######## control_unit_mc ########
<file path="src/rtl/control_unit_mc.sv">
// control_unit_mc: multi-cycle control unit. Owns the PC and IR and steps
// through FETCH / DECODE / EX1 / EX2 states, plus JMP_TGT for reading a jump
// operand and HALT. Instruction reads use a memRdy handshake. Outputs depend
// only on state and IR.
// Optional feature: define CTRL_ILLEGAL_TRAP_EN to trap undefined opcodes
// into HALT and raise the sticky illegal flag. Without it, undefined opcodes
// execute as NOP and illegal is tied low.
module control_unit_mc #(
    parameter int ADDR_W = 8,
    parameter int INST_W = 8,
    parameter int SEL_W  = 3
) (
    input  logic              clk,
    input  logic              rst,
    input  logic [INST_W-1:0] inst,
    input  logic              memRdy,
    output logic [ADDR_W-1:0] memAddr,
    output logic              memRd,
    output logic [SEL_W-1:0]  regSel,
    output logic [SEL_W-1:0]  aluSel,
    output logic              Rin,
    output logic              Rout,
    output logic              RAin,
    output logic              RCout,
    output logic              genConst,
    output logic              halted,
    output logic              illegal
);

    localparam int OP_W = INST_W - SEL_W;

    localparam logic [OP_W-1:0] OP_NOP  = OP_W'(0);
    localparam logic [OP_W-1:0] OP_MOVA = OP_W'(1);
    localparam logic [OP_W-1:0] OP_ALU  = OP_W'(2);
    localparam logic [OP_W-1:0] OP_LDC  = OP_W'(3);
    localparam logic [OP_W-1:0] OP_MOVR = OP_W'(4);
    localparam logic [OP_W-1:0] OP_JMP  = OP_W'(5);
    localparam logic [OP_W-1:0] OP_HALT = '1;

    typedef enum logic [2:0] {
        S_FETCH,
        S_DECODE,
        S_JMP_TGT,
        S_EX1,
        S_EX2,
        S_HALT
    } state_t;

    state_t              state;
    state_t              next_state;
    logic [ADDR_W-1:0]   pc;
    logic [INST_W-1:0]   ir;
    logic [OP_W-1:0]     opcode;
    logic [SEL_W-1:0]    operand;

    assign opcode  = ir[INST_W-1:SEL_W];
    assign operand = ir[SEL_W-1:0];
    assign memAddr = pc;

`ifdef CTRL_ILLEGAL_TRAP_EN
    logic undef_op;
    assign undef_op = !(opcode inside {OP_NOP, OP_MOVA, OP_ALU, OP_LDC,
                                       OP_MOVR, OP_JMP, OP_HALT});

    // Sticky illegal flag, set when an undefined opcode is decoded
    always_ff @(posedge clk or posedge rst) begin
        if (rst)
            illegal <= 1'b0;
        else if (state == S_DECODE && undef_op)
            illegal <= 1'b1;
    end
`else
    assign illegal = 1'b0;
`endif

    // State register
    always_ff @(posedge clk or posedge rst) begin
        if (rst)
            state <= S_FETCH;
        else
            state <= next_state;
    end

    // PC and IR: load on a ready fetch, redirect PC on a ready jump operand
    always_ff @(posedge clk or posedge rst) begin
        if (rst) begin
            pc <= '0;
            ir <= '0;
        end else if (state == S_FETCH && memRdy) begin
            ir <= inst;
            pc <= pc + ADDR_W'(1);
        end else if (state == S_JMP_TGT && memRdy) begin
            pc <= ADDR_W'(inst);
        end
    end

    // Next-state logic
    always_comb begin
        next_state = state;
        unique case (state)
            S_FETCH:   if (memRdy) next_state = S_DECODE;
            S_DECODE: begin
                if (opcode == OP_HALT)
                    next_state = S_HALT;
                else if (opcode == OP_JMP)
                    next_state = S_JMP_TGT;
`ifdef CTRL_ILLEGAL_TRAP_EN
                else if (undef_op)
                    next_state = S_HALT;
`endif
                else
                    next_state = S_EX1;
            end
            S_JMP_TGT: if (memRdy) next_state = S_FETCH;
            S_EX1:     next_state = (opcode == OP_ALU) ? S_EX2 : S_FETCH;
            S_EX2:     next_state = S_FETCH;
            S_HALT:    next_state = S_HALT;
            default:   next_state = S_FETCH;
        endcase
    end

    // Output decode from state and IR; memRd stays low while reset is held
    always_comb begin
        memRd    = 1'b0;
        regSel   = '0;
        aluSel   = '0;
        Rin      = 1'b0;
        Rout     = 1'b0;
        RAin     = 1'b0;
        RCout    = 1'b0;
        genConst = 1'b0;
        halted   = 1'b0;
        unique case (state)
            S_FETCH, S_JMP_TGT: memRd = !rst;
            S_HALT:             halted = 1'b1;
            S_EX1: begin
                case (opcode)
                    OP_MOVA: begin
                        regSel = operand;
                        Rout   = 1'b1;
                        RAin   = 1'b1;
                    end
                    OP_ALU: begin
                        aluSel = operand;
                        Rout   = 1'b1;
                    end
                    OP_LDC: begin
                        regSel   = operand;
                        genConst = 1'b1;
                        RAin     = 1'b1;
                    end
                    OP_MOVR: begin
                        regSel = operand;
                        RCout  = 1'b1;
                        Rin    = 1'b1;
                    end
                    default: ;
                endcase
            end
            S_EX2: begin
                aluSel = operand;
                RCout  = 1'b1;
                Rin    = 1'b1;
            end
            default: ;
        endcase
    end

endmodule

</file>
<file path="config.mk">
export PLATFORM = sky130hd
export DESIGN_NAME = control_unit_mc
export DESIGN_NICKNAME = d
export VERILOG_FILES = /design/src/rtl/control_unit_mc.sv
export SDC_FILE = /design/constraint.sdc
export NUM_CORES = 1
export LEC_CHECK = 0
export ABC_AREA = 1
export CAP_MARGIN = 20
export CORE_AREA = 2 2 82 45
export CTS_CLUSTER_DIAMETER = 80
export DETAILED_ROUTE_END_ITERATION = 6
export DIE_AREA = 0 0 84 47
export GPL_TIMING_DRIVEN = 0
export PLACE_DENSITY = 0.66
export RECOVER_POWER = 50
export SYNTH_ARGS = -nofsm -noshare
export SYNTH_HDL_FRONTEND = slang
export SYNTH_SLANG_ARGS = --single-unit
</file>
<file path="constraint.sdc">
create_clock -name clk -period 1.4 [get_ports clk]
set_input_delay 0.28 -clock clk [delete_from_list [all_inputs] [get_ports clk]]
set_output_delay 0.28 -clock clk [all_outputs]
set_load 0.1 [all_outputs]
</file>
==> flow_results.org <==
#+TITLE: Implementation results

** Run status
- The run finished, with violations left.
- The final reports fail on negative setup slack.

** Route
- The violation tally recorded at the end of detailed-routing iteration 0 is 34.
- In the per-layer breakdown of the detailed-route log, met1 shows 1770 µm.
- Final wirelength :: 3860 µm
- Once detail routing completed, the nets flagged for antenna violations numbered 0.

** Power
- Sw Ratio :: 0.580

** Timing
- Timing would allow up to 540 MHz.
- Across the routed clock network, the largest skew measured is 2.28 ps.
- The final timing report counts setup violations totalling 29.
- Number of max-slew violations in the final report :: 0
- After layout, the worst setup slack is -453 ps.
- Relative slew slack :: 0.491
- The tightest hold path in the finished design has a slack of about 520 ps.

** Layout
- Number of nets at the end of the flow :: between 200 and 300
- Diode insertion count for antenna repair :: 0
- Commonest non-fill, non-tap cells in the layout :: nand2_1, buf_4, inv_1

** Worst setup path
- Looking at the critical path, the single cell with the biggest stage delay is dfrtp_1.
- According to the timing report, the arrival time at the worst endpoint equals 1570 ps.

** Yosys
- The share of synthesized area in the top cell type comes to 0.388.
- The main area contributors are dfrtp_1, nand2_1, inv_1.
- In this run the mean area of a mapped cell was 6.74 µm².
- Count of mapped cells out of synthesis :: 182
- # Cells Yosys :: 182

** Clock tree
- Root buffer cell :: clkbuf_8

** Die
- Die Ht :: about 47 µm

** Place
- During placement, the flow inserted port buffers numbering 31.

** Run
- Maximum capacitance violations :: 0

** Global routing
- Largest net degree at the start of global routing :: 20
## what timing repair did
item	CTS	global route
pin swaps	14	8
gates cloned	0	0
hold buffers	0	0
hold endpoints to repair	0	0
setup endpoints to repair	21	22
gates resized	176	32
buffers inserted	10	10
## final cells by class
| cell class | instances | area, µm² | area share |
|---|---|---|---|
| plain buffers | 4 | 50.0 | 0.0227 |
| multi-input cells | 129 | 836 | 0.379 |
| well taps | 42 | 52.6 | 0.0238 |
| inverters | 30 | 126 | 0.0573 |
| repair buffers | 51 | 603 | 0.273 |
| clock buffers | 4 | 45.0 | 0.0204 |
| flip-flops and latches | 19 | 493 | 0.223 |
## worst max-delay path: cells and delay by family (launching register included)
family / cells / cell delay (ps)
AND-OR/OR-AND: 1 / 200
buffers and inverters: 3 / 430
flip-flops: 1 / 410
AND/OR/NAND/NOR: 3 / 280
## kinds of logic after synthesis
group,share of synthesized area
other,0.00306
AND/OR/NAND/NOR,0.380
buffers and inverters,0.124
AND-OR/OR-AND,0.0878
XOR/XNOR,0.00714
flip-flops,0.388
adder cells (fa/ha/maj),0.0102
## state kept, by name, indices dropped and copies added, names as in the netlist
signal and cells:
ir 8, state 3, memAddr 8
Fig. 1: control_unit_mc, zoomed window
Window x 30 to 55, y 2 to 27 µm. Cells in gray, sequential cells in the stronger gray; small squares are vias.
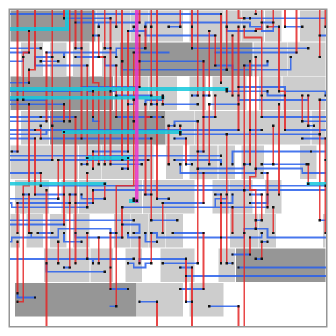
[blue] M1
[magenta] M4
[red] M2
[cyan] M3
netlist names of flops here include: ir (3), memAddr (3)
sequential cells in the window: 6
most frequent: nand2_1 (17), buf_4 (8), inv_1 (4)
cells with their middle in the window: 62

Fig. 2: control_unit_mc, ports around the boundary
Scale: 8 px per µm. Pins as bars across the die edge, other pins in gray.
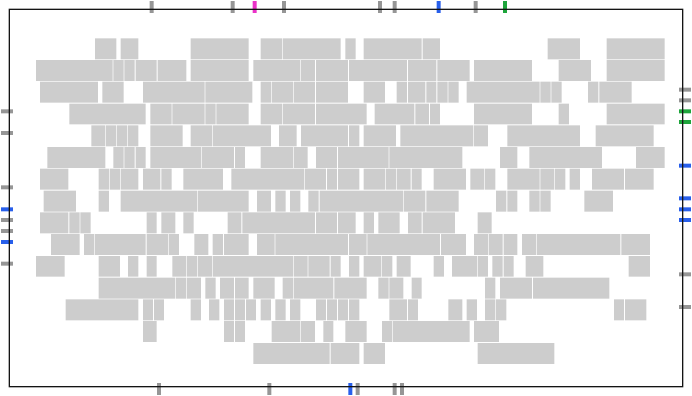
[magenta] Rin | pins: 1 | direction: output | edge: top
[blue] inst | pins: 8 | direction: input | edge: 4 right, 2 left, 1 top, 1 bottom
[green] aluSel | pins: 3 | direction: output | edge: 2 right, 1 top

Fig. 3: control_unit_mc, track usage over the die
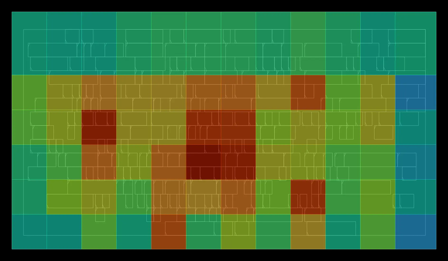
wire per inst: 13.8 µm
global routing usage on met2: 0.310


######## st_pkt_serializer_flat ########
## src/rtl/st_pkt_serializer_if.sv

```systemverilog
// Ready/valid packet stream: one data word per handshake with sop/eop framing
// and a byte count on the final word (0 means all bytes valid).
interface st_pkt_intf #(
  parameter int WIDTH = 32
);
  localparam int BYTES = WIDTH / 8;
  localparam int LEN_W = (BYTES > 1) ? $clog2(BYTES) : 1;

  logic             valid;
  logic             ready;
  logic             sop;
  logic             eop;
  logic [WIDTH-1:0] data;
  logic [LEN_W-1:0] len;

  modport master (output valid, sop, eop, data, len, input ready);
  modport slave  (input valid, sop, eop, data, len, output ready);
endinterface

```

## src/rtl/st_pkt_serializer.sv

```systemverilog
// Width-down converter: each wide word leaves as up to RATIO narrow beats,
// least-significant lane first, with sop/eop/len regenerated per beat.
module st_pkt_serializer #(
  parameter int IN_WIDTH  = 128,
  parameter int OUT_WIDTH = 32
) (
  input logic        clk,
  input logic        rst_n,
  st_pkt_intf.slave  s_in,
  st_pkt_intf.master m_out
);
  localparam int RATIO     = IN_WIDTH / OUT_WIDTH;
  localparam int OUT_BYTES = OUT_WIDTH / 8;
  localparam int IN_BYTES  = IN_WIDTH / 8;
  localparam int CNT_W     = (RATIO > 1) ? $clog2(RATIO) : 1;
  localparam int OLEN_W    = $clog2(OUT_BYTES);

  typedef enum logic {IDLE, SEND} state_t;

  state_t              state_q, state_d;
  logic [CNT_W-1:0]    cnt_q, cnt_d;
  logic [CNT_W-1:0]    last_beat_q, last_beat_d;
  logic [OLEN_W-1:0]   last_len_q, last_len_d;
  logic [IN_WIDTH-1:0] hold_q, hold_d;
  logic                sop_q, sop_d;
  logic                eop_q, eop_d;

  logic [OUT_WIDTH-1:0] lanes [RATIO];
  logic                 at_last;
  logic                 m_fire;
  logic                 s_rdy;
  logic                 s_fire;
  int unsigned          nbytes;

  for (genvar gi = 0; gi < RATIO; gi++) begin : g_lane
    assign lanes[gi] = hold_q[gi*OUT_WIDTH +: OUT_WIDTH];
  end

  assign at_last = (cnt_q == last_beat_q);
  assign m_fire  = (state_q == SEND) && m_out.ready;
  // Ready looks through to m_out.ready so the next word lands on the last beat.
  assign s_rdy   = (state_q == IDLE) || (at_last && m_out.ready);
  assign s_fire  = s_in.valid && s_rdy;
  assign nbytes  = (s_in.len == '0) ? IN_BYTES : 32'(s_in.len);

  always_ff @(posedge clk or negedge rst_n) begin
    if (!rst_n) begin
      state_q     <= IDLE;
      cnt_q       <= '0;
      last_beat_q <= '0;
      last_len_q  <= '0;
      hold_q      <= '0;
      sop_q       <= 1'b0;
      eop_q       <= 1'b0;
    end else begin
      state_q     <= state_d;
      cnt_q       <= cnt_d;
      last_beat_q <= last_beat_d;
      last_len_q  <= last_len_d;
      hold_q      <= hold_d;
      sop_q       <= sop_d;
      eop_q       <= eop_d;
    end
  end

  always_comb begin
    state_d = state_q;
    case (state_q)
      IDLE:    if (s_fire) state_d = SEND;
      SEND:    if (m_fire && at_last && !s_in.valid) state_d = IDLE;
      default: state_d = IDLE;
    endcase
  end

  always_comb begin
    cnt_d       = cnt_q;
    last_beat_d = last_beat_q;
    last_len_d  = last_len_q;
    hold_d      = hold_q;
    sop_d       = sop_q;
    eop_d       = eop_q;
    if (s_fire) begin
      hold_d = s_in.data;
      sop_d  = s_in.sop;
      eop_d  = s_in.eop;
      cnt_d  = '0;
      // Only an eop word can be short; its byte count sets the beat count.
      if (s_in.eop) begin
        last_beat_d = CNT_W'((nbytes + OUT_BYTES - 1) / OUT_BYTES - 1);
        last_len_d  = OLEN_W'(nbytes % OUT_BYTES);
      end else begin
        last_beat_d = CNT_W'(RATIO - 1);
        last_len_d  = '0;
      end
    end else if (m_fire && !at_last) begin
      cnt_d = cnt_q + 1'b1;
    end
  end

  always_comb begin
    s_in.ready  = s_rdy;
    m_out.valid = (state_q == SEND);
    m_out.data  = lanes[cnt_q];
    m_out.sop   = (state_q == SEND) && sop_q && (cnt_q == '0);
    m_out.eop   = (state_q == SEND) && eop_q && at_last;
    m_out.len   = ((state_q == SEND) && at_last) ? last_len_q : '0;
  end
endmodule

```

## src/flat_wrapper.sv

```systemverilog
// flat-port wrapper written by rule: the top's interface ports become plain ports
module st_pkt_serializer_flat 
#(
  parameter int IN_WIDTH  = 128,
  parameter int OUT_WIDTH = 32
)
  (clk, rst_n, s_in_valid, s_in_sop, s_in_eop, s_in_data, s_in_len, s_in_ready, m_out_valid, m_out_sop, m_out_eop, m_out_data, m_out_len, m_out_ready);
  st_pkt_intf s_in_i ();
  st_pkt_intf m_out_i ();
  input logic clk;
  input logic rst_n;
  input wire logic [$bits(s_in_i.valid)-1:0] s_in_valid;
  input wire logic [$bits(s_in_i.sop)-1:0] s_in_sop;
  input wire logic [$bits(s_in_i.eop)-1:0] s_in_eop;
  input wire logic [$bits(s_in_i.data)-1:0] s_in_data;
  input wire logic [$bits(s_in_i.len)-1:0] s_in_len;
  output wire logic [$bits(s_in_i.ready)-1:0] s_in_ready;
  output wire logic [$bits(m_out_i.valid)-1:0] m_out_valid;
  output wire logic [$bits(m_out_i.sop)-1:0] m_out_sop;
  output wire logic [$bits(m_out_i.eop)-1:0] m_out_eop;
  output wire logic [$bits(m_out_i.data)-1:0] m_out_data;
  output wire logic [$bits(m_out_i.len)-1:0] m_out_len;
  input wire logic [$bits(m_out_i.ready)-1:0] m_out_ready;
  assign s_in_i.valid = s_in_valid;
  assign s_in_i.sop = s_in_sop;
  assign s_in_i.eop = s_in_eop;
  assign s_in_i.data = s_in_data;
  assign s_in_i.len = s_in_len;
  assign s_in_ready = s_in_i.ready;
  assign m_out_valid = m_out_i.valid;
  assign m_out_sop = m_out_i.sop;
  assign m_out_eop = m_out_i.eop;
  assign m_out_data = m_out_i.data;
  assign m_out_len = m_out_i.len;
  assign m_out_i.ready = m_out_ready;
  st_pkt_serializer #(.IN_WIDTH(IN_WIDTH), .OUT_WIDTH(OUT_WIDTH)) u_core (.clk(clk), .rst_n(rst_n), .s_in(s_in_i), .m_out(m_out_i));
endmodule
```

## config.mk

```make
export PLATFORM = sky130hd
export DESIGN_NAME = st_pkt_serializer_flat
export DESIGN_NICKNAME = d
export VERILOG_FILES = /design/src/rtl/st_pkt_serializer_if.sv /design/src/rtl/st_pkt_serializer.sv /design/src/flat_wrapper.sv
export SDC_FILE = /design/constraint.sdc
export NUM_CORES = 1
export LEC_CHECK = 0
export ABC_AREA = 1
export ABC_CLOCK_PERIOD_IN_PS = 1800
export CAP_MARGIN = 0
export CELL_PAD_IN_SITES_DETAIL_PLACEMENT = 0
export CELL_PAD_IN_SITES_GLOBAL_PLACEMENT = 1
export CORE_MARGIN = 2
export CORE_UTILIZATION = 30
export DETAILED_ROUTE_END_ITERATION = 8
export HOLD_SLACK_MARGIN = 0.05
export PLACE_DENSITY = 0.79
export SLEW_MARGIN = 25
export SYNTH_ARGS = -nofsm -noshare
export SYNTH_HDL_FRONTEND = slang
export SYNTH_SLANG_ARGS = --single-unit
```

## constraint.sdc

```tcl
create_clock -name clk -period 1.8 [get_ports clk]
set_input_delay 0.36 -clock clk [delete_from_list [all_inputs] [get_ports clk]]
set_output_delay 0.36 -clock clk [all_outputs]
set_load 0.02 [all_outputs]
```

Fig. 4: st_pkt_serializer_flat, ports around the boundary
Scale: 6 px per µm. Pins as bars across the die edge, other pins in gray.
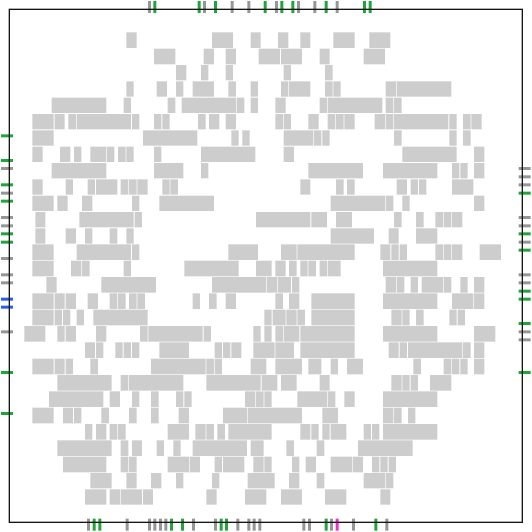
[green] s_in_data | pins: 32 | direction: input | edge: 9 top, 8 left, 8 bottom, 7 right
[blue] s_in_len | pins: 2 | direction: input | edge: left
[magenta] m_out_sop | pins: 1 | direction: output | edge: bottom
all pins by edge: 26 bottom, 18 left, 17 top, 17 right
DIE WIDTH: 85.3 µm
Die Ht: 85.3 µm
I/O Buffers: 77

Fig. 5: st_pkt_serializer_flat, where the registers sit
Scale: 3 px per µm. Other sequential cells in the stronger gray, the rest of the logic in the fainter gray.
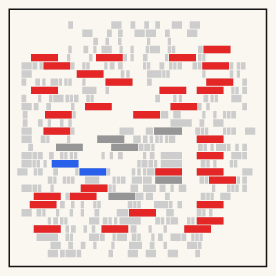
[blue] u_core.last_len_q | sequential cells: 2
[red] u_core.hold_q | sequential cells: 32 | where: widely spread

==> flow_results.org <==
#+TITLE: Implementation results

** Run status
- Status :: finished, final reports clean

** Power
- Clk. pwr :: 557 µW
- Combinational group power :: 2620 µW
- Summed over all nets, the switching power comes to between 2000 and 2500 µW.
- Across the VDD grid, the largest voltage drop is around 0.6 mV.

** Route
- Final routed DRC violation total :: 0
- Number of detailed-route iterations in the first pass :: 4
- Count of nets left with antenna violations after detail routing :: 0
- For this block, the initial DRC count from the detailed router was between 50 and 60.

** Clock tree
- Root buffer cell :: clkbuf_8

** Yosys
- Cell accounting for the most synthesized area :: dfrtp_1
- Distinct cell type count of the synthesized netlist :: 17
- Of the total synthesized cell area, the portion taken by AND, OR, NAND and NOR gates is 0.409.
- The share of synthesized area in the top cell type comes to 0.505.
- When the netlist entered floorplanning its net count stood at 314.

** Timing
- For the pin with the worst max-slew slack, the measured transition is 276 ps.
- Setup slack after layout :: 78.8 ps
- Adding up every negative setup slack in the final design gives 0 ps.
- Total count of hold-check failures in the final report :: 0

** Global routing
- Met3 Use GR :: 0.0350

** Layout
- Fraction of final layout cells sized beyond drive strength 1 :: 0.189
- Per the run report, area growth between synthesis and finish was 43.7%.

** Worst setup path
- Element type at the critical path end :: output port
- CP Launch Type :: flop

** Die
- The share of the core area taken by cells at floorplan is 0.312.

** Place
- Logged for this run, the post-placement worst setup slack is -204 ps.
## cells in the mapped netlist (2+ instances only)
master,number
nand2_1,118
nand3_1,42
dfrtp_1,40
nor2_1,35
inv_1,10
clkbuf_1,8
buf_2,6
buf_6,3
buf_1,2
nand4_1,2
## what timing repair did
action	in CTS	in global routing
pin swaps	1	1
hold buffers	1	0
setup buffers	0	1
endpoints found under the hold margin	2	0
resized	104	42
setup endpoints to repair	75	75
## area by class of cell
cell class,count,area [µm²],area share
Timing Repair Buffer,94,779,0.274
Sequential cell,40,1000,0.352
Tap cell,77,96.3,0.0338
Clock inverter,1,5.00,0.00176
Clock buffer,6,72.6,0.0255
Multi-Input combinational cell,203,848,0.298
Inverter,11,42.5,0.0149
## registers in the layout, summed over array words and instances, names as in the netlist
name                count
u_core.cnt_q            2
u_core.last_len_q       2
u_core.sop_q            1
u_core.last_beat_q      1
u_core.eop_q            1
u_core.hold_q          32
u_core.m_out.valid      1
## critical path, cell delays in order, from the launching register on
cell and delay [ps]:
dfrtp_1 440, clkinv_2 140, ha_1 210, and3_1 130
buf_2 150

######## mult_booth_ctrl_flat ########
Fig. 6: mult_booth_ctrl_flat, track usage over the die
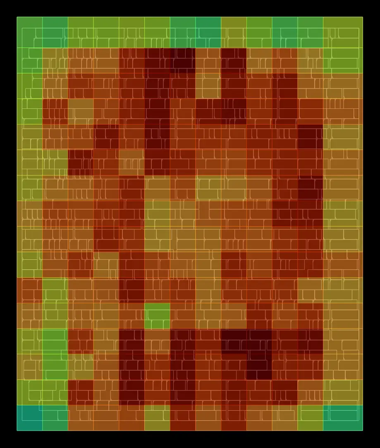
Fig. 7: mult_booth_ctrl_flat, zoomed window
Window x 34 to 59, y 21 to 46 µm. Cells in gray, sequential cells in the stronger gray; small squares are vias.
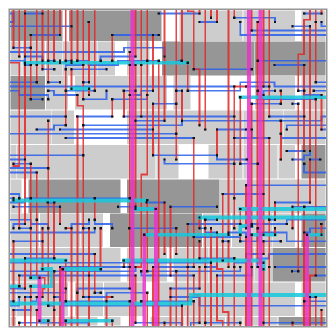
Fig. 8: mult_booth_ctrl_flat, ports around the boundary
Scale: 4 px per µm. Pins as bars across the die edge, other pins in gray.
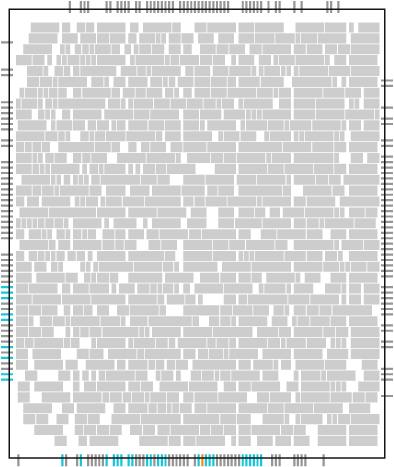
### config.mk
export PLATFORM = sky130hd
export DESIGN_NAME = mult_booth_ctrl_flat
export DESIGN_NICKNAME = d
export VERILOG_FILES = /design/src/rtl/mult_booth_ctrl_if.sv /design/src/rtl/mult_booth_ctrl.sv /design/src/flat_wrapper.sv
export SDC_FILE = /design/constraint.sdc
export NUM_CORES = 1
export LEC_CHECK = 0
export CAP_MARGIN = 10
export CORE_ASPECT_RATIO = 1.2
export CORE_UTILIZATION = 59
export CTS_BUF_LIST = sky130_fd_sc_hd__clkbuf_8
export CTS_CLUSTER_DIAMETER = 30
export DETAILED_ROUTE_END_ITERATION = 6
export DONT_BUFFER_PORTS = 1
export PLACE_DENSITY = 0.76
export RECOVER_POWER = 25
export SETUP_SLACK_MARGIN = 0.4
export SYNTH_ARGS = -nofsm -noshare
export SYNTH_HDL_FRONTEND = slang
export SYNTH_SLANG_ARGS = --single-unit
### constraint.sdc
create_clock -name clock -period 1.8 [get_ports clock]
set_input_delay 0.36 -clock clock [delete_from_list [all_inputs] [get_ports clock]]
set_output_delay 0.36 -clock clock [all_outputs]
set_load 0.01 [all_outputs]
### src/rtl/mult_booth_ctrl_if.sv
// ============================================================================
//  Module   : mult_booth_ctrl_if
//  Purpose  : Operand/result handshake and shared-adder port bundle for the
//             Booth multiply sequencer. MULT_HI_OUT_EN adds result_hi.
//  Revision : 1.0  initial release
// ============================================================================
`default_nettype none

interface mult_booth_ctrl_if #(
    parameter int WIDTH = 32
);
    logic             start;
    logic [WIDTH-1:0] multiplicand;
    logic [WIDTH-1:0] multiplier;
    logic             ready;
    logic             done;
    logic [WIDTH-1:0] result;
    logic             overflow;
    logic [WIDTH-1:0] add_a;
    logic [WIDTH-1:0] add_b;
    logic             add_cin;
    logic [WIDTH-1:0] add_sum;
    logic             add_cout;
`ifdef MULT_HI_OUT_EN
    logic [WIDTH-1:0] result_hi;

    modport master (
        output start, multiplicand, multiplier, add_sum, add_cout,
        input  ready, done, result, overflow, result_hi, add_a, add_b, add_cin
    );
    modport slave (
        input  start, multiplicand, multiplier, add_sum, add_cout,
        output ready, done, result, overflow, result_hi, add_a, add_b, add_cin
    );
`else
    modport master (
        output start, multiplicand, multiplier, add_sum, add_cout,
        input  ready, done, result, overflow, add_a, add_b, add_cin
    );
    modport slave (
        input  start, multiplicand, multiplier, add_sum, add_cout,
        output ready, done, result, overflow, add_a, add_b, add_cin
    );
`endif
endinterface

`default_nettype wire

### src/rtl/mult_booth_ctrl.sv
// ============================================================================
//  Module   : mult_booth_ctrl
//  Purpose  : Radix-2 Booth signed multiply sequencer driving an external
//             shared WIDTH-bit adder, one partial-product step per cycle.
//             Optional macro MULT_HI_OUT_EN exposes the product high word.
//  Revision : 1.0  initial release
// ============================================================================
`default_nettype none

module mult_booth_ctrl #(
    parameter int WIDTH = 32
) (
    input  wire logic          clock,
    input  wire logic          reset,
    mult_booth_ctrl_if.slave   bus
);

    localparam int c_cnt_w = (WIDTH > 1) ? $clog2(WIDTH) : 1;
    localparam logic [c_cnt_w-1:0] c_cnt_last = c_cnt_w'(WIDTH - 1);

    typedef enum logic [1:0] {
        S_IDLE = 2'd0,
        S_RUN  = 2'd1,
        S_DONE = 2'd2
    } state_t;

    state_t             r_state;
    logic               r_ready;
    logic               r_done;
    logic [WIDTH-1:0]   r_result;
    logic               r_overflow;
    logic [WIDTH-1:0]   r_p_hi;
    logic [WIDTH-1:0]   r_p_lo;
    logic               r_q_m1;
    logic [WIDTH-1:0]   r_m;
    logic [c_cnt_w-1:0] r_cnt;
`ifdef MULT_HI_OUT_EN
    logic [WIDTH-1:0]   r_result_hi;
    logic               w_unused_cout;
`endif

    logic [WIDTH-1:0]   w_add_a;
    logic [WIDTH-1:0]   w_add_b;
    logic               w_add_cin;
    logic               w_step_ovf;
    logic               w_step_sign;
    logic [WIDTH-1:0]   w_p_hi_nxt;
    logic [WIDTH-1:0]   w_p_lo_nxt;
    logic               w_ovf_nxt;

    // Booth recoding of the current multiplier bit pair selects +M, -M or 0.
    always_comb begin
        w_add_a   = '0;
        w_add_b   = '0;
        w_add_cin = 1'b0;
        if (r_state == S_RUN) begin
            w_add_a = r_p_hi;
            case ({r_p_lo[0], r_q_m1})
                2'b01: w_add_b = r_m;
                2'b10: begin
                    w_add_b   = ~r_m;
                    w_add_cin = 1'b1;
                end
                default: w_add_b = '0;
            endcase
        end
    end

    // The adder is only WIDTH bits wide; recover the true sign of the step
    // from its signed overflow so M = -2^(WIDTH-1) shifts in correctly.
    assign w_step_ovf  = (w_add_a[WIDTH-1] == w_add_b[WIDTH-1]) &&
                         (bus.add_sum[WIDTH-1] != w_add_a[WIDTH-1]);
    assign w_step_sign = bus.add_sum[WIDTH-1] ^ w_step_ovf;
    assign w_p_hi_nxt  = {w_step_sign, bus.add_sum[WIDTH-1:1]};
    assign w_p_lo_nxt  = {bus.add_sum[0], r_p_lo[WIDTH-1:1]};
    assign w_ovf_nxt   = (w_p_hi_nxt != {WIDTH{w_p_lo_nxt[WIDTH-1]}});

    always_ff @(posedge clock) begin
        if (reset) begin
            r_state    <= S_IDLE;
            r_ready    <= 1'b1;
            r_done     <= 1'b0;
            r_result   <= '0;
            r_overflow <= 1'b0;
            r_p_hi     <= '0;
            r_p_lo     <= '0;
            r_q_m1     <= 1'b0;
            r_m        <= '0;
            r_cnt      <= '0;
`ifdef MULT_HI_OUT_EN
            r_result_hi <= '0;
`endif
        end else begin
            case (r_state)
                S_IDLE: begin
                    r_done <= 1'b0;
                    if (bus.start) begin
                        r_p_hi  <= '0;
                        r_p_lo  <= bus.multiplier;
                        r_q_m1  <= 1'b0;
                        r_m     <= bus.multiplicand;
                        r_cnt   <= '0;
                        r_ready <= 1'b0;
                        r_state <= S_RUN;
                    end
                end
                S_RUN: begin
                    r_p_hi <= w_p_hi_nxt;
                    r_p_lo <= w_p_lo_nxt;
                    r_q_m1 <= r_p_lo[0];
                    r_cnt  <= r_cnt + 1'b1;
                    // Final step: capture the product from the post-step
                    // values so result is valid while done is high.
                    if (r_cnt == c_cnt_last) begin
                        r_result   <= w_p_lo_nxt;
                        r_overflow <= w_ovf_nxt;
`ifdef MULT_HI_OUT_EN
                        r_result_hi <= w_p_hi_nxt;
`endif
                        r_done     <= 1'b1;
                        r_state    <= S_DONE;
                    end
                end
                S_DONE: begin
                    r_done  <= 1'b0;
                    r_ready <= 1'b1;
                    r_state <= S_IDLE;
                end
                default: begin
                    r_done  <= 1'b0;
                    r_ready <= 1'b1;
                    r_state <= S_IDLE;
                end
            endcase
        end
    end

    assign bus.ready    = r_ready;
    assign bus.done     = r_done;
    assign bus.result   = r_result;
    assign bus.overflow = r_overflow;
    assign bus.add_a    = w_add_a;
    assign bus.add_b    = w_add_b;
    assign bus.add_cin  = w_add_cin;
`ifdef MULT_HI_OUT_EN
    assign bus.result_hi = r_result_hi;
    assign w_unused_cout = bus.add_cout;
`endif

endmodule

`default_nettype wire
### src/flat_wrapper.sv
// flat-port wrapper written by rule: the top's interface ports become plain ports
module mult_booth_ctrl_flat 
#(
    parameter int WIDTH = 32
)
  (clock, reset, bus_start, bus_multiplicand, bus_multiplier, bus_add_sum, bus_add_cout, bus_ready, bus_done, bus_result, bus_overflow, bus_add_a, bus_add_b, bus_add_cin);
  mult_booth_ctrl_if #(.WIDTH(WIDTH)) bus_i ();
  input  wire logic clock;
  input  wire logic reset;
  input wire logic [$bits(bus_i.start)-1:0] bus_start;
  input wire logic [$bits(bus_i.multiplicand)-1:0] bus_multiplicand;
  input wire logic [$bits(bus_i.multiplier)-1:0] bus_multiplier;
  input wire logic [$bits(bus_i.add_sum)-1:0] bus_add_sum;
  input wire logic [$bits(bus_i.add_cout)-1:0] bus_add_cout;
  output wire logic [$bits(bus_i.ready)-1:0] bus_ready;
  output wire logic [$bits(bus_i.done)-1:0] bus_done;
  output wire logic [$bits(bus_i.result)-1:0] bus_result;
  output wire logic [$bits(bus_i.overflow)-1:0] bus_overflow;
  output wire logic [$bits(bus_i.add_a)-1:0] bus_add_a;
  output wire logic [$bits(bus_i.add_b)-1:0] bus_add_b;
  output wire logic [$bits(bus_i.add_cin)-1:0] bus_add_cin;
  assign bus_i.start = bus_start;
  assign bus_i.multiplicand = bus_multiplicand;
  assign bus_i.multiplier = bus_multiplier;
  assign bus_i.add_sum = bus_add_sum;
  assign bus_i.add_cout = bus_add_cout;
  assign bus_ready = bus_i.ready;
  assign bus_done = bus_i.done;
  assign bus_result = bus_i.result;
  assign bus_overflow = bus_i.overflow;
  assign bus_add_a = bus_i.add_a;
  assign bus_add_b = bus_i.add_b;
  assign bus_add_cin = bus_i.add_cin;
  mult_booth_ctrl #(.WIDTH(WIDTH)) u_core (.clock(clock), .reset(reset), .bus(bus_i));
endmodule
==> flow_results.org <==
#+TITLE: Implementation results

** Yosys
- The synthesized instance count is 742.
- Aoi/oai-family share of the synthesized area :: 0.218
- Synth warn :: 0

** Timing
- The critical path in the final layout is reported with a setup slack of -136 ps.
- Subtracting the final worst setup slack from the clock period gives 1940 ps.
- The final report lists the setup-violating endpoint count as approximately 75.
- Counting endpoints that fail hold in the final report gives 2.
- Max-slew check failures listed in the final report amount to 0.
- Final hold analysis gives a worst-case slack of -30.9 ps.

** Route
- Wire per inst :: between 20 and 30 µm
- Per the log, the first TritonRoute iteration ended with a DRC count of 598.
- Number of detailed-route iterations in the first pass :: 7
- Final routed DRC violation total :: 0
- Once detail routing completed, the nets flagged for antenna violations numbered 0.

** Place
- Port buffering added 0 buffers.

** Clock tree
- Per the CTS log, the maximum H-tree level is 4.
- As reported, the later end of the worst-skew pair has a clock insertion delay of roughly 460 ps.
- Clock tree from TritonCTS :: done
- Post_cts resized :: 191

** Global routing
- Entering global routing, the biggest net connects 75 pins.
- Antenna violations before repair :: 1

** Layout
- Of the total standard cell area in the layout, the sequential portion is 0.319.
- Of the total standard cell area in the layout, the multi-input combinational portion is 0.476.
- Fraction of final layout cells sized beyond drive strength 1 :: 0.470
- Ranking logic cells in the layout by count gives the top entries dfxtp_1, nand2_1, nor2_1.
- Diode insertion count for antenna repair :: 0
- Cell class with the largest area share :: multi-input combinational cells
- Non-clock buffer count in the final layout :: between 70 and 80
- The final layout contains 874 nets.

** Worst setup path
- Data arrival time of the critical path :: 1580 ps
- Worst path slowest cell :: dfxtp_4
- Startpoint of the worst-slack reg-to-reg timing path :: u_core.r_state[0]$_SDFFE_PP0P_
- The capture point of the critical path was reported as bus_add_b[3].

** Die
- DIE WIDTH :: 93.5 µm
- The floorplan report lists the tap cell count as 123.
- Core area :: 9660 µm²

** Run status
- The run finished, with violations left.
- Failing checks :: negative hold slack, negative setup slack

** Power
- Total power :: 7880 µW
- Summed over all cells, the static leakage comes to between 0.003 and 0.004 µW.
About Fig. 6:
global routing usage on met2: 0.559
global routing met1 resource utilization: 0.365
overall global routing resource usage: 0.323
final core utilization: 0.909

About Fig. 7:
[red] M2
[cyan] M3
[blue] M1
[magenta] M4
most frequent: dfxtp_1 (7), nor2_1 (6), nand3_1 (4)
sequential cells in the window: 7
cells with their middle in the window: 48
netlist names of flops here include: u_core.r_cnt (2), u_core.r_p_hi (2)

About Fig. 8:
[orange] reset | pins: 1 | direction: input | edge: bottom
[cyan] bus_add_a | pins: 32 | direction: output | edge: 23 bottom, 9 left
all pins by edge: 58 bottom, 50 left, 48 top, 44 right

[report_power, final]
part           leakage, µW  switching [µW]  internal (µW)
clock network     0.000226            1320           1650
logic              0.00209             822            694
registers          0.00114             163           3230
[worst max-delay path: cells and delay by family (launching register included)]
kind                   cells  cell delay, ps
AOI/OAI and AO/OA          1              70
buffers and inverters      2             290
and+or+nand+nor            2             330
DFF                        1             430
[routing by layer]
metal / routed length [µm] / part of all wire / track usage
met1: 8110 / 0.34 / 0.365
met2: 11700 / 0.50 / 0.559
met4: 1400 / 0.059 / 0.159
met5: 0 / 0 / 0
met3: 2460 / 0.10 / 0.0806
[state kept, by name, summed over array words and instances (netlist names)]
signal,cells
u_core.r_state,2
u_core.bus.done,1
u_core.r_p_hi,32
u_core.r_q_m1,1
u_core.r_m,32
u_core.bus.ready,1
u_core.bus.overflow,1
u_core.r_p_lo,32
u_core.r_cnt,5
u_core.bus.result,32
[metrics by stage]
stage	setup TNS [ps]	cells
6_report	-4520	908
5_1_grt	-7740	908
4_1_cts	-1120	878
3_5_place_dp	-2310	816
3_3_place_gp	0	816
2_1_floorplan	0	742

######## adder_control_system_pipe_flat ########
Fig. 9: adder_control_system_pipe_flat, track usage over the die
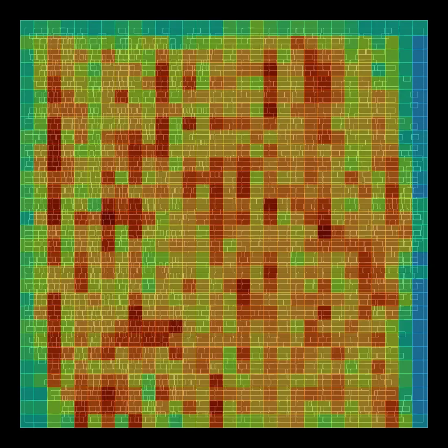
Fig. 10: adder_control_system_pipe_flat, zoomed window
Window x 91 to 116, y 50 to 75 µm. Cells in gray, sequential cells in the stronger gray; small squares are vias.
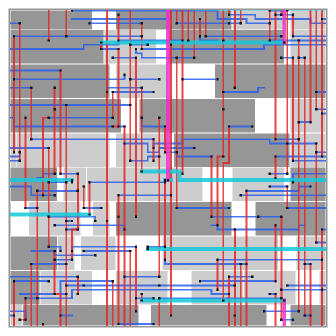
--- src/rtl/adder_control_system_pipe_if.sv ---
// Operation/result bus for the pipelined add/sub controller.
// master = producer/consumer side, slave = the pipeline itself.
interface adder_control_system_pipe_if #(
  parameter int WIDTH   = 64,
  parameter int TAG_W   = 4,
  parameter int LATENCY = 7
);
  localparam int CNT_W = $clog2(LATENCY + 1) + 1;

  logic              sta;
  logic              add_sub;
  logic [WIDTH-1:0]  x;
  logic [WIDTH-1:0]  y;
  logic [TAG_W-1:0]  tag_in;
  logic              sta_rdy;
  logic              flush;
  logic [WIDTH-1:0]  xy;
  logic              ovf;
  logic [TAG_W-1:0]  tag_out;
  logic              done_sig;
  logic              res_rdy;
  logic [CNT_W-1:0]  inflight;

  modport master (
    output sta, add_sub, x, y, tag_in, flush, res_rdy,
    input  sta_rdy, xy, ovf, tag_out, done_sig, inflight
  );

  modport slave (
    input  sta, add_sub, x, y, tag_in, flush, res_rdy,
    output sta_rdy, xy, ovf, tag_out, done_sig, inflight
  );
endinterface

--- src/rtl/adder_control_system_pipe.sv ---
// Pipelined signed add/sub with optional saturation, tag pass-through,
// valid/ready backpressure, flush and an in-flight operation counter.
// The pipe is a lock-step shift register with one global enable; a stalled
// output freezes every stage, empty ones included.
module adder_control_system_pipe #(
  parameter int WIDTH   = 64,
  parameter int LATENCY = 7,
  parameter int TAG_W   = 4,
  parameter int SAT     = 0
) (
  input logic                   clk,
  input logic                   rst,
  adder_control_system_pipe_if.slave bus
);
  localparam int CNT_W = $clog2(LATENCY + 1) + 1;
  localparam logic [WIDTH:0] ONE = (WIDTH + 1)'(1);

  logic [LATENCY:1]              vld_pipe_q, vld_pipe_d;
  logic [LATENCY:1][WIDTH-1:0]   res_pipe_q, res_pipe_d;
  logic [LATENCY:1]              ovf_pipe_q, ovf_pipe_d;
  logic [LATENCY:1][TAG_W-1:0]   tag_pipe_q, tag_pipe_d;
  logic [CNT_W-1:0]              inflight_q, inflight_d;

  logic             stall, shift, acc, cons;
  logic [WIDTH:0]   xe, ye, sum;
  logic             s1_ovf;
  logic [WIDTH-1:0] s1_res;

  // Stage-1 arithmetic on WIDTH+1 bits so that negating the most-negative
  // y cannot wrap; overflow is the disagreement of the two top sum bits.
  always_comb begin
    xe     = {bus.x[WIDTH-1], bus.x};
    ye     = bus.add_sub ? {bus.y[WIDTH-1], bus.y}
                         : ~{bus.y[WIDTH-1], bus.y} + ONE;
    sum    = xe + ye;
    s1_ovf = sum[WIDTH] ^ sum[WIDTH-1];
    s1_res = sum[WIDTH-1:0];
    if (SAT != 0 && s1_ovf)
      s1_res = sum[WIDTH] ? {1'b1, {(WIDTH-1){1'b0}}}
                          : {1'b0, {(WIDTH-1){1'b1}}};
  end

  // Handshake: stall only when a finished result is refused; flush wins
  // over a same-cycle accept.
  always_comb begin
    stall = vld_pipe_q[LATENCY] & ~bus.res_rdy;
    shift = ~stall & ~bus.flush;
    acc   = bus.sta & ~stall & ~bus.flush;
    cons  = vld_pipe_q[LATENCY] & bus.res_rdy;
  end

  // Next state of the pipe; payload only moves behind a valid so idle
  // stages (and the visible outputs) keep their last contents.
  always_comb begin
    vld_pipe_d = vld_pipe_q;
    res_pipe_d = res_pipe_q;
    ovf_pipe_d = ovf_pipe_q;
    tag_pipe_d = tag_pipe_q;
    if (bus.flush) begin
      vld_pipe_d = '0;
    end else if (shift) begin
      vld_pipe_d[1] = acc;
      if (acc) begin
        res_pipe_d[1] = s1_res;
        ovf_pipe_d[1] = s1_ovf;
        tag_pipe_d[1] = bus.tag_in;
      end
      for (int k = 2; k <= LATENCY; k++) begin
        vld_pipe_d[k] = vld_pipe_q[k-1];
        if (vld_pipe_q[k-1]) begin
          res_pipe_d[k] = res_pipe_q[k-1];
          ovf_pipe_d[k] = ovf_pipe_q[k-1];
          tag_pipe_d[k] = tag_pipe_q[k-1];
        end
      end
    end
  end

  // Accepted-but-not-consumed count; accept and consume in one cycle cancel.
  always_comb begin
    if (bus.flush) inflight_d = '0;
    else           inflight_d = inflight_q + CNT_W'(acc) - CNT_W'(cons);
  end

  // State registers.
  always_ff @(posedge clk or negedge rst) begin
    if (!rst) begin
      vld_pipe_q <= '0;
      res_pipe_q <= '0;
      ovf_pipe_q <= '0;
      tag_pipe_q <= '0;
      inflight_q <= '0;
    end else begin
      vld_pipe_q <= vld_pipe_d;
      res_pipe_q <= res_pipe_d;
      ovf_pipe_q <= ovf_pipe_d;
      tag_pipe_q <= tag_pipe_d;
      inflight_q <= inflight_d;
    end
  end

  assign bus.sta_rdy  = ~stall;
  assign bus.done_sig = vld_pipe_q[LATENCY];
  assign bus.xy       = res_pipe_q[LATENCY];
  assign bus.ovf      = ovf_pipe_q[LATENCY];
  assign bus.tag_out  = tag_pipe_q[LATENCY];
  assign bus.inflight = inflight_q;
endmodule

--- src/flat_wrapper.sv ---
// flat-port wrapper written by rule: the top's interface ports become plain ports
module adder_control_system_pipe_flat 
#(
  parameter int WIDTH   = 64,
  parameter int LATENCY = 7,
  parameter int TAG_W   = 4,
  parameter int SAT     = 0
)
  (clk, rst, bus_sta, bus_add_sub, bus_x, bus_y, bus_tag_in, bus_flush, bus_res_rdy, bus_sta_rdy, bus_xy, bus_ovf, bus_tag_out, bus_done_sig, bus_inflight);
  adder_control_system_pipe_if #(.WIDTH(WIDTH), .TAG_W(TAG_W), .LATENCY(LATENCY)) bus_i ();
  input logic clk;
  input logic rst;
  input wire logic [$bits(bus_i.sta)-1:0] bus_sta;
  input wire logic [$bits(bus_i.add_sub)-1:0] bus_add_sub;
  input wire logic [$bits(bus_i.x)-1:0] bus_x;
  input wire logic [$bits(bus_i.y)-1:0] bus_y;
  input wire logic [$bits(bus_i.tag_in)-1:0] bus_tag_in;
  input wire logic [$bits(bus_i.flush)-1:0] bus_flush;
  input wire logic [$bits(bus_i.res_rdy)-1:0] bus_res_rdy;
  output wire logic [$bits(bus_i.sta_rdy)-1:0] bus_sta_rdy;
  output wire logic [$bits(bus_i.xy)-1:0] bus_xy;
  output wire logic [$bits(bus_i.ovf)-1:0] bus_ovf;
  output wire logic [$bits(bus_i.tag_out)-1:0] bus_tag_out;
  output wire logic [$bits(bus_i.done_sig)-1:0] bus_done_sig;
  output wire logic [$bits(bus_i.inflight)-1:0] bus_inflight;
  assign bus_i.sta = bus_sta;
  assign bus_i.add_sub = bus_add_sub;
  assign bus_i.x = bus_x;
  assign bus_i.y = bus_y;
  assign bus_i.tag_in = bus_tag_in;
  assign bus_i.flush = bus_flush;
  assign bus_i.res_rdy = bus_res_rdy;
  assign bus_sta_rdy = bus_i.sta_rdy;
  assign bus_xy = bus_i.xy;
  assign bus_ovf = bus_i.ovf;
  assign bus_tag_out = bus_i.tag_out;
  assign bus_done_sig = bus_i.done_sig;
  assign bus_inflight = bus_i.inflight;
  adder_control_system_pipe #(.WIDTH(WIDTH), .LATENCY(LATENCY), .TAG_W(TAG_W), .SAT(SAT)) u_core (.clk(clk), .rst(rst), .bus(bus_i));
endmodule
--- config.mk ---
export PLATFORM = sky130hd
export DESIGN_NAME = adder_control_system_pipe_flat
export DESIGN_NICKNAME = d
export VERILOG_FILES = /design/src/rtl/adder_control_system_pipe_if.sv /design/src/rtl/adder_control_system_pipe.sv /design/src/flat_wrapper.sv
export SDC_FILE = /design/constraint.sdc
export NUM_CORES = 1
export LEC_CHECK = 0
export CAP_MARGIN = 25
export CORE_MARGIN = 2
export CORE_UTILIZATION = 58
export DETAILED_ROUTE_END_ITERATION = 8
export PLACE_DENSITY = 0.85
export SLEW_MARGIN = 20
export SYNTH_ARGS = -nofsm -noshare
export SYNTH_HDL_FRONTEND = slang
export SYNTH_SLANG_ARGS = --single-unit
--- constraint.sdc ---
create_clock -name clk -period 2.7 [get_ports clk]
set_input_delay 0.675 -clock clk [delete_from_list [all_inputs] [get_ports clk]]
set_output_delay 0.675 -clock clk [all_outputs]
set_load 0.01 [all_outputs]
==> flow_results.org <==
#+TITLE: Implementation results

** Layout
- In the final layout, excluding clock buffers the buffer count is 682.
- Most common cell after layout, fill and taps aside :: dfrtp_1

** Worst setup path
- Looking at the reg2reg group, the worst path starts from u_core.vld_pipe_q[7]$_DFFE_PN0P_.
- Per STA, the worst path is made up of clkdlybuf4s15_1 -> or4_4 -> nor4_4 -> and3_4 -> and2_4 -> buf_6 -> nand2b_4 -> nor3_4 -> and3_4 -> a21oi_2 -> xor2_1 -> ha_1 -> a21o_1 -> a221oi_2 -> o21ai_1 -> nand2_1 -> o31ai_2 -> a211oi_2 -> xnor3_1 -> xnor2_1 -> o21ai_1.

** Die
- Count of boundary I/O pins :: 213
- The floorplan has about 74 rows.

** Route
- Metal-1 WL :: ~28000 µm

** Global routing
- The first global-routing pass estimated 102000 µm of wire.

** Place
- During placement, the flow inserted port buffers numbering approximately 210.

** Yosys
- # Cells Yosys :: 2026
- Top FF cell, synth :: dfrtp_1
- The synthesis report gives the async set-or-reset register share as 1.00.

** Run status
- Failing checks :: negative setup slack
- Status :: complete, but fails checks

** Timing
- Setup slack after layout :: -1650 ps
- For the pin with the worst max-slew slack, the measured transition is about 600 ps.
- Dividing the final minimum period by the clock period gives 1.61.
- Finish-stage setup viols :: 56

** Run
- Maximum capacitance violations :: 0
## Picture notes: Fig. 9
overall global routing resource usage: 0.293
global-route layer with the greatest usage: met2

## Picture notes: Fig. 10
[red] M2
[cyan] M3
[magenta] M4
[blue] M1
most frequent: mux2_2 (15), dfrtp_1 (13), nand2_1 (3)
netlist names of flops here include: u_core.res_pipe_q (13)
sequential cells in the window: 13
cells with their middle in the window: 36

## critical path: cells and delay by family
| kind | cells | cell delay [ps] |
|---|---|---|
| buffers and inverters | 2 | 300 |
| AND-OR/OR-AND | 7 | 1110 |
| XOR/XNOR | 3 | 630 |
| AND/OR/NAND/NOR | 8 | 1730 |
| adder cells (fa/ha/maj) | 1 | 350 |
## cells in the mapped netlist (all sizes together), types with 12 or more instances
cell type	count	share of area
xor2	79	0.029
nand3	14	0.0029
a31oi	16	0.0057
o21a	15	0.0047
or4	12	0.0041
nand4	12	0.0037
inv	36	0.0056
buf	90	0.026
nor3	32	0.0080
mux2	416	0.19
nand2	157	0.024
o21bai	17	0.0053
and2	14	0.0036
dfrtp	494	0.51
nor4	13	0.0043
xnor2	42	0.016
a21oi	112	0.023
clkbuf	65	0.011
nor2	91	0.014
ha	69	0.036
a21o	42	0.013
o21ai	90	0.019
## timing repair
item                                    CTS  global route
buffers inserted                         48            46
endpoints found under the setup margin   60            58
resized                                 282           127
hold buffers                              0             0
pin swaps                               166           125
## report_power, final
part / internal (µW) / switching [µW]
Clock: 3700 / 2690
Combinational: 3190 / 2680
Sequential: 9120 / 1260
Total: 16000 / 6630

######## seq_diff_decoder ########
Fig. 11: seq_diff_decoder, placed cells, one color a class
Scale: 6 px per µm.
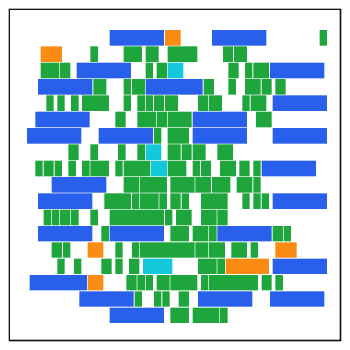
Fig. 12: seq_diff_decoder, track usage over the die
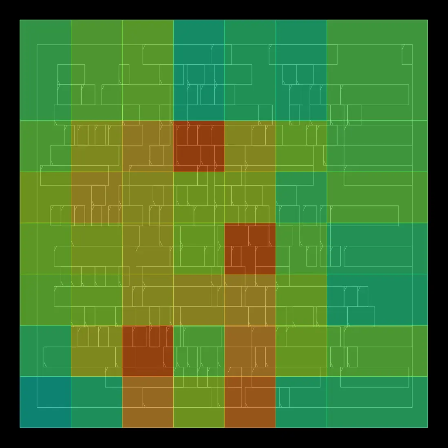
Fig. 13: seq_diff_decoder, zoomed window
Window x 15 to 40, y 4 to 29 µm. Cells in gray, sequential cells in the stronger gray; small squares are vias.
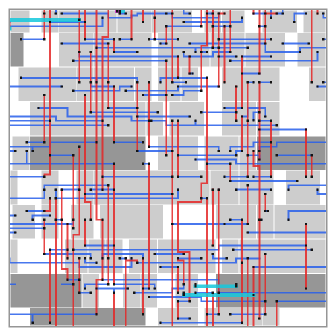
[config.mk]
export PLATFORM = sky130hd
export DESIGN_NAME = seq_diff_decoder
export DESIGN_NICKNAME = d
export VERILOG_FILES = /design/src/rtl/seq_diff_decoder.sv
export SDC_FILE = /design/constraint.sdc
export NUM_CORES = 1
export LEC_CHECK = 0
export CAP_MARGIN = 30
export CORE_MARGIN = 2
export CORE_UTILIZATION = 55
export CTS_CLUSTER_SIZE = 25
export DETAILED_ROUTE_END_ITERATION = 16
export DONT_BUFFER_PORTS = 1
export GPL_TIMING_DRIVEN = 0
export PLACE_DENSITY = 0.73
export REMOVE_ABC_BUFFERS = 1
export SYNTH_ARGS = -nofsm -noshare
export SYNTH_HDL_FRONTEND = slang
export SYNTH_SLANG_ARGS = --single-unit
[constraint.sdc]
create_clock -name clk -period 2 [get_ports clk]
set_input_delay 0.3 -clock clk [delete_from_list [all_inputs] [get_ports clk]]
set_output_delay 0.3 -clock clk [all_outputs]
set_load 0.05 [all_outputs]
[src/rtl/seq_diff_decoder.sv]
// Sequence difference decoder: recovers increments D = S(n) - S(n-1) from an accumulator's running sums.
// Optional macro SEQ_DIFF_WRAP_CHECK_EN registers a borrow flag (S < prev) alongside each result.
module seq_diff_decoder #(
    parameter int WIDTH = 8,
    parameter int CNT_W = 8
) (
    input  logic             clk,
    input  logic             rst_n,
    input  logic             clr,
    input  logic [WIDTH-1:0] s,
    input  logic             in_valid,
    output logic             in_ready,
    output logic [WIDTH-1:0] d,
    output logic             out_valid,
    input  logic             out_ready,
    output logic [CNT_W-1:0] count,
    output logic             err
);
    typedef enum logic {
        IDLE = 1'b0,
        RUN  = 1'b1
    } state_t;

    state_t           state_reg;
    logic [WIDTH-1:0] prev_reg;
    logic [WIDTH-1:0] d_reg;
    logic             out_valid_reg;
    logic [CNT_W-1:0] count_reg;
    logic             in_xfer;
    logic             out_xfer;
    logic [WIDTH-1:0] prev_eff;

    // The one-entry buffer frees up in the same cycle it is drained.
    assign in_ready = !out_valid_reg || out_ready;
    assign in_xfer  = in_valid && in_ready;
    assign out_xfer = out_valid_reg && out_ready;

    // In IDLE the reference is the reset accumulator value (zero).
    assign prev_eff = (state_reg == RUN) ? prev_reg : '0;

    always_ff @(posedge clk or negedge rst_n) begin
        if (!rst_n) begin
            state_reg     <= IDLE;
            prev_reg      <= '0;
            d_reg         <= '0;
            out_valid_reg <= 1'b0;
            count_reg     <= '0;
        end else if (clr) begin
            state_reg     <= IDLE;
            prev_reg      <= '0;
            out_valid_reg <= 1'b0;
            count_reg     <= '0;
        end else if (in_xfer) begin
            state_reg     <= RUN;
            prev_reg      <= s;
            d_reg         <= s - prev_eff;
            out_valid_reg <= 1'b1;
            count_reg     <= count_reg + CNT_W'(1);
        end else if (out_xfer) begin
            out_valid_reg <= 1'b0;
        end
    end

`ifdef SEQ_DIFF_WRAP_CHECK_EN
    logic err_reg;

    // A borrow means the accumulator wrapped or the stream went backwards.
    always_ff @(posedge clk or negedge rst_n) begin
        if (!rst_n) begin
            err_reg <= 1'b0;
        end else if (clr) begin
            err_reg <= 1'b0;
        end else if (in_xfer) begin
            err_reg <= (s < prev_eff);
        end
    end

    assign err = err_reg;
`else
    assign err = 1'b0;
`endif

    assign d         = d_reg;
    assign out_valid = out_valid_reg;
    assign count     = count_reg;

endmodule

==> flow_results.org <==
#+TITLE: Implementation results

** Power
- Sw Ratio :: 0.362
- The power report attributes to the sequential group a share of 0.616.

** Timing
- Final worst path period share :: 0.961
- Setup violations remaining at the end of the flow were counted as 0.
- Total count of hold-check failures in the final report :: 0

** Global routing
- Overflow left after global routing :: 0
- Overall global routing resource usage :: 0.199

** Worst setup path
- The data arrival time reported for the critical path is 2190 ps.
- The critical path goes through and2_1 -> ha_1 -> inv_1 -> fa_2 -> a21oi_2 -> o21ai_1 -> a2111o_1 -> nand3_1.

** Run status
- Status :: finished, final reports clean

** Layout
- The most common logic cells in the final layout are nand2_1, dfrtp_1, a21oi_1.

** Place
- Final weighted congestion in routability-driven placement :: 0.800

** Yosys
- Top area cell types :: dfrtp_1, nand2_1, ha_1
- Synthesized-area fraction occupied by adder cells :: 0.0841
- The commonest cells after synthesis are nand2_1, dfrtp_1, a21oi_1, ha_1.
- Aoi/oai-family share of the synthesized area :: 0.155

** Route
- Count of routing violations after the opening detailed-route iteration :: 24
- TritonRoute reported its final design rule violation total as 0.
About Fig. 11:
[cyan] clock drivers and dummy loads | cells: 4 | share of their area: 2.3%
[blue] registers | cells: 26 | share of their area: 42%
[orange] remaining buffers and delay cells | cells: 6 | share of their area: 4.0%
[green] remaining logic cells | cells: 129 | share of their area: 51%

About Fig. 12:
met3 Use GR: 0.0323
global-route layer with the greatest usage: met1

About Fig. 13:
[cyan] M3
[magenta] M4
[blue] M1
[red] M2
most frequent: nand2_1 (14)
sequential cells in the window: 5
cells with their middle in the window: 63
netlist names of flops here include: prev_reg (3), d (2)

## through the flow
step           cell area, µm²  hold WS, ps  power [µW]  instances  setup slack, ps
2_1_floorplan            1400         4.41         859        155             28.1
3_3_place_gp             1440         4.97         885        185             -117
3_5_place_dp             1440         4.93         894        185             -151
4_1_cts                  1530         4.71        1180        194             1.60
5_1_grt                  1590         2.08        1250        195            -6.25
6_report                 1590         15.7        1190        195             77.2
## kinds of logic after synthesis
family | after synthesis
XOR/XNOR | 6
other | 1
AND/OR/NAND/NOR | 67
buffers and inverters | 14
flip-flops | 26
adder cells (fa/ha/maj) | 9
AND-OR/OR-AND | 37
multiplexers | 1
## power groups by stage
stage / combinational [µW] / sequential (µW) / clock [µW]
6_report: 187 / 733 / 271
5_1_grt: 213 / 743 / 296
4_1_cts: 171 / 735 / 278
3_5_place_dp: 146 / 748 / 0
3_3_place_gp: 141 / 744 / 0
2_1_floorplan: 122 / 737 / 0
## worst register-to-register path, cell delays in order, from the launching register on
cell and delay (ps):
dfrtp_2 380, and2_1 120, ha_1 150, inv_1 50, fa_2 360, a21oi_2 200, o21ai_1 120, a2111o_1 420
nand3_1 70

######## fetch_unit ########
Fig. 14: fetch_unit, ports around the boundary
Scale: 6 px per µm. Pins as bars across the die edge, other pins in gray.
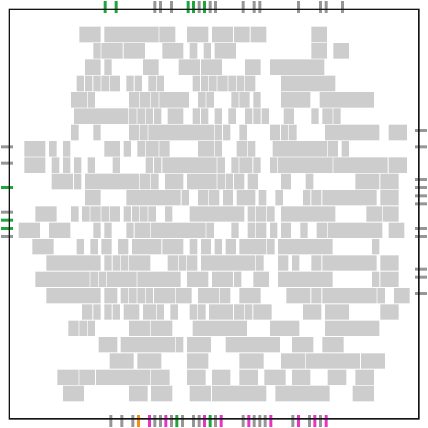
Fig. 15: fetch_unit, where the registers sit
Scale: 4 px per µm. Other sequential cells in the stronger gray, the rest of the logic in the fainter gray.
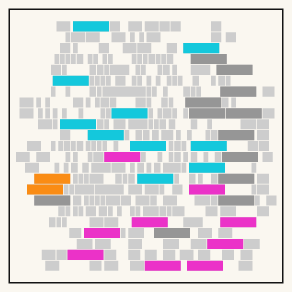
Fig. 16: fetch_unit, track usage over the die
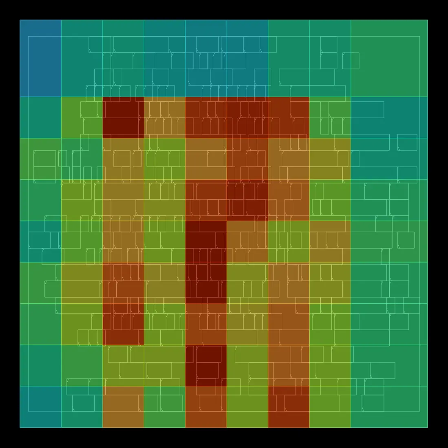
## config.mk

```make
export PLATFORM = sky130hd
export DESIGN_NAME = fetch_unit
export DESIGN_NICKNAME = d
export VERILOG_FILES = /design/src/rtl/fetch_unit.sv
export SDC_FILE = /design/constraint.sdc
export NUM_CORES = 1
export LEC_CHECK = 0
export ABC_AREA = 1
export CORE_UTILIZATION = 40
export CTS_CLUSTER_SIZE = 24
export DETAILED_ROUTE_END_ITERATION = 8
export HOLD_SLACK_MARGIN = 0.08
export MAX_ROUTING_LAYER = met4
export PLACE_DENSITY = 0.77
export SETUP_SLACK_MARGIN = 0.2
export SYNTH_ARGS = -nofsm -noshare
export SYNTH_HDL_FRONTEND = slang
export SYNTH_SLANG_ARGS = --single-unit
```

## constraint.sdc

```tcl
create_clock -name CLK -period 1.9 [get_ports CLK]
set_input_delay 0.38 -clock CLK [delete_from_list [all_inputs] [get_ports CLK]]
set_output_delay 0.38 -clock CLK [all_outputs]
set_load 0.05 [all_outputs]
```

## src/rtl/fetch_unit.sv

```systemverilog
// Instruction fetch stage: owns the PC, drives imem, registers instructions
// for decode, redirects on taken branches and halts on the RST opcode.
module fetch_unit #(
  parameter int PC_W    = 10,
  parameter int INSTR_W = 9
) (
  input  logic               CLK,
  input  logic               Reset_n,
  input  logic               Start,
  input  logic [PC_W-1:0]    StartAddr,
  input  logic               Stall,
  input  logic               BranchTaken,
  input  logic [PC_W-1:0]    BranchTarget,
  output logic [PC_W-1:0]    ImemAddr,
  input  logic [INSTR_W-1:0] ImemData,
  output logic [INSTR_W-1:0] Instr,
  output logic [PC_W-1:0]    InstrPC,
  output logic               InstrValid,
  output logic               Done
);

  typedef enum logic [1:0] {
    S_IDLE,
    S_RUN,
    S_HALT
  } state_t;

  state_t state_q, state_d;

  logic [PC_W-1:0]    pc_q, pc_d;
  logic [PC_W-1:0]    ipc_q, ipc_d;
  logic [INSTR_W-1:0] instr_q, instr_d;
  logic               valid_q, valid_d;
  logic               done_q, done_d;
  logic               is_rst;

  assign is_rst = (ImemData[INSTR_W-1 -: 4] == 4'b1111);

  always_ff @(posedge CLK or negedge Reset_n) begin
    if (!Reset_n) begin
      state_q <= S_IDLE;
      pc_q    <= '0;
      ipc_q   <= '0;
      instr_q <= '0;
      valid_q <= 1'b0;
      done_q  <= 1'b0;
    end else begin
      state_q <= state_d;
      pc_q    <= pc_d;
      ipc_q   <= ipc_d;
      instr_q <= instr_d;
      valid_q <= valid_d;
      done_q  <= done_d;
    end
  end

  always_comb begin
    state_d = state_q;
    unique case (state_q)
      S_IDLE: if (Start) state_d = S_RUN;
      S_RUN: begin
        if (!BranchTaken && !Stall && is_rst)
          state_d = S_HALT;
      end
      S_HALT: if (Start) state_d = S_RUN;
      default: state_d = S_IDLE;
    endcase
  end

  always_comb begin
    pc_d    = pc_q;
    ipc_d   = ipc_q;
    instr_d = instr_q;
    valid_d = valid_q;
    done_d  = done_q;
    unique case (state_q)
      S_IDLE: begin
        if (Start) pc_d = StartAddr;
      end
      S_RUN: begin
        // a taken branch squashes the word being fetched, even an RST
        if (BranchTaken) begin
          pc_d    = BranchTarget;
          valid_d = 1'b0;
        end else if (!Stall) begin
          instr_d = ImemData;
          ipc_d   = pc_q;
          valid_d = 1'b1;
          if (!is_rst) pc_d = pc_q + PC_W'(1);
        end
      end
      S_HALT: begin
        if (Start) begin
          pc_d    = StartAddr;
          done_d  = 1'b0;
          valid_d = 1'b0;
        end else if (!Stall) begin
          valid_d = 1'b0;
          done_d  = 1'b1;
        end
      end
      default: ;
    endcase
  end

  assign ImemAddr   = pc_q;
  assign Instr      = instr_q;
  assign InstrPC    = ipc_q;
  assign InstrValid = valid_q;
  assign Done       = done_q;

endmodule

```

==> flow_results.org <==
#+TITLE: Implementation results

** Run status
- Status :: finished, final reports clean

** Worst setup path
- Largest stage delay on the critical path :: 540 ps

** Timing
- In the finished design, the share of the clock period the worst path needs comes to 0.820.
- Maximum achievable frequency :: roughly 640 MHz
- Relative slew slack :: 0.665

** Die
- Rows :: 23

** Yosys
- Synth Register Bits :: 33
- Grouping non-sequential cells by family puts the most area in simple AND/OR/NAND/NOR gates.
- For this run, the register share of the synthesized area comes to 0.474.

** Power
- In this run the static leakage power is between 0.001 and 0.0015 µW.
- The power report attributes to the sequential group a share of 0.277.
- Combinational group power :: ~2600 µW

** Layout
- The final antenna diode tally reported by the flow is 0.
- Counting the fill cells in the layout gives 379.
- Ranked by total area, the top cell class in this layout is registers.
- For this run, the post-layout net count is 328.

** Place
- Summed over all nets, the half-perimeter wirelength after detailed placement is 3300 µm.
- I/O Buffers :: 64

** Route
- Drt via density :: 4.90

** Clock tree
- Number of buffers between clock root and the deepest sink :: 2
- Looking at the clock tree report, the H-tree level count equals 2.

** Run
- Maximum capacitance violations :: 0

** Global routing
- Antenna violations before repair :: 0
About Fig. 14:
[orange] Stall | pins: 1 | direction: input | edge: bottom
[green] StartAddr | pins: 10 | direction: input | edge: 5 top, 3 left, 2 bottom
[magenta] Instr | pins: 9 | direction: output | edge: bottom
all pins by edge: 29 bottom, 18 top, 11 right, 7 left

About Fig. 15:
[magenta] Instr | sequential cells: 9
[cyan] ImemAddr | sequential cells: 10
[orange] state_q | sequential cells: 2
flip-flop and latch area: 826 µm²
power dissipated in sequential cells: 1270 µW
flop share of the area: 0.329
final core utilization: 0.615

About Fig. 16:
overall global routing resource usage: 0.222
global-route layer with the greatest usage: met2

-- layer usage --
| metal | wire length, µm | GRT usage | up-vias |
|---|---|---|---|
| met5 | 0 | - | - |
| met4 | 133 | 0.109 | 0 |
| met3 | 173 | 0.0467 | 13 |
| li1 | - | - | 841 |
| met2 | 2030 | 0.335 | 52 |
| met1 | 1960 | 0.281 | 780 |
-- placed cells by master (no fill, tap or decap), drive strengths merged --
master         netlist  final
a22oi                1      1
a21oi                3      3
ha                   1      1
xor2                 2      2
nor2                36     36
bufinv               0      1
dfrtp               33     33
clkdlybuf4s50        0     33
a21boi               3      3
nand2               58     58
o21ai               26     26
nand3               12     12
dlygate4sd2          0     18
buf                  6     20
mux2                10     10
inv                 28     28
nand4                2      2
clkbuf               1      7
-- through the flow --
step | std cells | utilization | setup WS (ps)
after CTS | 344 | 0.615 | 330
after global placement | 336 | 0.592 | 158
after detailed placement | 336 | 0.592 | 125
after global routing | 344 | 0.615 | 217
final | 344 | 0.615 | 343
after floorplan | 222 | - | 373
-- timing repair --
action / CTS / global route
hold buffers: 0 / 0
setup endpoints to repair: 18 / 0
gates resized: 18 / 0

######## mul_fu_scheduler ########
Fig. 17: mul_fu_scheduler, ports around the boundary
Scale: 3 px per µm. Pins as bars across the die edge, other pins in gray.
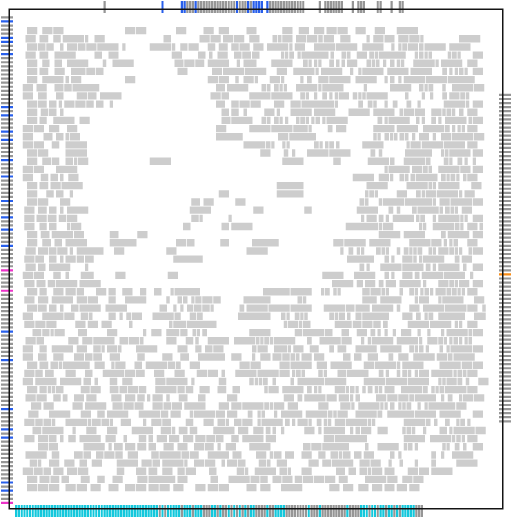
Fig. 18: mul_fu_scheduler, where the registers sit
Scale: 1.5 px per µm. Other sequential cells in the stronger gray, the rest of the logic in the fainter gray.
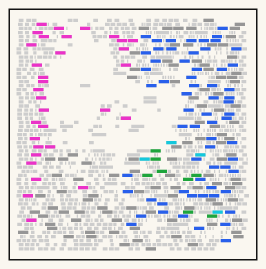
`src/rtl/mul_fu_scheduler.sv`:
```
// -----------------------------------------------------------------------------
// mul_fu_scheduler
//
// Issue and sequencing controller for the 32x32 multiplier functional unit.
// A round-robin arbiter picks one multiply reservation station per cycle. The
// winner's operands and tag are captured into stage 1, which drives the
// external combinational multiplier. Stage 2 captures the product, and later
// stages copy it forward. The last stage requests the CDB with a req/gnt
// handshake. Valid bits collapse bubbles, so a stalled result at the tail
// still lets younger operations move up behind it.
//
// Parameters:
//   NUM_RS  number of reservation stations (2..8)
//   TAG_W   tag width broadcast on the CDB
//   LAT     stages from grant to CDB request (2..6); stage 1 holds operands,
//           stages 2..LAT hold the product
//
// Ports:
//   clk_i       clock, rising edge
//   rst_i       synchronous active-high reset
//   rs_req_i    per-station issue request
//   rs_tag_i    flattened station tags, station i at [i*TAG_W +: TAG_W]
//   rs_opa_i    flattened operand A, station i at [i*32 +: 32]
//   rs_opb_i    flattened operand B, station i at [i*32 +: 32]
//   rs_gnt_o    one-hot issue grant, combinational in the accept cycle
//   mul_a_o     multiplier operand A (stage-1 register)
//   mul_b_o     multiplier operand B (stage-1 register)
//   mul_p_i     64-bit product from the multiplier, taken unsigned as-is
//   cdb_req_o   result valid at the last stage
//   cdb_gnt_i   CDB grant
//   cdb_tag_o   tag of the result at the last stage
//   cdb_data_o  product at the last stage
//   busy_o      any stage valid
//   flush_i     pipeline kill
//
// Build option:
//   MUL_SCHED_FLUSH_EN  when defined, flush_i clears every stage valid bit and
//                       blocks issue in that cycle. When it is not defined,
//                       flush_i is ignored.
// -----------------------------------------------------------------------------
module mul_fu_scheduler #(
  parameter int NUM_RS = 3,
  parameter int TAG_W  = 4,
  parameter int LAT    = 3
) (
  input  logic                    clk_i,
  input  logic                    rst_i,
  input  logic [NUM_RS-1:0]       rs_req_i,
  input  logic [NUM_RS*TAG_W-1:0] rs_tag_i,
  input  logic [NUM_RS*32-1:0]    rs_opa_i,
  input  logic [NUM_RS*32-1:0]    rs_opb_i,
  output logic [NUM_RS-1:0]       rs_gnt_o,
  output logic [31:0]             mul_a_o,
  output logic [31:0]             mul_b_o,
  input  logic [63:0]             mul_p_i,
  output logic                    cdb_req_o,
  input  logic                    cdb_gnt_i,
  output logic [TAG_W-1:0]        cdb_tag_o,
  output logic [63:0]             cdb_data_o,
  output logic                    busy_o,
  input  logic                    flush_i
);

  localparam int PTR_W = $clog2(NUM_RS);

  // Pipeline state, stages numbered 1..LAT
  logic [LAT:1]       v_q, v_d;
  logic [TAG_W-1:0]   tag_q [1:LAT];
  logic [TAG_W-1:0]   tag_d [1:LAT];
  logic [31:0]        a_q, a_d;
  logic [31:0]        b_q, b_d;
  logic [63:0]        data_q [2:LAT];
  logic [63:0]        data_d [2:LAT];
  logic [PTR_W-1:0]   ptr_q, ptr_d;

  // take[k]: stage k can be written this edge (empty, or its occupant leaves)
  logic [LAT:1]       take;

  logic [NUM_RS-1:0]  gnt_oh;
  logic               found;
  logic               accept;
  logic               flush_act;
  logic [PTR_W-1:0]   ptr_nxt;
  logic [TAG_W-1:0]   sel_tag;
  logic [31:0]        sel_a;
  logic [31:0]        sel_b;

`ifdef MUL_SCHED_FLUSH_EN
  assign flush_act = flush_i;
`else
  logic unused_flush;
  assign unused_flush = flush_i;
  assign flush_act    = 1'b0;
`endif

  // Back-propagated readiness. The tail frees on cdb_gnt. Each earlier stage
  // frees when it is empty or when the stage ahead of it can be written.
  always_comb begin
    logic nxt;
    nxt  = cdb_gnt_i;
    take = '0;
    for (int k = LAT; k >= 1; k--) begin
      take[k] = ~v_q[k] | nxt;
      nxt     = take[k];
    end
  end

  // Round-robin search: the first requester at or after ptr_q, with wrap.
  always_comb begin
    found   = 1'b0;
    gnt_oh  = '0;
    ptr_nxt = '0;
    for (int off = 0; off < NUM_RS; off++) begin
      for (int i = 0; i < NUM_RS; i++) begin
        if (!found && rs_req_i[i] &&
            ((int'(ptr_q) + off == i) || (int'(ptr_q) + off == i + NUM_RS))) begin
          found     = 1'b1;
          gnt_oh[i] = 1'b1;
          ptr_nxt   = (i == NUM_RS - 1) ? '0 : PTR_W'(i + 1);
        end
      end
    end
  end

  assign accept   = found & take[1] & ~flush_act;
  assign rs_gnt_o = accept ? gnt_oh : '0;

  // Winner's operands and tag, selected by the one-hot grant
  always_comb begin
    sel_tag = '0;
    sel_a   = '0;
    sel_b   = '0;
    for (int i = 0; i < NUM_RS; i++) begin
      if (gnt_oh[i]) begin
        sel_tag = rs_tag_i[i*TAG_W +: TAG_W];
        sel_a   = rs_opa_i[i*32 +: 32];
        sel_b   = rs_opb_i[i*32 +: 32];
      end
    end
  end

  // Next state. Payload registers load only when valid contents arrive, so a
  // bubble moving through a stage leaves the old payload in place and the CDB
  // outputs do not toggle needlessly.
  always_comb begin
    v_d    = v_q;
    tag_d  = tag_q;
    data_d = data_q;
    a_d    = a_q;
    b_d    = b_q;
    ptr_d  = ptr_q;

    for (int k = 3; k <= LAT; k++) begin
      if (take[k]) begin
        v_d[k] = v_q[k-1];
        if (v_q[k-1]) begin
          tag_d[k]  = tag_q[k-1];
          data_d[k] = data_q[k-1];
        end
      end
    end

    // Stage 2 samples the multiplier output driven by the stage-1 operands
    if (take[2]) begin
      v_d[2] = v_q[1];
      if (v_q[1]) begin
        tag_d[2]  = tag_q[1];
        data_d[2] = mul_p_i;
      end
    end

    if (take[1]) begin
      v_d[1] = accept;
      if (accept) begin
        tag_d[1] = sel_tag;
        a_d      = sel_a;
        b_d      = sel_b;
      end
    end

    if (accept) begin
      ptr_d = ptr_nxt;
    end

    // Flush kills every in-flight result but keeps payloads and the pointer
    if (flush_act) begin
      v_d = '0;
    end
  end

  always_ff @(posedge clk_i) begin
    if (rst_i) begin
      v_q   <= '0;
      a_q   <= '0;
      b_q   <= '0;
      ptr_q <= '0;
      for (int k = 1; k <= LAT; k++) begin
        tag_q[k] <= '0;
      end
      for (int k = 2; k <= LAT; k++) begin
        data_q[k] <= '0;
      end
    end else begin
      v_q   <= v_d;
      a_q   <= a_d;
      b_q   <= b_d;
      ptr_q <= ptr_d;
      for (int k = 1; k <= LAT; k++) begin
        tag_q[k] <= tag_d[k];
      end
      for (int k = 2; k <= LAT; k++) begin
        data_q[k] <= data_d[k];
      end
    end
  end

  assign mul_a_o    = a_q;
  assign mul_b_o    = b_q;
  assign cdb_req_o  = v_q[LAT];
  assign cdb_tag_o  = tag_q[LAT];
  assign cdb_data_o = data_q[LAT];
  assign busy_o     = |v_q;

endmodule
```
`config.mk`:
```
export PLATFORM = sky130hd
export DESIGN_NAME = mul_fu_scheduler
export DESIGN_NICKNAME = d
export VERILOG_FILES = /design/src/rtl/mul_fu_scheduler.sv
export SDC_FILE = /design/constraint.sdc
export NUM_CORES = 1
export LEC_CHECK = 0
export CAP_MARGIN = 15
export CORE_AREA = 4 4 160 162
export DETAILED_ROUTE_END_ITERATION = 8
export DIE_AREA = 0 0 164 166
export PLACE_DENSITY = 0.75
export SETUP_SLACK_MARGIN = 0.05
export SKIP_LAST_GASP = 1
export SYNTH_ARGS = -nofsm -noshare
export SYNTH_HDL_FRONTEND = slang
export SYNTH_SLANG_ARGS = --single-unit
```
`constraint.sdc`:
```
create_clock -name clk_i -period 4.5 [get_ports clk_i]
set_input_delay 0.675 -clock clk_i [delete_from_list [all_inputs] [get_ports clk_i]]
set_output_delay 0.675 -clock clk_i [all_outputs]
set_load 0.02 [all_outputs]
```
==> flow_results.org <==
#+TITLE: Implementation results

** Worst setup path
- Worst path slowest cell :: clkdlybuf4s50_1
- Setup Crit Path Kind :: flop to output port
- Worst reg2reg endpoint :: mul_a_o[19]$_SDFFE_PP0P_

** Place
- DP Wirelength :: around 23000 µm
- Including well taps, the total number of placed cells is 1682.

** Route
- Final wirelength :: 33300 µm
- TritonRoute reported its final design rule violation total as 0.
- The detail route stage leaves a number of antenna-violating nets equal to 0.

** Layout
- Final core utilization :: 0.565
- The net count of the finished layout is 1661.
- Cell area after layout :: 13600 µm²
- Per the cell usage report, the commonest logic cell in the layout is clkdlybuf4s50_1.
- After filler insertion, the fill cell instance count of the layout stands at 2233.
- Gate Area :: 3930 µm²

** Clock tree
- Root buffer cell :: clkbuf_16
- Number of clock sinks :: 209
- Post-CTS setup buffers :: 0

** Yosys
- # Cells Yosys :: between 1k and 1.5k
- Aoi/oai-family share of the synthesized area :: 0.269
- Largest type area fraction :: 0.465
- Post-synthesis net count :: 1378
- Async set-reset flop share out of synthesis :: 0
- Most common cell in the synthesized netlist :: nand2_1
- Synthesized-area fraction occupied by adder cells :: 0.00278
- Count of mapped cells out of synthesis :: about 1.1k
- Portion of the post-synthesis area used by sequential elements :: 0.465
- After synthesis, the most frequently instantiated cells are nand2_1, dfxtp_1, a21oi_1, clkbuf_1, nor2_1.
- Distinct cell type count of the synthesized netlist :: 31

** Timing
- Setup repair after global routing left no endpoint under its margin.

** Die
- Overall die area :: 27200 µm²
- Count of boundary I/O pins :: 412
- According to the floorplan log, the row count is between 50 and 60.

** Worst hold path
- Count of cells along the worst hold path :: 2

** Power
- The analysis attributes to cell leakage a power of around 0.0047 µW.

** Run status
- The run finished with clean final reports.
Notes on Fig. 17 above:
[orange] cdb_req_o | pins: 1 | direction: output | edge: right
[blue] mul_a_o | pins: 32 | direction: output | edge: 21 left, 11 top
[cyan] rs_opb_i | pins: 96 | direction: input | edge: bottom
[magenta] rs_gnt_o | pins: 3 | direction: output | edge: left

Notes on Fig. 18 above:
[green] tag_q | sequential cells: 8
[blue] data_q | sequential cells: 64
[cyan] cdb_tag_o | sequential cells: 4
[magenta] mul_a_o | sequential cells: 32

## report_power, final
| part | internal (µW) | leakage, µW | switching (µW) |
|---|---|---|---|
| combinational | 922 | 0.00261 | 1170 |
| sequential | 2130 | 0.00171 | 147 |
| clock | 1300 | 0.000414 | 797 |
| total | 4340 | 0.00474 | 2120 |
## per-layer routing
metal	vias to the layer above	share of wire	track usage
met5	-	0.0012	0
met4	6	0.026	0.0584
met3	59	0.11	0.0812
met2	408	0.48	0.393
met1	4361	0.38	0.275
li1	4387	-	-
## final cells by class
type	count	share of cell area
diodes	2	0.000367
well taps	324	0.0298
clock inverters	13	0.0132
repair buffers	422	0.310
multi-input cells	721	0.288
clock buffers	31	0.0498
flip-flops and latches	209	0.307
inverters	6	0.00165
## critical path, delay by kind of cell (launching register included)
family | cells | cell delay, ps
compound gates | 1 | 340
simple gates | 2 | 540
flops | 1 | 330
fa+ha+maj | 1 | 350
buf+inv | 2 | 680
## state kept, by name (all words and copies together) (netlist names)
register and count:
mul_b_o 32, ptr_q 2, data_q 64, mul_a_o 32, v_q 3, cdb_tag_o 4, cdb_data_o 64, tag_q 8

######## conv_mac_writer ########
Fig. 19: conv_mac_writer, track usage over the die
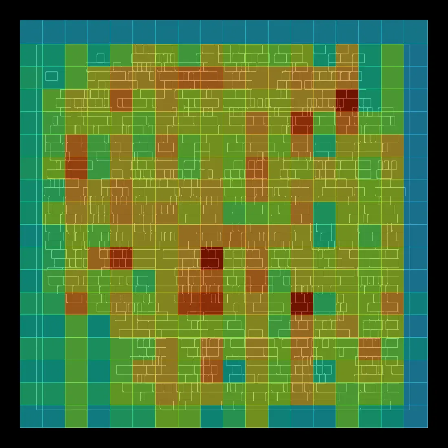
## config.mk

```make
export PLATFORM = sky130hd
export DESIGN_NAME = conv_mac_writer
export DESIGN_NICKNAME = d
export VERILOG_FILES = /design/src/rtl/conv_pkg.sv /design/src/rtl/conv_round_sat.sv /design/src/rtl/conv_mac_writer.sv
export SDC_FILE = /design/constraint.sdc
export NUM_CORES = 1
export LEC_CHECK = 0
export CAP_MARGIN = 0
export CORE_MARGIN = 5
export CORE_UTILIZATION = 45
export CTS_BUF_LIST = sky130_fd_sc_hd__clkbuf_8
export DETAILED_ROUTE_END_ITERATION = 6
export SLEW_MARGIN = 30
export SYNTH_ARGS = -nofsm -noshare
export SYNTH_HDL_FRONTEND = slang
export SYNTH_HIERARCHICAL = 1
export SYNTH_SLANG_ARGS = --single-unit
```

## constraint.sdc

```tcl
create_clock -name clk -period 9.86 [get_ports clk]
set_input_delay 0.986 -clock clk [delete_from_list [all_inputs] [get_ports clk]]
set_output_delay 0.986 -clock clk [all_outputs]
set_load 0.05 [all_outputs]
```

## src/rtl/conv_pkg.sv

```systemverilog
// Shared types and constants for the convolution MAC/writer stage.
package conv_pkg;

    localparam int unsigned TAPS    = 16;   // pixel/weight pairs per output point
    localparam int unsigned NUM_OUT = 169;  // output points per frame

    // Accumulator width: 17-bit product plus headroom for TAPS additions.
    function automatic int unsigned acc_w(input int unsigned taps);
        return 17 + $clog2(taps);
    endfunction

    localparam int unsigned ACC_W = acc_w(TAPS);

    typedef enum logic [2:0] {
        StIdle,
        StAcc,
        StScale,
        StWrite,
        StDone
    } state_e;

    typedef logic        [7:0]  pixel_t;
    typedef logic signed [7:0]  weight_t;
    typedef logic        [7:0]  result_t;
    typedef logic signed [16:0] prod_t;

endpackage

```

## src/rtl/conv_round_sat.sv

```systemverilog
// Combinational round, arithmetic shift and saturate of the accumulator to one byte.
// Macro CONV_RELU_EN: when defined, the result is clamped to 0..255 (unsigned);
// otherwise it is clamped to -128..127 (two's complement).
module conv_round_sat #(
    parameter int unsigned ACC_W = 21,
    parameter int unsigned SHIFT = 4
) (
    input  logic signed [ACC_W-1:0] acc,
    output logic        [7:0]       result
);

    localparam int unsigned RndPos = (SHIFT > 0) ? SHIFT - 1 : 0;
    localparam logic signed [ACC_W:0] SMax  = (ACC_W + 1)'(127);
    localparam logic signed [ACC_W:0] SMin  = (ACC_W + 1)'(-128);
    localparam logic signed [ACC_W:0] UMax  = (ACC_W + 1)'(255);

    logic signed [ACC_W:0] rnd;
    logic signed [ACC_W:0] biased;
    logic signed [ACC_W:0] r;

    // Half-LSB rounding constant; zero when no shift is applied.
    always_comb begin
        rnd = '0;
        if (SHIFT > 0) rnd[RndPos] = 1'b1;
    end

    // One guard bit keeps the rounding add from overflowing.
    assign biased = $signed({acc[ACC_W-1], acc}) + rnd;
    assign r      = biased >>> SHIFT;

    // Clamp the shifted value into the output byte range.
    always_comb begin
        result = r[7:0];
`ifdef CONV_RELU_EN
        if (r[ACC_W]) begin
            result = 8'h00;
        end else if (r > UMax) begin
            result = 8'hFF;
        end
`else
        if (r > SMax) begin
            result = 8'h7F;
        end else if (r < SMin) begin
            result = 8'h80;
        end
`endif
    end

endmodule

```

## src/rtl/conv_mac_writer.sv

```systemverilog
// Multiply-accumulates TAPS pixel/weight pairs per window, scales the sum to a
// byte and writes it to output memory at sequential addresses; pulses done after
// NUM_OUT results. Output clamping mode follows macro CONV_RELU_EN (see conv_round_sat).
module conv_mac_writer
    import conv_pkg::*;
#(
    parameter int unsigned TAPS     = conv_pkg::TAPS,
    parameter int unsigned NUM_OUT  = conv_pkg::NUM_OUT,
    parameter int unsigned SHIFT    = 4,
    parameter int unsigned ADDR_W   = 8,
    parameter int unsigned OUT_BASE = 0
) (
    input  logic              clk,
    input  logic              rst,
    input  logic              start,
    input  logic              tap_valid,
    output logic              tap_ready,
    input  logic [7:0]        tap_pixel,
    input  logic [7:0]        tap_weight,
    input  logic              tap_last,
    output logic              wr_valid,
    input  logic              wr_ready,
    output logic [ADDR_W-1:0] wr_addr,
    output logic [7:0]        wr_data,
    output logic              busy,
    output logic              done,
    output logic              err
);

    localparam int unsigned       AccW     = acc_w(TAPS);
    localparam int unsigned       TapW     = (TAPS > 1) ? $clog2(TAPS) : 1;
    localparam int unsigned       CntW     = (NUM_OUT > 1) ? $clog2(NUM_OUT) : 1;
    localparam logic [TapW-1:0]   TapLast  = TapW'(TAPS - 1);
    localparam logic [CntW-1:0]   OutLast  = CntW'(NUM_OUT - 1);
    localparam logic [ADDR_W-1:0] AddrBase = ADDR_W'(OUT_BASE);

    state_e                 state_q, state_d;
    logic signed [AccW-1:0] acc_q, acc_d;
    logic [TapW-1:0]        tap_cnt_q, tap_cnt_d;
    logic [CntW-1:0]        out_cnt_q, out_cnt_d;
    logic [ADDR_W-1:0]      wr_addr_q, wr_addr_d;
    logic [7:0]             wr_data_q, wr_data_d;
    logic                   err_q, err_d;

    logic signed [8:0]      px_s;
    weight_t                wt_s;
    prod_t                  prod;
    result_t                scaled;
    logic                   tap_fire;

    // Pixel is unsigned: zero-extend to 9-bit signed before the signed multiply.
    assign px_s = {1'b0, tap_pixel};
    assign wt_s = tap_weight;
    assign prod = 17'(px_s) * 17'(wt_s);

    assign tap_ready = (state_q == StAcc);
    assign wr_valid  = (state_q == StWrite);
    assign done      = (state_q == StDone);
    assign busy      = (state_q != StIdle);
    assign err       = err_q;
    assign wr_addr   = wr_addr_q;
    assign wr_data   = wr_data_q;
    assign tap_fire  = tap_valid && tap_ready;

    conv_round_sat #(
        .ACC_W (AccW),
        .SHIFT (SHIFT)
    ) u_round_sat (
        .acc    (acc_q),
        .result (scaled)
    );

    // Next-state and datapath updates for the frame sequencer.
    always_comb begin
        state_d   = state_q;
        acc_d     = acc_q;
        tap_cnt_d = tap_cnt_q;
        out_cnt_d = out_cnt_q;
        wr_addr_d = wr_addr_q;
        wr_data_d = wr_data_q;
        err_d     = err_q;
        unique case (state_q)
            StIdle: begin
                if (start) begin
                    state_d   = StAcc;
                    acc_d     = '0;
                    tap_cnt_d = '0;
                    out_cnt_d = '0;
                    wr_addr_d = AddrBase;
                end
            end
            StAcc: begin
                if (tap_fire) begin
                    acc_d = acc_q + AccW'(prod);
                    // Window boundaries come from tap_cnt; tap_last only flags errors.
                    if (tap_cnt_q == TapLast) begin
                        tap_cnt_d = '0;
                        state_d   = StScale;
                        if (!tap_last) err_d = 1'b1;
                    end else begin
                        tap_cnt_d = tap_cnt_q + 1'b1;
                        if (tap_last) err_d = 1'b1;
                    end
                end
            end
            StScale: begin
                wr_data_d = scaled;
                state_d   = StWrite;
            end
            StWrite: begin
                if (wr_ready) begin
                    if (out_cnt_q == OutLast) begin
                        state_d = StDone;
                    end else begin
                        state_d   = StAcc;
                        out_cnt_d = out_cnt_q + 1'b1;
                        wr_addr_d = wr_addr_q + 1'b1;
                        acc_d     = '0;
                    end
                end
            end
            StDone: begin
                state_d = StIdle;
            end
            default: begin
                state_d = StIdle;
            end
        endcase
    end

    // State register; reset aborts any frame in progress at once.
    always_ff @(posedge clk or posedge rst) begin
        if (rst) begin
            state_q   <= StIdle;
            acc_q     <= '0;
            tap_cnt_q <= '0;
            out_cnt_q <= '0;
            wr_addr_q <= AddrBase;
            wr_data_q <= '0;
            err_q     <= 1'b0;
        end else begin
            state_q   <= state_d;
            acc_q     <= acc_d;
            tap_cnt_q <= tap_cnt_d;
            out_cnt_q <= out_cnt_d;
            wr_addr_q <= wr_addr_d;
            wr_data_q <= wr_data_d;
            err_q     <= err_d;
        end
    end

endmodule

```

==> flow_results.org <==
#+TITLE: Implementation results

** Yosys
- Of all cell types, the one taking the most synthesized area is dfrtp_1.
- Largest type area fraction :: 0.224
- Of the post-synthesis cell area, the part taken by muxes is 0.0241.
- The area recorded from the Yosys report for this design is 5910 µm².
- Count of mapped cells out of synthesis :: 646
- Post-Syn Area per Cell :: 9.15 µm²

** Layout
- Final core utilization :: 0.516
- The final report lists a non-filler cell total of 852.

** Timing
- In this build the clock could be raised as far as 168 MHz.
- After routing, the total negative slack on setup checks comes to 0 ps.

** Worst setup path
- STA puts the critical path data arrival time at 6200 ps.
- The script reports the combined buffer and inverter count of the critical path as 3.
- Counting buffers and inverters, the worst setup path is 15 cells deep.
- Worst-path fanout max :: 9

** Clock tree
- Cts-stage hold buffer count :: 0

** Run status
- Status :: finished, final reports clean

** Die
- Core area :: 12700 µm²
- From left edge to right edge, the die measures 125 µm.
- Die Ht :: 125 µm
- Overall die area :: approximately 16000 µm²

** Worst hold path
- Along the worst hold path, the cell count comes to 1.
- Checking hold timing, the worst path is listed with class flop to flop.

** Global routing
- The via count of the first global-routing pass came to 4711.

** Route
- In the per-layer breakdown of the detailed-route log, met1 shows 6200 µm.

** Place
- The placement report lists the number of port buffers as 42.

** Run
- Maximum capacitance violations :: 0

** Power
- Static leakage :: 0.00301 µW
Notes on Fig. 19 above:
overall global routing resource usage: 0.167
wire per inst: 14.9 µm
global-route layer with the greatest usage: met2
met3 Use GR: 0.0253
global routing usage on met2: 0.274

cell usage in the layout, fill, tap and decap left out, types with 2 or more instances in the layout:
cell type	count
and2_1	32
a21o_1	7
nand4_1	14
nand3_1	17
or4_1	3
nand2_1	72
ha_1	69
clkbuf_8	5
a21oi_1	24
o21a_1	4
and3_1	2
mux2i_1	3
nor3_1	13
or3_4	2
and4_1	2
o21ai_0	35
a22o_1	6
inv_1	78
nor2b_1	2
nand2b_1	6
xor2_1	9
nor3b_2	2
o31ai_1	6
or3_1	3
dfrtp_1	53
a41oi_1	2
a31oi_1	4
nor2_1	30
xnor2_1	23
o22ai_1	2
fa_1	51
mux2_2	10
o21ai_1	5
nor4_1	6
nor3b_1	2
inv_6	2
o211ai_1	3
clkdlybuf4s50_1	42
through the flow:
| stage | area, µm² | power [µW] |
|---|---|---|
| finish | 6560 | 1730 |
| global route | 6560 | 1940 |
| CTS | 6560 | 1750 |
| detailed placement | 6470 | 1610 |
| global placement | 6470 | 1580 |
| floorplan | 5910 | 1330 |
where the power goes:
part           switching (µW)  leakage, µW  internal, µW
logic                     713      0.00227           510
registers                97.7     0.000686           278
clock network            80.5    0.0000452          52.0
total                     891      0.00301           840

######## tff_sync_counter ########
===== config.mk =====
export PLATFORM = sky130hd
export DESIGN_NAME = tff_sync_counter
export DESIGN_NICKNAME = d
export VERILOG_FILES = /design/src/rtl/tff_cnt_pkg.sv /design/src/rtl/tff_sync_counter_tff_cell.sv /design/src/rtl/tff_sync_counter.sv
export SDC_FILE = /design/constraint.sdc
export NUM_CORES = 1
export LEC_CHECK = 0
export ABC_AREA = 1
export CAP_MARGIN = 20
export CORE_UTILIZATION = 40
export CTS_BUF_LIST = sky130_fd_sc_hd__clkbuf_4 sky130_fd_sc_hd__clkbuf_8 sky130_fd_sc_hd__clkbuf_16
export CTS_CLUSTER_DIAMETER = 100
export DETAILED_ROUTE_END_ITERATION = 8
export PLACE_DENSITY_LB_ADDON = 0.15
export SYNTH_ARGS = -nofsm -noshare
export SYNTH_HDL_FRONTEND = slang
export SYNTH_SLANG_ARGS = --single-unit

===== constraint.sdc =====
create_clock -name clk -period 1.44 [get_ports clk]
set_input_delay 0.288 -clock clk [delete_from_list [all_inputs] [get_ports clk]]
set_output_delay 0.288 -clock clk [all_outputs]
set_load 0.05 [all_outputs]

===== src/rtl/tff_cnt_pkg.sv =====
// Shared definitions for the toggle-flop based up/down counter.
//   state_e      : controller state (2-bit encoding)
//   MODE_FREE    : free-running, wraps at the ends of the range
//   MODE_ONESHOT : stops at terminal count and pulses done
package tff_cnt_pkg;

  typedef enum logic [1:0] {
    ST_IDLE = 2'b00,
    ST_RUN  = 2'b01,
    ST_DONE = 2'b10
  } state_e;

  localparam logic MODE_FREE    = 1'b0;
  localparam logic MODE_ONESHOT = 1'b1;

endpackage


===== src/rtl/tff_sync_counter_tff_cell.sv =====
// Single toggle flop with synchronous parallel load.
//   clk    : rising-edge clock
//   rst_n  : asynchronous active-low reset, clears the flop to 0
//   t_i    : toggle request for this edge
//   ld_i   : synchronous load, overrides the toggle
//   d_i    : load data
//   q_o    : flop output
module tff_cell (
  input  logic clk,
  input  logic rst_n,
  input  logic t_i,
  input  logic ld_i,
  input  logic d_i,
  output logic q_o
);

  logic q_q;
  logic q_d;

  always_comb begin
    q_d = ld_i ? d_i : (q_q ^ t_i);
  end

  always_ff @(posedge clk or negedge rst_n) begin
    if (!rst_n) begin
      q_q <= 1'b0;
    end else begin
      q_q <= q_d;
    end
  end

  assign q_o = q_q;

endmodule


===== src/rtl/tff_sync_counter.sv =====
// W-bit synchronous up/down event/timeout counter built from toggle flops.
//   clk      : rising-edge clock
//   rst_n    : asynchronous active-low reset
//   start    : begin counting (taken in IDLE or DONE)
//   stop     : abort to IDLE from any state, wins over start
//   en       : qualifies each count step while running
//   mode     : 0 free-run (wrap), 1 one-shot (stop at terminal count)
//   up_dn    : 1 count up, 0 count down
//   load     : synchronous load of load_val, wins over counting
//   load_val : load data
//   q        : counter value (registered)
//   tc       : terminal count for the current direction (combinational)
//   busy     : high while running (registered)
//   done     : one-cycle pulse on one-shot completion (registered)
//
// state   | meaning
// IDLE    | stopped, waiting for start
// RUN     | counting on enabled edges
// DONE    | one-shot reached terminal count, q held
module tff_sync_counter
  import tff_cnt_pkg::*;
#(
  parameter int W = 4
) (
  input  logic         clk,
  input  logic         rst_n,
  input  logic         start,
  input  logic         stop,
  input  logic         en,
  input  logic         mode,
  input  logic         up_dn,
  input  logic         load,
  input  logic [W-1:0] load_val,
  output logic [W-1:0] q,
  output logic         tc,
  output logic         busy,
  output logic         done
);

  state_e         state_q;
  logic           busy_q;
  logic           done_q;
  logic           running;
  logic           cnt_step;
  logic           term_hit;
  logic [W-1:0]   t;

  assign running = (state_q == ST_RUN);
  assign tc      = up_dn ? (&q) : ~(|q);

  // In one-shot mode the terminal edge holds q instead of wrapping.
  assign cnt_step = running & en & ~load & ((mode == MODE_FREE) | ~tc);
  assign term_hit = running & en & ~load & (mode == MODE_ONESHOT) & tc;

  // Ripple toggle chain: a bit flips when every lower bit is at the
  // carry (up) or borrow (down) value.
  always_comb begin
    t[0] = cnt_step;
    for (int i = 1; i < W; i++) begin
      t[i] = t[i-1] & (up_dn ? q[i-1] : ~q[i-1]);
    end
  end

  for (genvar g = 0; g < W; g++) begin : g_cell
    tff_cell u_cell (
      .clk   (clk),
      .rst_n (rst_n),
      .t_i   (t[g]),
      .ld_i  (load),
      .d_i   (load_val[g]),
      .q_o   (q[g])
    );
  end

  // Load never affects the state; it only suppresses the terminal check
  // through term_hit.
  always_ff @(posedge clk or negedge rst_n) begin
    if (!rst_n) begin
      state_q <= ST_IDLE;
      busy_q  <= 1'b0;
      done_q  <= 1'b0;
    end else begin
      done_q <= 1'b0;
      unique case (state_q)
        ST_IDLE: begin
          if (start && !stop) begin
            state_q <= ST_RUN;
            busy_q  <= 1'b1;
          end
        end
        ST_RUN: begin
          if (stop) begin
            state_q <= ST_IDLE;
            busy_q  <= 1'b0;
          end else if (term_hit) begin
            state_q <= ST_DONE;
            busy_q  <= 1'b0;
            done_q  <= 1'b1;
          end
        end
        ST_DONE: begin
          if (stop) begin
            state_q <= ST_IDLE;
          end else if (start) begin
            state_q <= ST_RUN;
            busy_q  <= 1'b1;
          end
        end
        default: begin
          state_q <= ST_IDLE;
          busy_q  <= 1'b0;
        end
      endcase
    end
  end

  assign busy = busy_q;
  assign done = done_q;

endmodule


Fig. 20: tff_sync_counter, selected gate families
Scale: 8 px per µm.
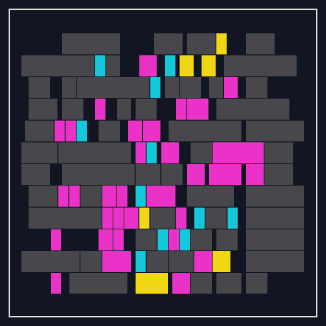
[magenta] nand cells | cells: 32
[yellow] nor cells | cells: 6
[cyan] inv cells | cells: 11

Fig. 21: tff_sync_counter, where the registers sit
Scale: 8 px per µm. Other sequential cells in the stronger gray, the rest of the logic in the fainter gray.
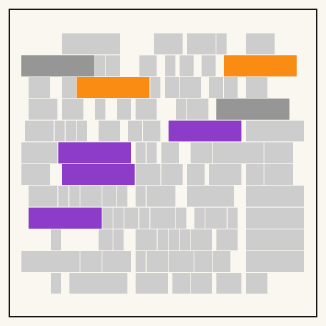
[orange] state_q | sequential cells: 2
[purple] g_cell.u_cell.q_o | sequential cells: 4
flop share of the area: 0.212
power dissipated in sequential cells: 301 µW
flip-flop and latch area: 200 µm²
final core utilization: 0.815

==> flow_results.org <==
#+TITLE: Implementation results

** Yosys
- After synthesis, the design contains roughly 70 cells according to Yosys.
- The main area contributors are dfrtp_1, nand2_1, nand3_1.
- A synthesized cell averages between 7 and 8 µm².
- Yosys xor share :: 0.0333
- Per the post-synthesis report, the nets total 82.
- Area fraction in and, or, nand and nor cells :: 0.369
- Synth warn :: 0
- By count the netlist is led by nand2_1, dfrtp_1, inv_1, nand3_1, buf_4.
- Top FF cell, synth :: dfrtp_1
- Portion of the post-synthesis area used by sequential elements :: 0.381
- Synth Register Bits :: 8

** Layout
- Most common cell after layout, fill and taps aside :: nand2_1
- The layout has 11 inverters outside the clock class.
- The number of antenna diodes in the final layout is 0.
- Gate Area :: approximately 280 µm²
- The finished cells cover 942 µm².
- Measured on the final layout, buffering overhead outside the clock network stands at 0.400.
- Fraction of standard cell area in multi-input logic :: 0.301
- The layout contains a multi-input combinational cell count of 47.

** Timing
- Finish-stage setup viols :: 1
- The final timing report gives a worst setup slack of -14.2 ps.
- Looking at the max-slew report, the worst-margin pin has a slew of 361 ps.
- In the final timing run, aggregate negative setup slack is -14.2 ps.

** Run status
- The checks that failed: negative setup slack.
- Status :: complete, but fails checks

** Power
- Worst VDD drop :: 0.843 mV

** Worst setup path
- Worst reg-to-reg setup slack :: 40 ps
- Element type at the critical path end :: output port
- Cell-by-cell trace of the critical path :: nor2_2 -> nand3_2 -> nand2_4 -> buf_12

** Place
- I/O Buffers :: 18
- DP Wirelength :: between 900 and 1000 µm
- Final weighted congestion in routability-driven placement :: 0.849
- The post-placement cell area is 831 µm².

** Die
- 19 I/O pins were placed.

** Run
- Warnings raised by the tools during the run amount to 28.

** Global routing
- Via count of the first global-routing pass :: 460
- Summed over all layers, the global routing overflow is 0.
- Overall global routing resource usage :: 0.197

** Route
- For this run, the detailed router's first-pass iteration total came to 4.

** Clock tree
- Post_cts resized :: 3
[layer usage]
metal,part of all wire,up-vias,track usage
met5,0,-,0
met4,0,0,0.0625
met3,0.049,0,0.0872
met2,0.47,16,0.284
met1,0.48,251,0.261
li1,-,286,-
[worst max-delay path by stage]
stage	start	slack (ps)	to
after floorplan	g_cell[1].u_cell.q_o$_DFF_PN0_	120	g_cell[0].u_cell.q_o$_DFF_PN0_
after global placement	up_dn	-190	g_cell[0].u_cell.q_o$_DFF_PN0_
after detailed placement	up_dn	-280	g_cell[0].u_cell.q_o$_DFF_PN0_
after CTS	g_cell[0].u_cell.q_o$_DFF_PN0_	-3	tc
after global routing	g_cell[0].u_cell.q_o$_DFF_PN0_	-70	tc
final	g_cell[0].u_cell.q_o$_DFF_PN0_	-10	tc
[state kept, by name, indices dropped and copies added (netlist names)]
signal             flops
state_q                2
done                   1
g_cell.u_cell.q_o      4
busy                   1
[where the power goes]
group | internal [µW] | leakage (µW) | switching, µW
Clock | 95.4 | 0.0000138 | 77.0
Sequential | 266 | 0.000101 | 35.3
Combinational | 245 | 0.000334 | 275
Total | 607 | 0.000449 | 387

######## replay_buffer ########
<file path="src/rtl/replay_buffer_pkg.sv">
// Shared constants and types for the transmit-side replay buffer.
// Latency: n/a (declarations only).
// Backpressure: n/a (declarations only).
package replay_buffer_pkg;

    localparam int DEPTH  = 4;                  // TLP entries held (power of 2)
    localparam int DATA_W = 128;                // TLP width
    localparam int OUT_W  = 16;                 // transmit word width
    localparam int WORDS  = DATA_W / OUT_W;     // words per TLP
    localparam int SEQ_W  = 12;                 // sequence-number width

    localparam int PTR_W  = $clog2(DEPTH);
    localparam int CNT_W  = $clog2(DEPTH + 1);
    localparam int WSEL_W = $clog2(WORDS);
    // One extra bit so the word index can reach WORDS, which marks end of stream.
    localparam int IDX_W  = WSEL_W + 1;

    localparam logic [1:0] ACK = 2'b01;
    localparam logic [1:0] NAK = 2'b10;

    typedef enum logic [1:0] {
        IDLE,
        XMIT,
        PURGE,
        REPLAY
    } state_t;

endpackage

</file>
<file path="src/rtl/rb_store.sv">
// Replay storage: circular array of {TLP, seq} with head/tail/count and purge compare.
// Latency: write lands on the clock edge; read port and purge result are combinational.
// Backpressure: none internally; caller must not write when full.
//
// Ports:
//   clk, reset            clock, asynchronous active-high reset
//   wr_en/wr_dat/wr_seq   append an entry at tail
//   purge_en/purge_seq    retire the oldest run of entries covered by purge_seq
//   rd_ptr/rd_dat         random read of stored TLP data
//   head, tail, count     occupancy state; full/empty flags
//   keep_head, keep_cnt   head and count that a purge this cycle would leave
module rb_store #(
    parameter int DEPTH  = 4,
    parameter int DATA_W = 128,
    parameter int SEQ_W  = 12,
    parameter int PTR_W  = $clog2(DEPTH),
    parameter int CNT_W  = $clog2(DEPTH + 1)
) (
    input  logic              clk,
    input  logic              reset,
    input  logic              wr_en,
    input  logic [DATA_W-1:0] wr_dat,
    input  logic [SEQ_W-1:0]  wr_seq,
    input  logic              purge_en,
    input  logic [SEQ_W-1:0]  purge_seq,
    input  logic [PTR_W-1:0]  rd_ptr,
    output logic [DATA_W-1:0] rd_dat,
    output logic [PTR_W-1:0]  head,
    output logic [PTR_W-1:0]  tail,
    output logic [CNT_W-1:0]  count,
    output logic              full,
    output logic              empty,
    output logic [PTR_W-1:0]  keep_head,
    output logic [CNT_W-1:0]  keep_cnt
);

    logic [DATA_W-1:0] dat_mem [DEPTH];
    logic [SEQ_W-1:0]  seq_mem [DEPTH];

    logic [CNT_W-1:0]  drop;
    logic              run;
    logic [PTR_W-1:0]  scan_ptr;
    logic [SEQ_W-1:0]  seq_diff;

    assign full   = (count == CNT_W'(DEPTH));
    assign empty  = (count == '0);
    assign rd_dat = dat_mem[rd_ptr];

    // Walk from the oldest entry; an entry is covered when it lies at or before
    // purge_seq in the half-range modular window, i.e. the MSB of
    // (purge_seq - entry_seq) is clear. The first uncovered entry ends the run.
    always_comb begin
        drop     = '0;
        run      = 1'b1;
        scan_ptr = '0;
        seq_diff = '0;
        for (int i = 0; i < DEPTH; i++) begin
            scan_ptr = head + PTR_W'(i);
            seq_diff = purge_seq - seq_mem[scan_ptr];
            if (run && (CNT_W'(i) < count) && !seq_diff[SEQ_W-1]) begin
                drop = drop + CNT_W'(1);
            end else begin
                run = 1'b0;
            end
        end
    end

    assign keep_head = head + drop[PTR_W-1:0];
    assign keep_cnt  = count - drop;

    always_ff @(posedge clk or posedge reset) begin
        if (reset) begin
            head  <= '0;
            tail  <= '0;
            count <= '0;
        end else if (wr_en) begin
            tail  <= tail + PTR_W'(1);
            count <= count + CNT_W'(1);
        end else if (purge_en) begin
            head  <= keep_head;
            count <= keep_cnt;
        end
    end

    // Payload array carries no reset; only entries between head and tail are ever read.
    always_ff @(posedge clk) begin
        if (wr_en) begin
            dat_mem[tail] <= wr_dat;
            seq_mem[tail] <= wr_seq;
        end
    end

endmodule

</file>
<file path="src/rtl/replay_buffer.sv">
// Transmit replay buffer: stores sequenced TLPs, streams them as 16-bit words, retires on ACK, replays on NAK/timeout.
// Latency: first word on the accept edge, last word 7 edges later, dout back to 0 on the following edge.
// Backpressure: busy_n=0 freezes the stream; ready=0 outside IDLE or when full (we ignored then).
//
// Ports:
//   clk, reset     clock, asynchronous active-high reset
//   busy_n         0 holds dout and the word/entry position
//   ack_nack, seq  DLLP acknowledge (01 ACK, 10 NAK) and its sequence number
//   tim_out        replay-timer expiry pulse
//   ready          IDLE and not full
//   we, din        new TLP write
//   dout           word stream, 0 when idle
module replay_buffer
    import replay_buffer_pkg::*;
(
    input  logic              clk,
    input  logic              reset,
    input  logic              busy_n,
    input  logic [1:0]        ack_nack,
    input  logic [SEQ_W-1:0]  seq,
    input  logic              tim_out,
    output logic              ready,
    input  logic              we,
    input  logic [DATA_W-1:0] din,
    output logic [OUT_W-1:0]  dout
);

    state_t             state, state_nx;
    logic [IDX_W-1:0]   idx, idx_nx;
    logic [PTR_W-1:0]   xmit_ptr, xmit_ptr_nx;   // entry being sent fresh
    logic [PTR_W-1:0]   rply_ptr, rply_ptr_nx;   // entry being replayed
    logic [CNT_W-1:0]   rply_cnt, rply_cnt_nx;   // entries left to replay, including current
    logic               purge_nak, purge_nak_nx;
    logic [SEQ_W-1:0]   purge_seq, purge_seq_nx;
    logic [SEQ_W-1:0]   next_seq, next_seq_nx;
    logic [OUT_W-1:0]   dout_nx;

    logic               wr_en;
    logic               purge_en;
    logic [PTR_W-1:0]   rd_ptr;
    logic [DATA_W-1:0]  rd_dat;
    logic [PTR_W-1:0]   st_head;
    logic [PTR_W-1:0]   st_tail;
    logic [CNT_W-1:0]   st_count;
    logic               st_full;
    logic               st_empty;
    logic [PTR_W-1:0]   keep_head;
    logic [CNT_W-1:0]   keep_cnt;

    logic [WSEL_W-1:0]  word_sel;
    logic [OUT_W-1:0]   cur_word;

    rb_store #(
        .DEPTH  (DEPTH),
        .DATA_W (DATA_W),
        .SEQ_W  (SEQ_W),
        .PTR_W  (PTR_W),
        .CNT_W  (CNT_W)
    ) u_store (
        .clk       (clk),
        .reset     (reset),
        .wr_en     (wr_en),
        .wr_dat    (din),
        .wr_seq    (next_seq),
        .purge_en  (purge_en),
        .purge_seq (purge_seq),
        .rd_ptr    (rd_ptr),
        .rd_dat    (rd_dat),
        .head      (st_head),
        .tail      (st_tail),
        .count     (st_count),
        .full      (st_full),
        .empty     (st_empty),
        .keep_head (keep_head),
        .keep_cnt  (keep_cnt)
    );

    assign ready  = (state == IDLE) && !st_full;
    assign rd_ptr = (state == XMIT) ? xmit_ptr : rply_ptr;

    // Word mux, most-significant word first.
    assign word_sel = idx[WSEL_W-1:0];
    always_comb begin
        cur_word = '0;
        for (int w = 0; w < WORDS; w++) begin
            if (word_sel == WSEL_W'(w)) begin
                cur_word = rd_dat[DATA_W-1-w*OUT_W -: OUT_W];
            end
        end
    end

    always_comb begin
        state_nx     = state;
        idx_nx       = idx;
        xmit_ptr_nx  = xmit_ptr;
        rply_ptr_nx  = rply_ptr;
        rply_cnt_nx  = rply_cnt;
        purge_nak_nx = purge_nak;
        purge_seq_nx = purge_seq;
        next_seq_nx  = next_seq;
        dout_nx      = dout;
        wr_en        = 1'b0;
        purge_en     = 1'b0;

        case (state)
            IDLE: begin
                if (ack_nack == NAK) begin
                    purge_nak_nx = 1'b1;
                    purge_seq_nx = seq;
                    state_nx     = PURGE;
                end else if (tim_out) begin
                    if (!st_empty) begin
                        rply_ptr_nx = st_head;
                        rply_cnt_nx = st_count;
                        idx_nx      = '0;
                        state_nx    = REPLAY;
                    end
                end else if (ack_nack == ACK) begin
                    purge_nak_nx = 1'b0;
                    purge_seq_nx = seq;
                    state_nx     = PURGE;
                end else if (we && !st_full) begin
                    wr_en       = 1'b1;
                    xmit_ptr_nx = st_tail;
                    next_seq_nx = next_seq + SEQ_W'(1);
                    // Word 0 comes straight from din: the array write lands on this same edge.
                    dout_nx     = din[DATA_W-1 -: OUT_W];
                    idx_nx      = IDX_W'(1);
                    state_nx    = XMIT;
                end
            end

            XMIT: begin
                if (busy_n) begin
                    if (idx == IDX_W'(WORDS)) begin
                        dout_nx  = '0;
                        state_nx = IDLE;
                    end else begin
                        dout_nx = cur_word;
                        idx_nx  = idx + IDX_W'(1);
                    end
                end
            end

            PURGE: begin
                purge_en = 1'b1;
                if (purge_nak && (keep_cnt != '0)) begin
                    rply_ptr_nx = keep_head;
                    rply_cnt_nx = keep_cnt;
                    idx_nx      = '0;
                    state_nx    = REPLAY;
                end else begin
                    state_nx = IDLE;
                end
            end

            REPLAY: begin
                if (busy_n) begin
                    if (rply_cnt == '0) begin
                        dout_nx  = '0;
                        state_nx = IDLE;
                    end else begin
                        dout_nx = cur_word;
                        if (idx == IDX_W'(WORDS - 1)) begin
                            idx_nx      = '0;
                            rply_ptr_nx = rply_ptr + PTR_W'(1);
                            rply_cnt_nx = rply_cnt - CNT_W'(1);
                        end else begin
                            idx_nx = idx + IDX_W'(1);
                        end
                    end
                end
            end

            default: begin
                state_nx = IDLE;
            end
        endcase
    end

    always_ff @(posedge clk or posedge reset) begin
        if (reset) begin
            state     <= IDLE;
            idx       <= '0;
            xmit_ptr  <= '0;
            rply_ptr  <= '0;
            rply_cnt  <= '0;
            purge_nak <= 1'b0;
            purge_seq <= '0;
            next_seq  <= '0;
            dout      <= '0;
        end else begin
            state     <= state_nx;
            idx       <= idx_nx;
            xmit_ptr  <= xmit_ptr_nx;
            rply_ptr  <= rply_ptr_nx;
            rply_cnt  <= rply_cnt_nx;
            purge_nak <= purge_nak_nx;
            purge_seq <= purge_seq_nx;
            next_seq  <= next_seq_nx;
            dout      <= dout_nx;
        end
    end

endmodule

</file>
<file path="config.mk">
export PLATFORM = sky130hd
export DESIGN_NAME = replay_buffer
export DESIGN_NICKNAME = d
export VERILOG_FILES = /design/src/rtl/replay_buffer_pkg.sv /design/src/rtl/rb_store.sv /design/src/rtl/replay_buffer.sv
export SDC_FILE = /design/constraint.sdc
export NUM_CORES = 1
export LEC_CHECK = 0
export ABC_CLOCK_PERIOD_IN_PS = 14100
export CAP_MARGIN = 20
export CORE_UTILIZATION = 55
export CTS_BUF_LIST = sky130_fd_sc_hd__clkbuf_8
export DETAILED_ROUTE_END_ITERATION = 7
export GPL_TIMING_DRIVEN = 0
export PLACE_DENSITY = 0.75
export SLEW_MARGIN = 25
export SYNTH_ARGS = -nofsm -noshare
export SYNTH_HDL_FRONTEND = slang
export SYNTH_SLANG_ARGS = --single-unit
</file>
<file path="constraint.sdc">
create_clock -name clk -period 14.1 [get_ports clk]
set_input_delay 3.525 -clock clk [delete_from_list [all_inputs] [get_ports clk]]
set_output_delay 3.525 -clock clk [all_outputs]
set_load 0.005 [all_outputs]
</file>
Fig. 22: replay_buffer, track usage over the die
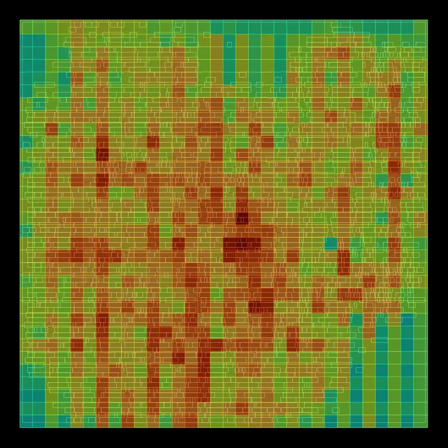
global-route layer with the greatest usage: met2
final core utilization: 0.654
global routing usage on met2: 0.413
overall global routing resource usage: 0.250

==> flow_results.org <==
#+TITLE: Implementation results

** Run status
- Status :: finished, final reports clean

** Route
- Met3 layer wire length in the routed design :: 4920 µm
- Routed met2 length :: 30100 µm
- After detailed routing, the total wire length is approximately 60000 µm.
- Drt via density :: 6.08

** Die
- The die covers 49100 µm².
- Count of boundary I/O pins :: 164

** Timing
- Maximum achievable frequency :: 128 MHz

** Worst setup path
- STA classifies the critical path startpoint as a flop.
- Data arrival time of the critical path :: 8350 ps

** Run
- The tool flagged a number of max-cap violations equal to 0.

** Clock tree
- In this run, post-CTS hold repair placed 0 buffers.

** Yosys
- Top FF cell, synth :: edfxtp_1
- EDFF count, synth :: approximately 560

** Layout
- Non-clock inverter total of the final layout :: roughly 77
- In the finished layout, the clock tree contains a buffer count of 108.

** Global routing
- Antenna violations before repair :: 6

** Power
- Internal power of the cells :: ~4000 µW
-- logic make-up (layout without fill, tap and decap cells) --
| group | count (synthesis) | in the layout |
|---|---|---|
| multiplexers | 208 | 208 |
| XOR/XNOR | 25 | 25 |
| other | 0 | 4 |
| AND/OR/NAND/NOR | 162 | 162 |
| buffers and inverters | 155 | 516 |
| flip-flops | 621 | 621 |
| AND-OR/OR-AND | 191 | 191 |
| adder cells (fa/ha/maj) | 63 | 63 |
-- stage by stage --
stage / util / hold slack [ps] / total power [µW]
global route: 0.654 / 518 / 6600
detailed placement: 0.614 / 499 / 4870
global placement: 0.607 / 492 / 4840
finish: 0.654 / 512 / 6270
CTS: 0.654 / 512 / 6310
floorplan: - / 480 / 4070
-- worst max-delay path: stages (launching register included) --
cell and delay, ps:
dfrtp_1 310, buf_2 190, buf_1 640, clkbuf_1 560
clkbuf_1 610, mux4_2 420, inv_1 80, ha_1 220
a21o_1 170, a21o_1 180, a21oi_1 210, o21ai_0 130
a21oi_1 210, o21ai_0 210, xnor2_1 250, o211a_1 210
ha_1 180, inv_1 40, nor2_1 100, and4_1 280
a2bb2oi_4 220, xor2_1 190, ha_1 250, mux2i_1 240
fa_1 520, nand2b_1 260, o31ai_2 420, mux2_2 390

######## ahb_bus_arbiter_2m ########
Fig. 23: ahb_bus_arbiter_2m, ports around the boundary
Scale: 3 px per µm. Pins as bars across the die edge, other pins in gray.
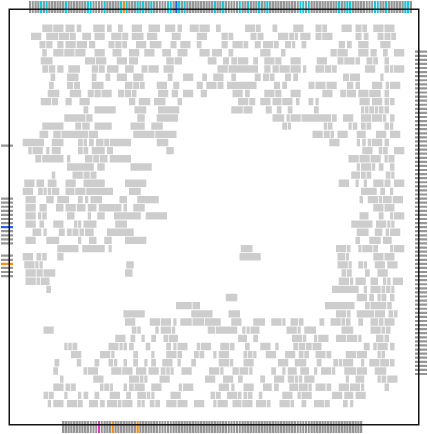
[config.mk]
export PLATFORM = sky130hd
export DESIGN_NAME = ahb_bus_arbiter_2m
export DESIGN_NICKNAME = d
export VERILOG_FILES = /design/src/rtl/ahb_bus_arbiter_2m.sv
export SDC_FILE = /design/constraint.sdc
export NUM_CORES = 1
export LEC_CHECK = 0
export CAP_MARGIN = 10
export CORE_AREA = 4 4 132 134
export CTS_CLUSTER_DIAMETER = 80
export CTS_CLUSTER_SIZE = 30
export DETAILED_ROUTE_END_ITERATION = 7
export DIE_AREA = 0 0 136 138
export RECOVER_POWER = 25
export SYNTH_ARGS = -nofsm -noshare
export SYNTH_HDL_FRONTEND = slang
export SYNTH_SLANG_ARGS = --single-unit
export TNS_END_PERCENT = 5
[constraint.sdc]
create_clock -name clk -period 2.1 [get_ports clk]
set_clock_uncertainty 0.05 [all_clocks]
set_input_delay 0.525 -clock clk [delete_from_list [all_inputs] [get_ports clk]]
set_output_delay 0.525 -clock clk [all_outputs]
set_load 0.01 [all_outputs]
[src/rtl/ahb_bus_arbiter_2m.sv]
// Two-master round-robin arbiter for the shared accelerator bus. Ownership moves only
// at transfer boundaries, with a bounded hold time and a one-cycle idle handover.
module ahb_bus_arbiter_2m #(
  parameter int MAX_HOLD = 64,
  parameter int CNT_W    = 8
) (
  input  logic        clk,
  input  logic        reset,
  input  logic        m0_req,
  input  logic        m1_req,
  output logic        m0_gnt,
  output logic        m1_gnt,
  input  logic [31:0] m0_ADDR,
  input  logic [31:0] m1_ADDR,
  input  logic [1:0]  m0_TRANS,
  input  logic [1:0]  m1_TRANS,
  input  logic [2:0]  m0_BURST,
  input  logic [2:0]  m1_BURST,
  input  logic [2:0]  m0_hsize,
  input  logic [2:0]  m1_hsize,
  input  logic        m0_SEL,
  input  logic        m1_SEL,
  input  logic [3:0]  m0_PROT,
  input  logic [3:0]  m1_PROT,
  input  logic        m0_HWRITE,
  input  logic        m1_HWRITE,
  input  logic [31:0] m0_WDATA,
  input  logic [31:0] m1_WDATA,
  input  logic        m0_READY_in,
  input  logic        m1_READY_in,
  output logic [31:0] m0_RDATA,
  output logic [31:0] m1_RDATA,
  output logic        m0_READY_out,
  output logic        m1_READY_out,
  output logic        m0_RESP,
  output logic        m1_RESP,
  output logic [31:0] ADDR,
  output logic [1:0]  TRANS,
  output logic [2:0]  BURST,
  output logic [2:0]  hsize,
  output logic        SEL,
  output logic [3:0]  PROT,
  output logic        HWRITE,
  output logic [31:0] WDATA,
  output logic        READY_in,
  input  logic [31:0] RDATA,
  input  logic        READY_out,
  input  logic        RESP,
  output logic        owner,
  output logic        busy
);

  localparam logic [1:0] ST_IDLE     = 2'd0;
  localparam logic [1:0] ST_GRANT0   = 2'd1;
  localparam logic [1:0] ST_GRANT1   = 2'd2;
  localparam logic [1:0] ST_HANDOVER = 2'd3;

  logic [1:0]       state_reg, state_next;
  logic             last_reg, last_next;
  logic [CNT_W-1:0] hold_cnt_reg, hold_cnt_next;

  logic [1:0] req;
  logic [1:0] boundary;
  logic [1:0] gnt_vec;
  logic       cur;
  logic       pick;
  logic       hold_expired;

  assign req          = {m1_req, m0_req};
  assign boundary     = {m1_TRANS == 2'b00, m0_TRANS == 2'b00};
  assign gnt_vec      = {state_reg == ST_GRANT1, state_reg == ST_GRANT0};
  assign cur          = gnt_vec[1];
  // On a tie the master that did not win last time goes next.
  assign pick         = (req == 2'b11) ? ~last_reg : req[1];
  assign hold_expired = hold_cnt_reg >= CNT_W'(MAX_HOLD);

  always_comb begin
    state_next    = state_reg;
    last_next     = last_reg;
    hold_cnt_next = hold_cnt_reg;
    case (state_reg)
      ST_IDLE, ST_HANDOVER: begin
        if (|req) begin
          state_next    = pick ? ST_GRANT1 : ST_GRANT0;
          last_next     = pick;
          hold_cnt_next = '0;
        end else begin
          state_next = ST_IDLE;
        end
      end
      ST_GRANT0, ST_GRANT1: begin
        // Release is only considered while the owner is between transfers.
        if (boundary[cur] && (!req[cur] || (hold_expired && req[!cur]))) begin
          state_next = ST_HANDOVER;
        end else if (!hold_expired) begin
          hold_cnt_next = hold_cnt_reg + CNT_W'(1);
        end
      end
      default: state_next = ST_IDLE;
    endcase
  end

  always_ff @(posedge clk) begin
    if (reset) begin
      state_reg    <= ST_IDLE;
      last_reg     <= 1'b1;
      hold_cnt_reg <= '0;
    end else begin
      state_reg    <= state_next;
      last_reg     <= last_next;
      hold_cnt_reg <= hold_cnt_next;
    end
  end

  assign m0_gnt = gnt_vec[0];
  assign m1_gnt = gnt_vec[1];
  assign busy   = |gnt_vec;
  assign owner  = last_reg;

  always_comb begin
    ADDR     = '0;
    TRANS    = '0;
    BURST    = '0;
    hsize    = '0;
    SEL      = 1'b0;
    PROT     = '0;
    HWRITE   = 1'b0;
    WDATA    = '0;
    READY_in = 1'b0;
    if (gnt_vec[0]) begin
      ADDR     = m0_ADDR;
      TRANS    = m0_TRANS;
      BURST    = m0_BURST;
      hsize    = m0_hsize;
      SEL      = m0_SEL;
      PROT     = m0_PROT;
      HWRITE   = m0_HWRITE;
      WDATA    = m0_WDATA;
      READY_in = m0_READY_in;
    end else if (gnt_vec[1]) begin
      ADDR     = m1_ADDR;
      TRANS    = m1_TRANS;
      BURST    = m1_BURST;
      hsize    = m1_hsize;
      SEL      = m1_SEL;
      PROT     = m1_PROT;
      HWRITE   = m1_HWRITE;
      WDATA    = m1_WDATA;
      READY_in = m1_READY_in;
    end
  end

  logic [31:0] rdata_ret [2];
  logic [1:0]  ready_ret;
  logic [1:0]  resp_ret;

  generate
    for (genvar gi = 0; gi < 2; gi++) begin : g_ret
      assign rdata_ret[gi] = gnt_vec[gi] ? RDATA : 32'd0;
      assign ready_ret[gi] = gnt_vec[gi] & READY_out;
      assign resp_ret[gi]  = gnt_vec[gi] & RESP;
    end
  endgenerate

  assign m0_RDATA     = rdata_ret[0];
  assign m1_RDATA     = rdata_ret[1];
  assign m0_READY_out = ready_ret[0];
  assign m1_READY_out = ready_ret[1];
  assign m0_RESP      = resp_ret[0];
  assign m1_RESP      = resp_ret[1];

endmodule

==> flow_results.org <==
#+TITLE: Implementation results

** Global routing
- Global-route layer with the greatest usage :: met2
- Overall global routing resource usage :: 0.146
- Global routing met1 resource utilization :: 0.182

** Route
- Number of detailed-route iterations in the first pass :: 4
- Overall via count from detail_route :: 3952
- Met3 layer wire length in the routed design :: around 1100 µm
- In the per-layer breakdown of the detailed-route log, met1 shows 6110 µm.
- Uppermost layer routed :: met4

** Worst hold path
- STA shows the worst min-delay path finishing at hold_cnt_reg[5]$_SDFFE_PP0P_.

** Yosys
- Count of mapped cells out of synthesis :: ~400
- Summing all multiplexer cells gives an area fraction of 0.00931.
- After synthesis, the cell types taking the most area are nand2_1, and2_1, o21ai_0.
- Distinct cell type count of the synthesized netlist :: 38

** Worst setup path
- Worst reg-to-reg setup slack :: approximately 100 ps
- In this design, the stage delay of the slowest critical-path cell is about 320 ps.
- The timing report shows that the slowest cell on the worst path is dfxtp_2.
- Cell-by-cell trace of the critical path :: buf_6 -> ha_4 -> buf_6 -> nor2b_4 -> buf_6 -> a22o_1 -> buf_2
- For the worst reg-to-reg path, the startpoint reported by OpenROAD is state_reg[0]$_SDFFE_PP0P_.
- Looking at the reg2reg group, the worst path ends at hold_cnt_reg[6]$_SDFFE_PP0P_.
- Per STA, the endpoint of the critical path is ADDR[31].

** Run status
- Status :: complete, but fails checks
- The checks that failed: negative setup slack.

** Layout
- Of the total standard cell area in the layout, the multi-input combinational portion is 0.308.
- Gate Area :: 1960 µm²
- Cell area after layout :: ~6400 µm²
- Among logic cells in the layout, the one with the most instances is clkdlybuf4s50_1.
- The layout has 4 clock buffers.
- Flip-flop and latch area :: 223 µm²

** Clock tree
- Once the clock tree was built, the setup fixing pass inserted 21 buffers.
- Clock-pin slew of the registers on the worst-case setup and hold paths :: 40 ps
- In this run, post-CTS hold repair placed 0 buffers.
- Per the CTS log, the maximum H-tree level is 1.
- The skew report gives the latency at the later pin of the worst-skew pair as 230 ps.

** Timing
- For reference, the final report shows the max-slew violation count at 0.
- Setup slack after layout :: -50.7 ps
- Finish-stage setup viols :: ~41
- The final timing summary puts the cycle share of the worst path at 1.02.

** Power
- Power density relative to cell area :: 866 nW/µm²
- For the combinational group, total power comes out at 4880 µW.
- Clk. pwr :: approximately 350 µW
- The dominant power group in this design is combinational cells.

** Run
- Number of warnings the tools reported :: 30

** Die
- The share of the core area taken by cells at floorplan is 0.132.

** Place
- DP Wirelength :: 11700 µm
## Picture notes: Fig. 23
[blue] TRANS | pins: 2 | direction: output | edge: 1 left, 1 top
[magenta] m0_gnt | pins: 1 | direction: output | edge: bottom
[cyan] RDATA | pins: 32 | direction: input | edge: top
[orange] m0_PROT | pins: 4 | direction: input | edge: 2 bottom, 1 left, 1 top
all pins by edge: 139 top, 109 bottom, 80 right, 19 left
I/O Buffers: 346
DIE WIDTH: 136 µm
Die Ht: 138 µm

[critical path: cells and delay by family, from the launching register on]
| kind | cells | cell delay (ps) |
|---|---|---|
| adders and majority gates | 1 | 190 |
| buffers and inverters | 4 | 510 |
| DFF | 1 | 320 |
| and+or+nand+nor | 1 | 170 |
| AOI/OAI and AO/OA | 1 | 150 |
[cells in the mapped netlist]
master,count
nand2_1,148
o21ai_0,72
and2_1,69
clkbuf_1,24
dfxtp_1,11
a22o_1,8
buf_2,8
ha_1,4
nand3_1,4
o211ai_1,4
inv_1,3
nand2b_1,3
a21oi_1,2
buf_1,2
mux2i_1,2
nor2_1,2
nor3_1,2
o21ai_2,2
or2_2,2
or3_1,2
a221oi_1,1
a311oi_1,1
a31oi_1,1
buf_4,1
nand4_1,1
nand4b_1,1
nor2b_1,1
nor3_2,1
nor3b_1,1
o21a_1,1
o21a_2,1
o21ai_1,1
o311ai_1,1
o31ai_1,1
o32a_1,1
o41ai_2,1
or3_4,1
or4b_1,1
[through the flow]
stage,cells,power [µW],hold slack (ps),TNS (ps)
finish,993,5500,424,-712
global route,993,5940,466,-6380
CTS,988,5420,418,-3510
detailed placement,959,4750,413,-27620
global placement,959,4750,406,-26860
floorplan,392,2010,393,0


==> screenshots <==
Track usage over the die.
Plate I
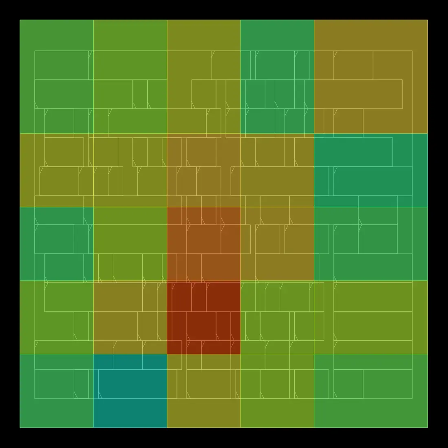
Plate II
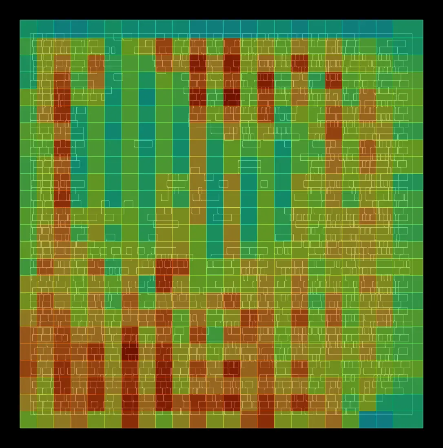
Plate III
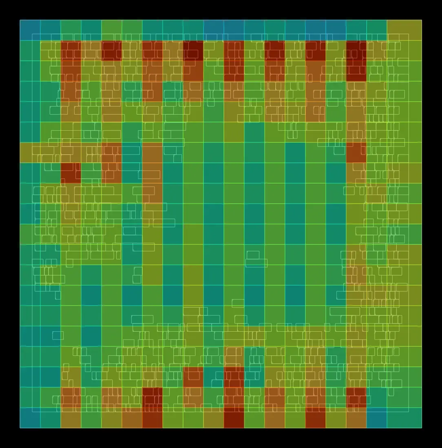
Plate IV
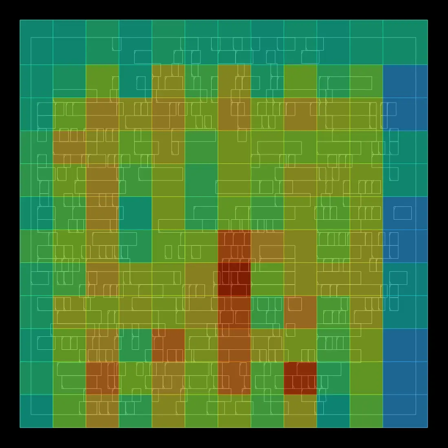
| picture | from |
|---|---|
| Plate III | ahb_bus_arbiter_2m |
| Plate I | tff_sync_counter |
| Plate IV | st_pkt_serializer_flat |
| Plate II | mul_fu_scheduler |
The one with the most wire per cell is Plate II.
The one with the highest utilization is Plate I.


==> layout pictures side by side <==
Where the registers sit.
(a)
Scale: 2 px per µm. Other sequential cells in the stronger gray, the rest of the logic in the fainter gray.
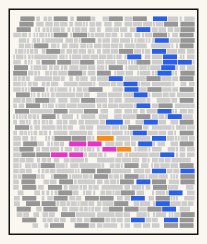
(b)
Scale: 1.5 px per µm. Other sequential cells in the stronger gray, the rest of the logic in the fainter gray.
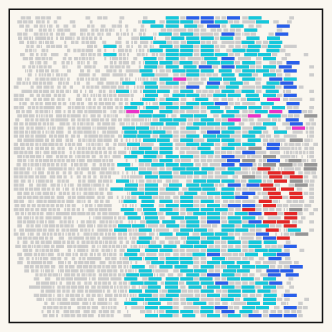
(c)
Scale: 2 px per µm. Other sequential cells in the stronger gray, the rest of the logic in the fainter gray.
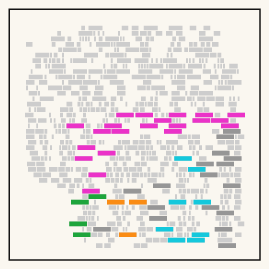
(d)
Scale: 1 px per µm. Other sequential cells in the stronger gray, the rest of the logic in the fainter gray.
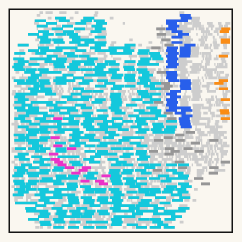
(e)
Scale: 2 px per µm. Other sequential cells in the stronger gray, the rest of the logic in the fainter gray.
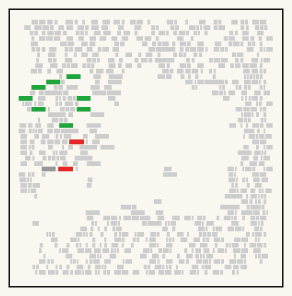
(f)
Scale: 4 px per µm. Other sequential cells in the stronger gray, the rest of the logic in the fainter gray.
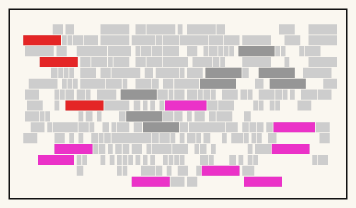
The one with the fewest sequential cells is (e).
The one with the most cells is (b).
replay_buffer: (d)
control_unit_mc: (f)
ahb_bus_arbiter_2m: (e)
conv_mac_writer: (c)
adder_control_system_pipe_flat: (b)
mult_booth_ctrl_flat: (a)

Key to (a):
[orange] u_core.r_state | sequential cells: 2
[magenta] u_core.r_cnt | sequential cells: 5
[blue] u_core.r_p_lo | sequential cells: 32 | where: a column on the right
not colored: 100

No activity file was given, so power comes from the tool's default toggle rates.
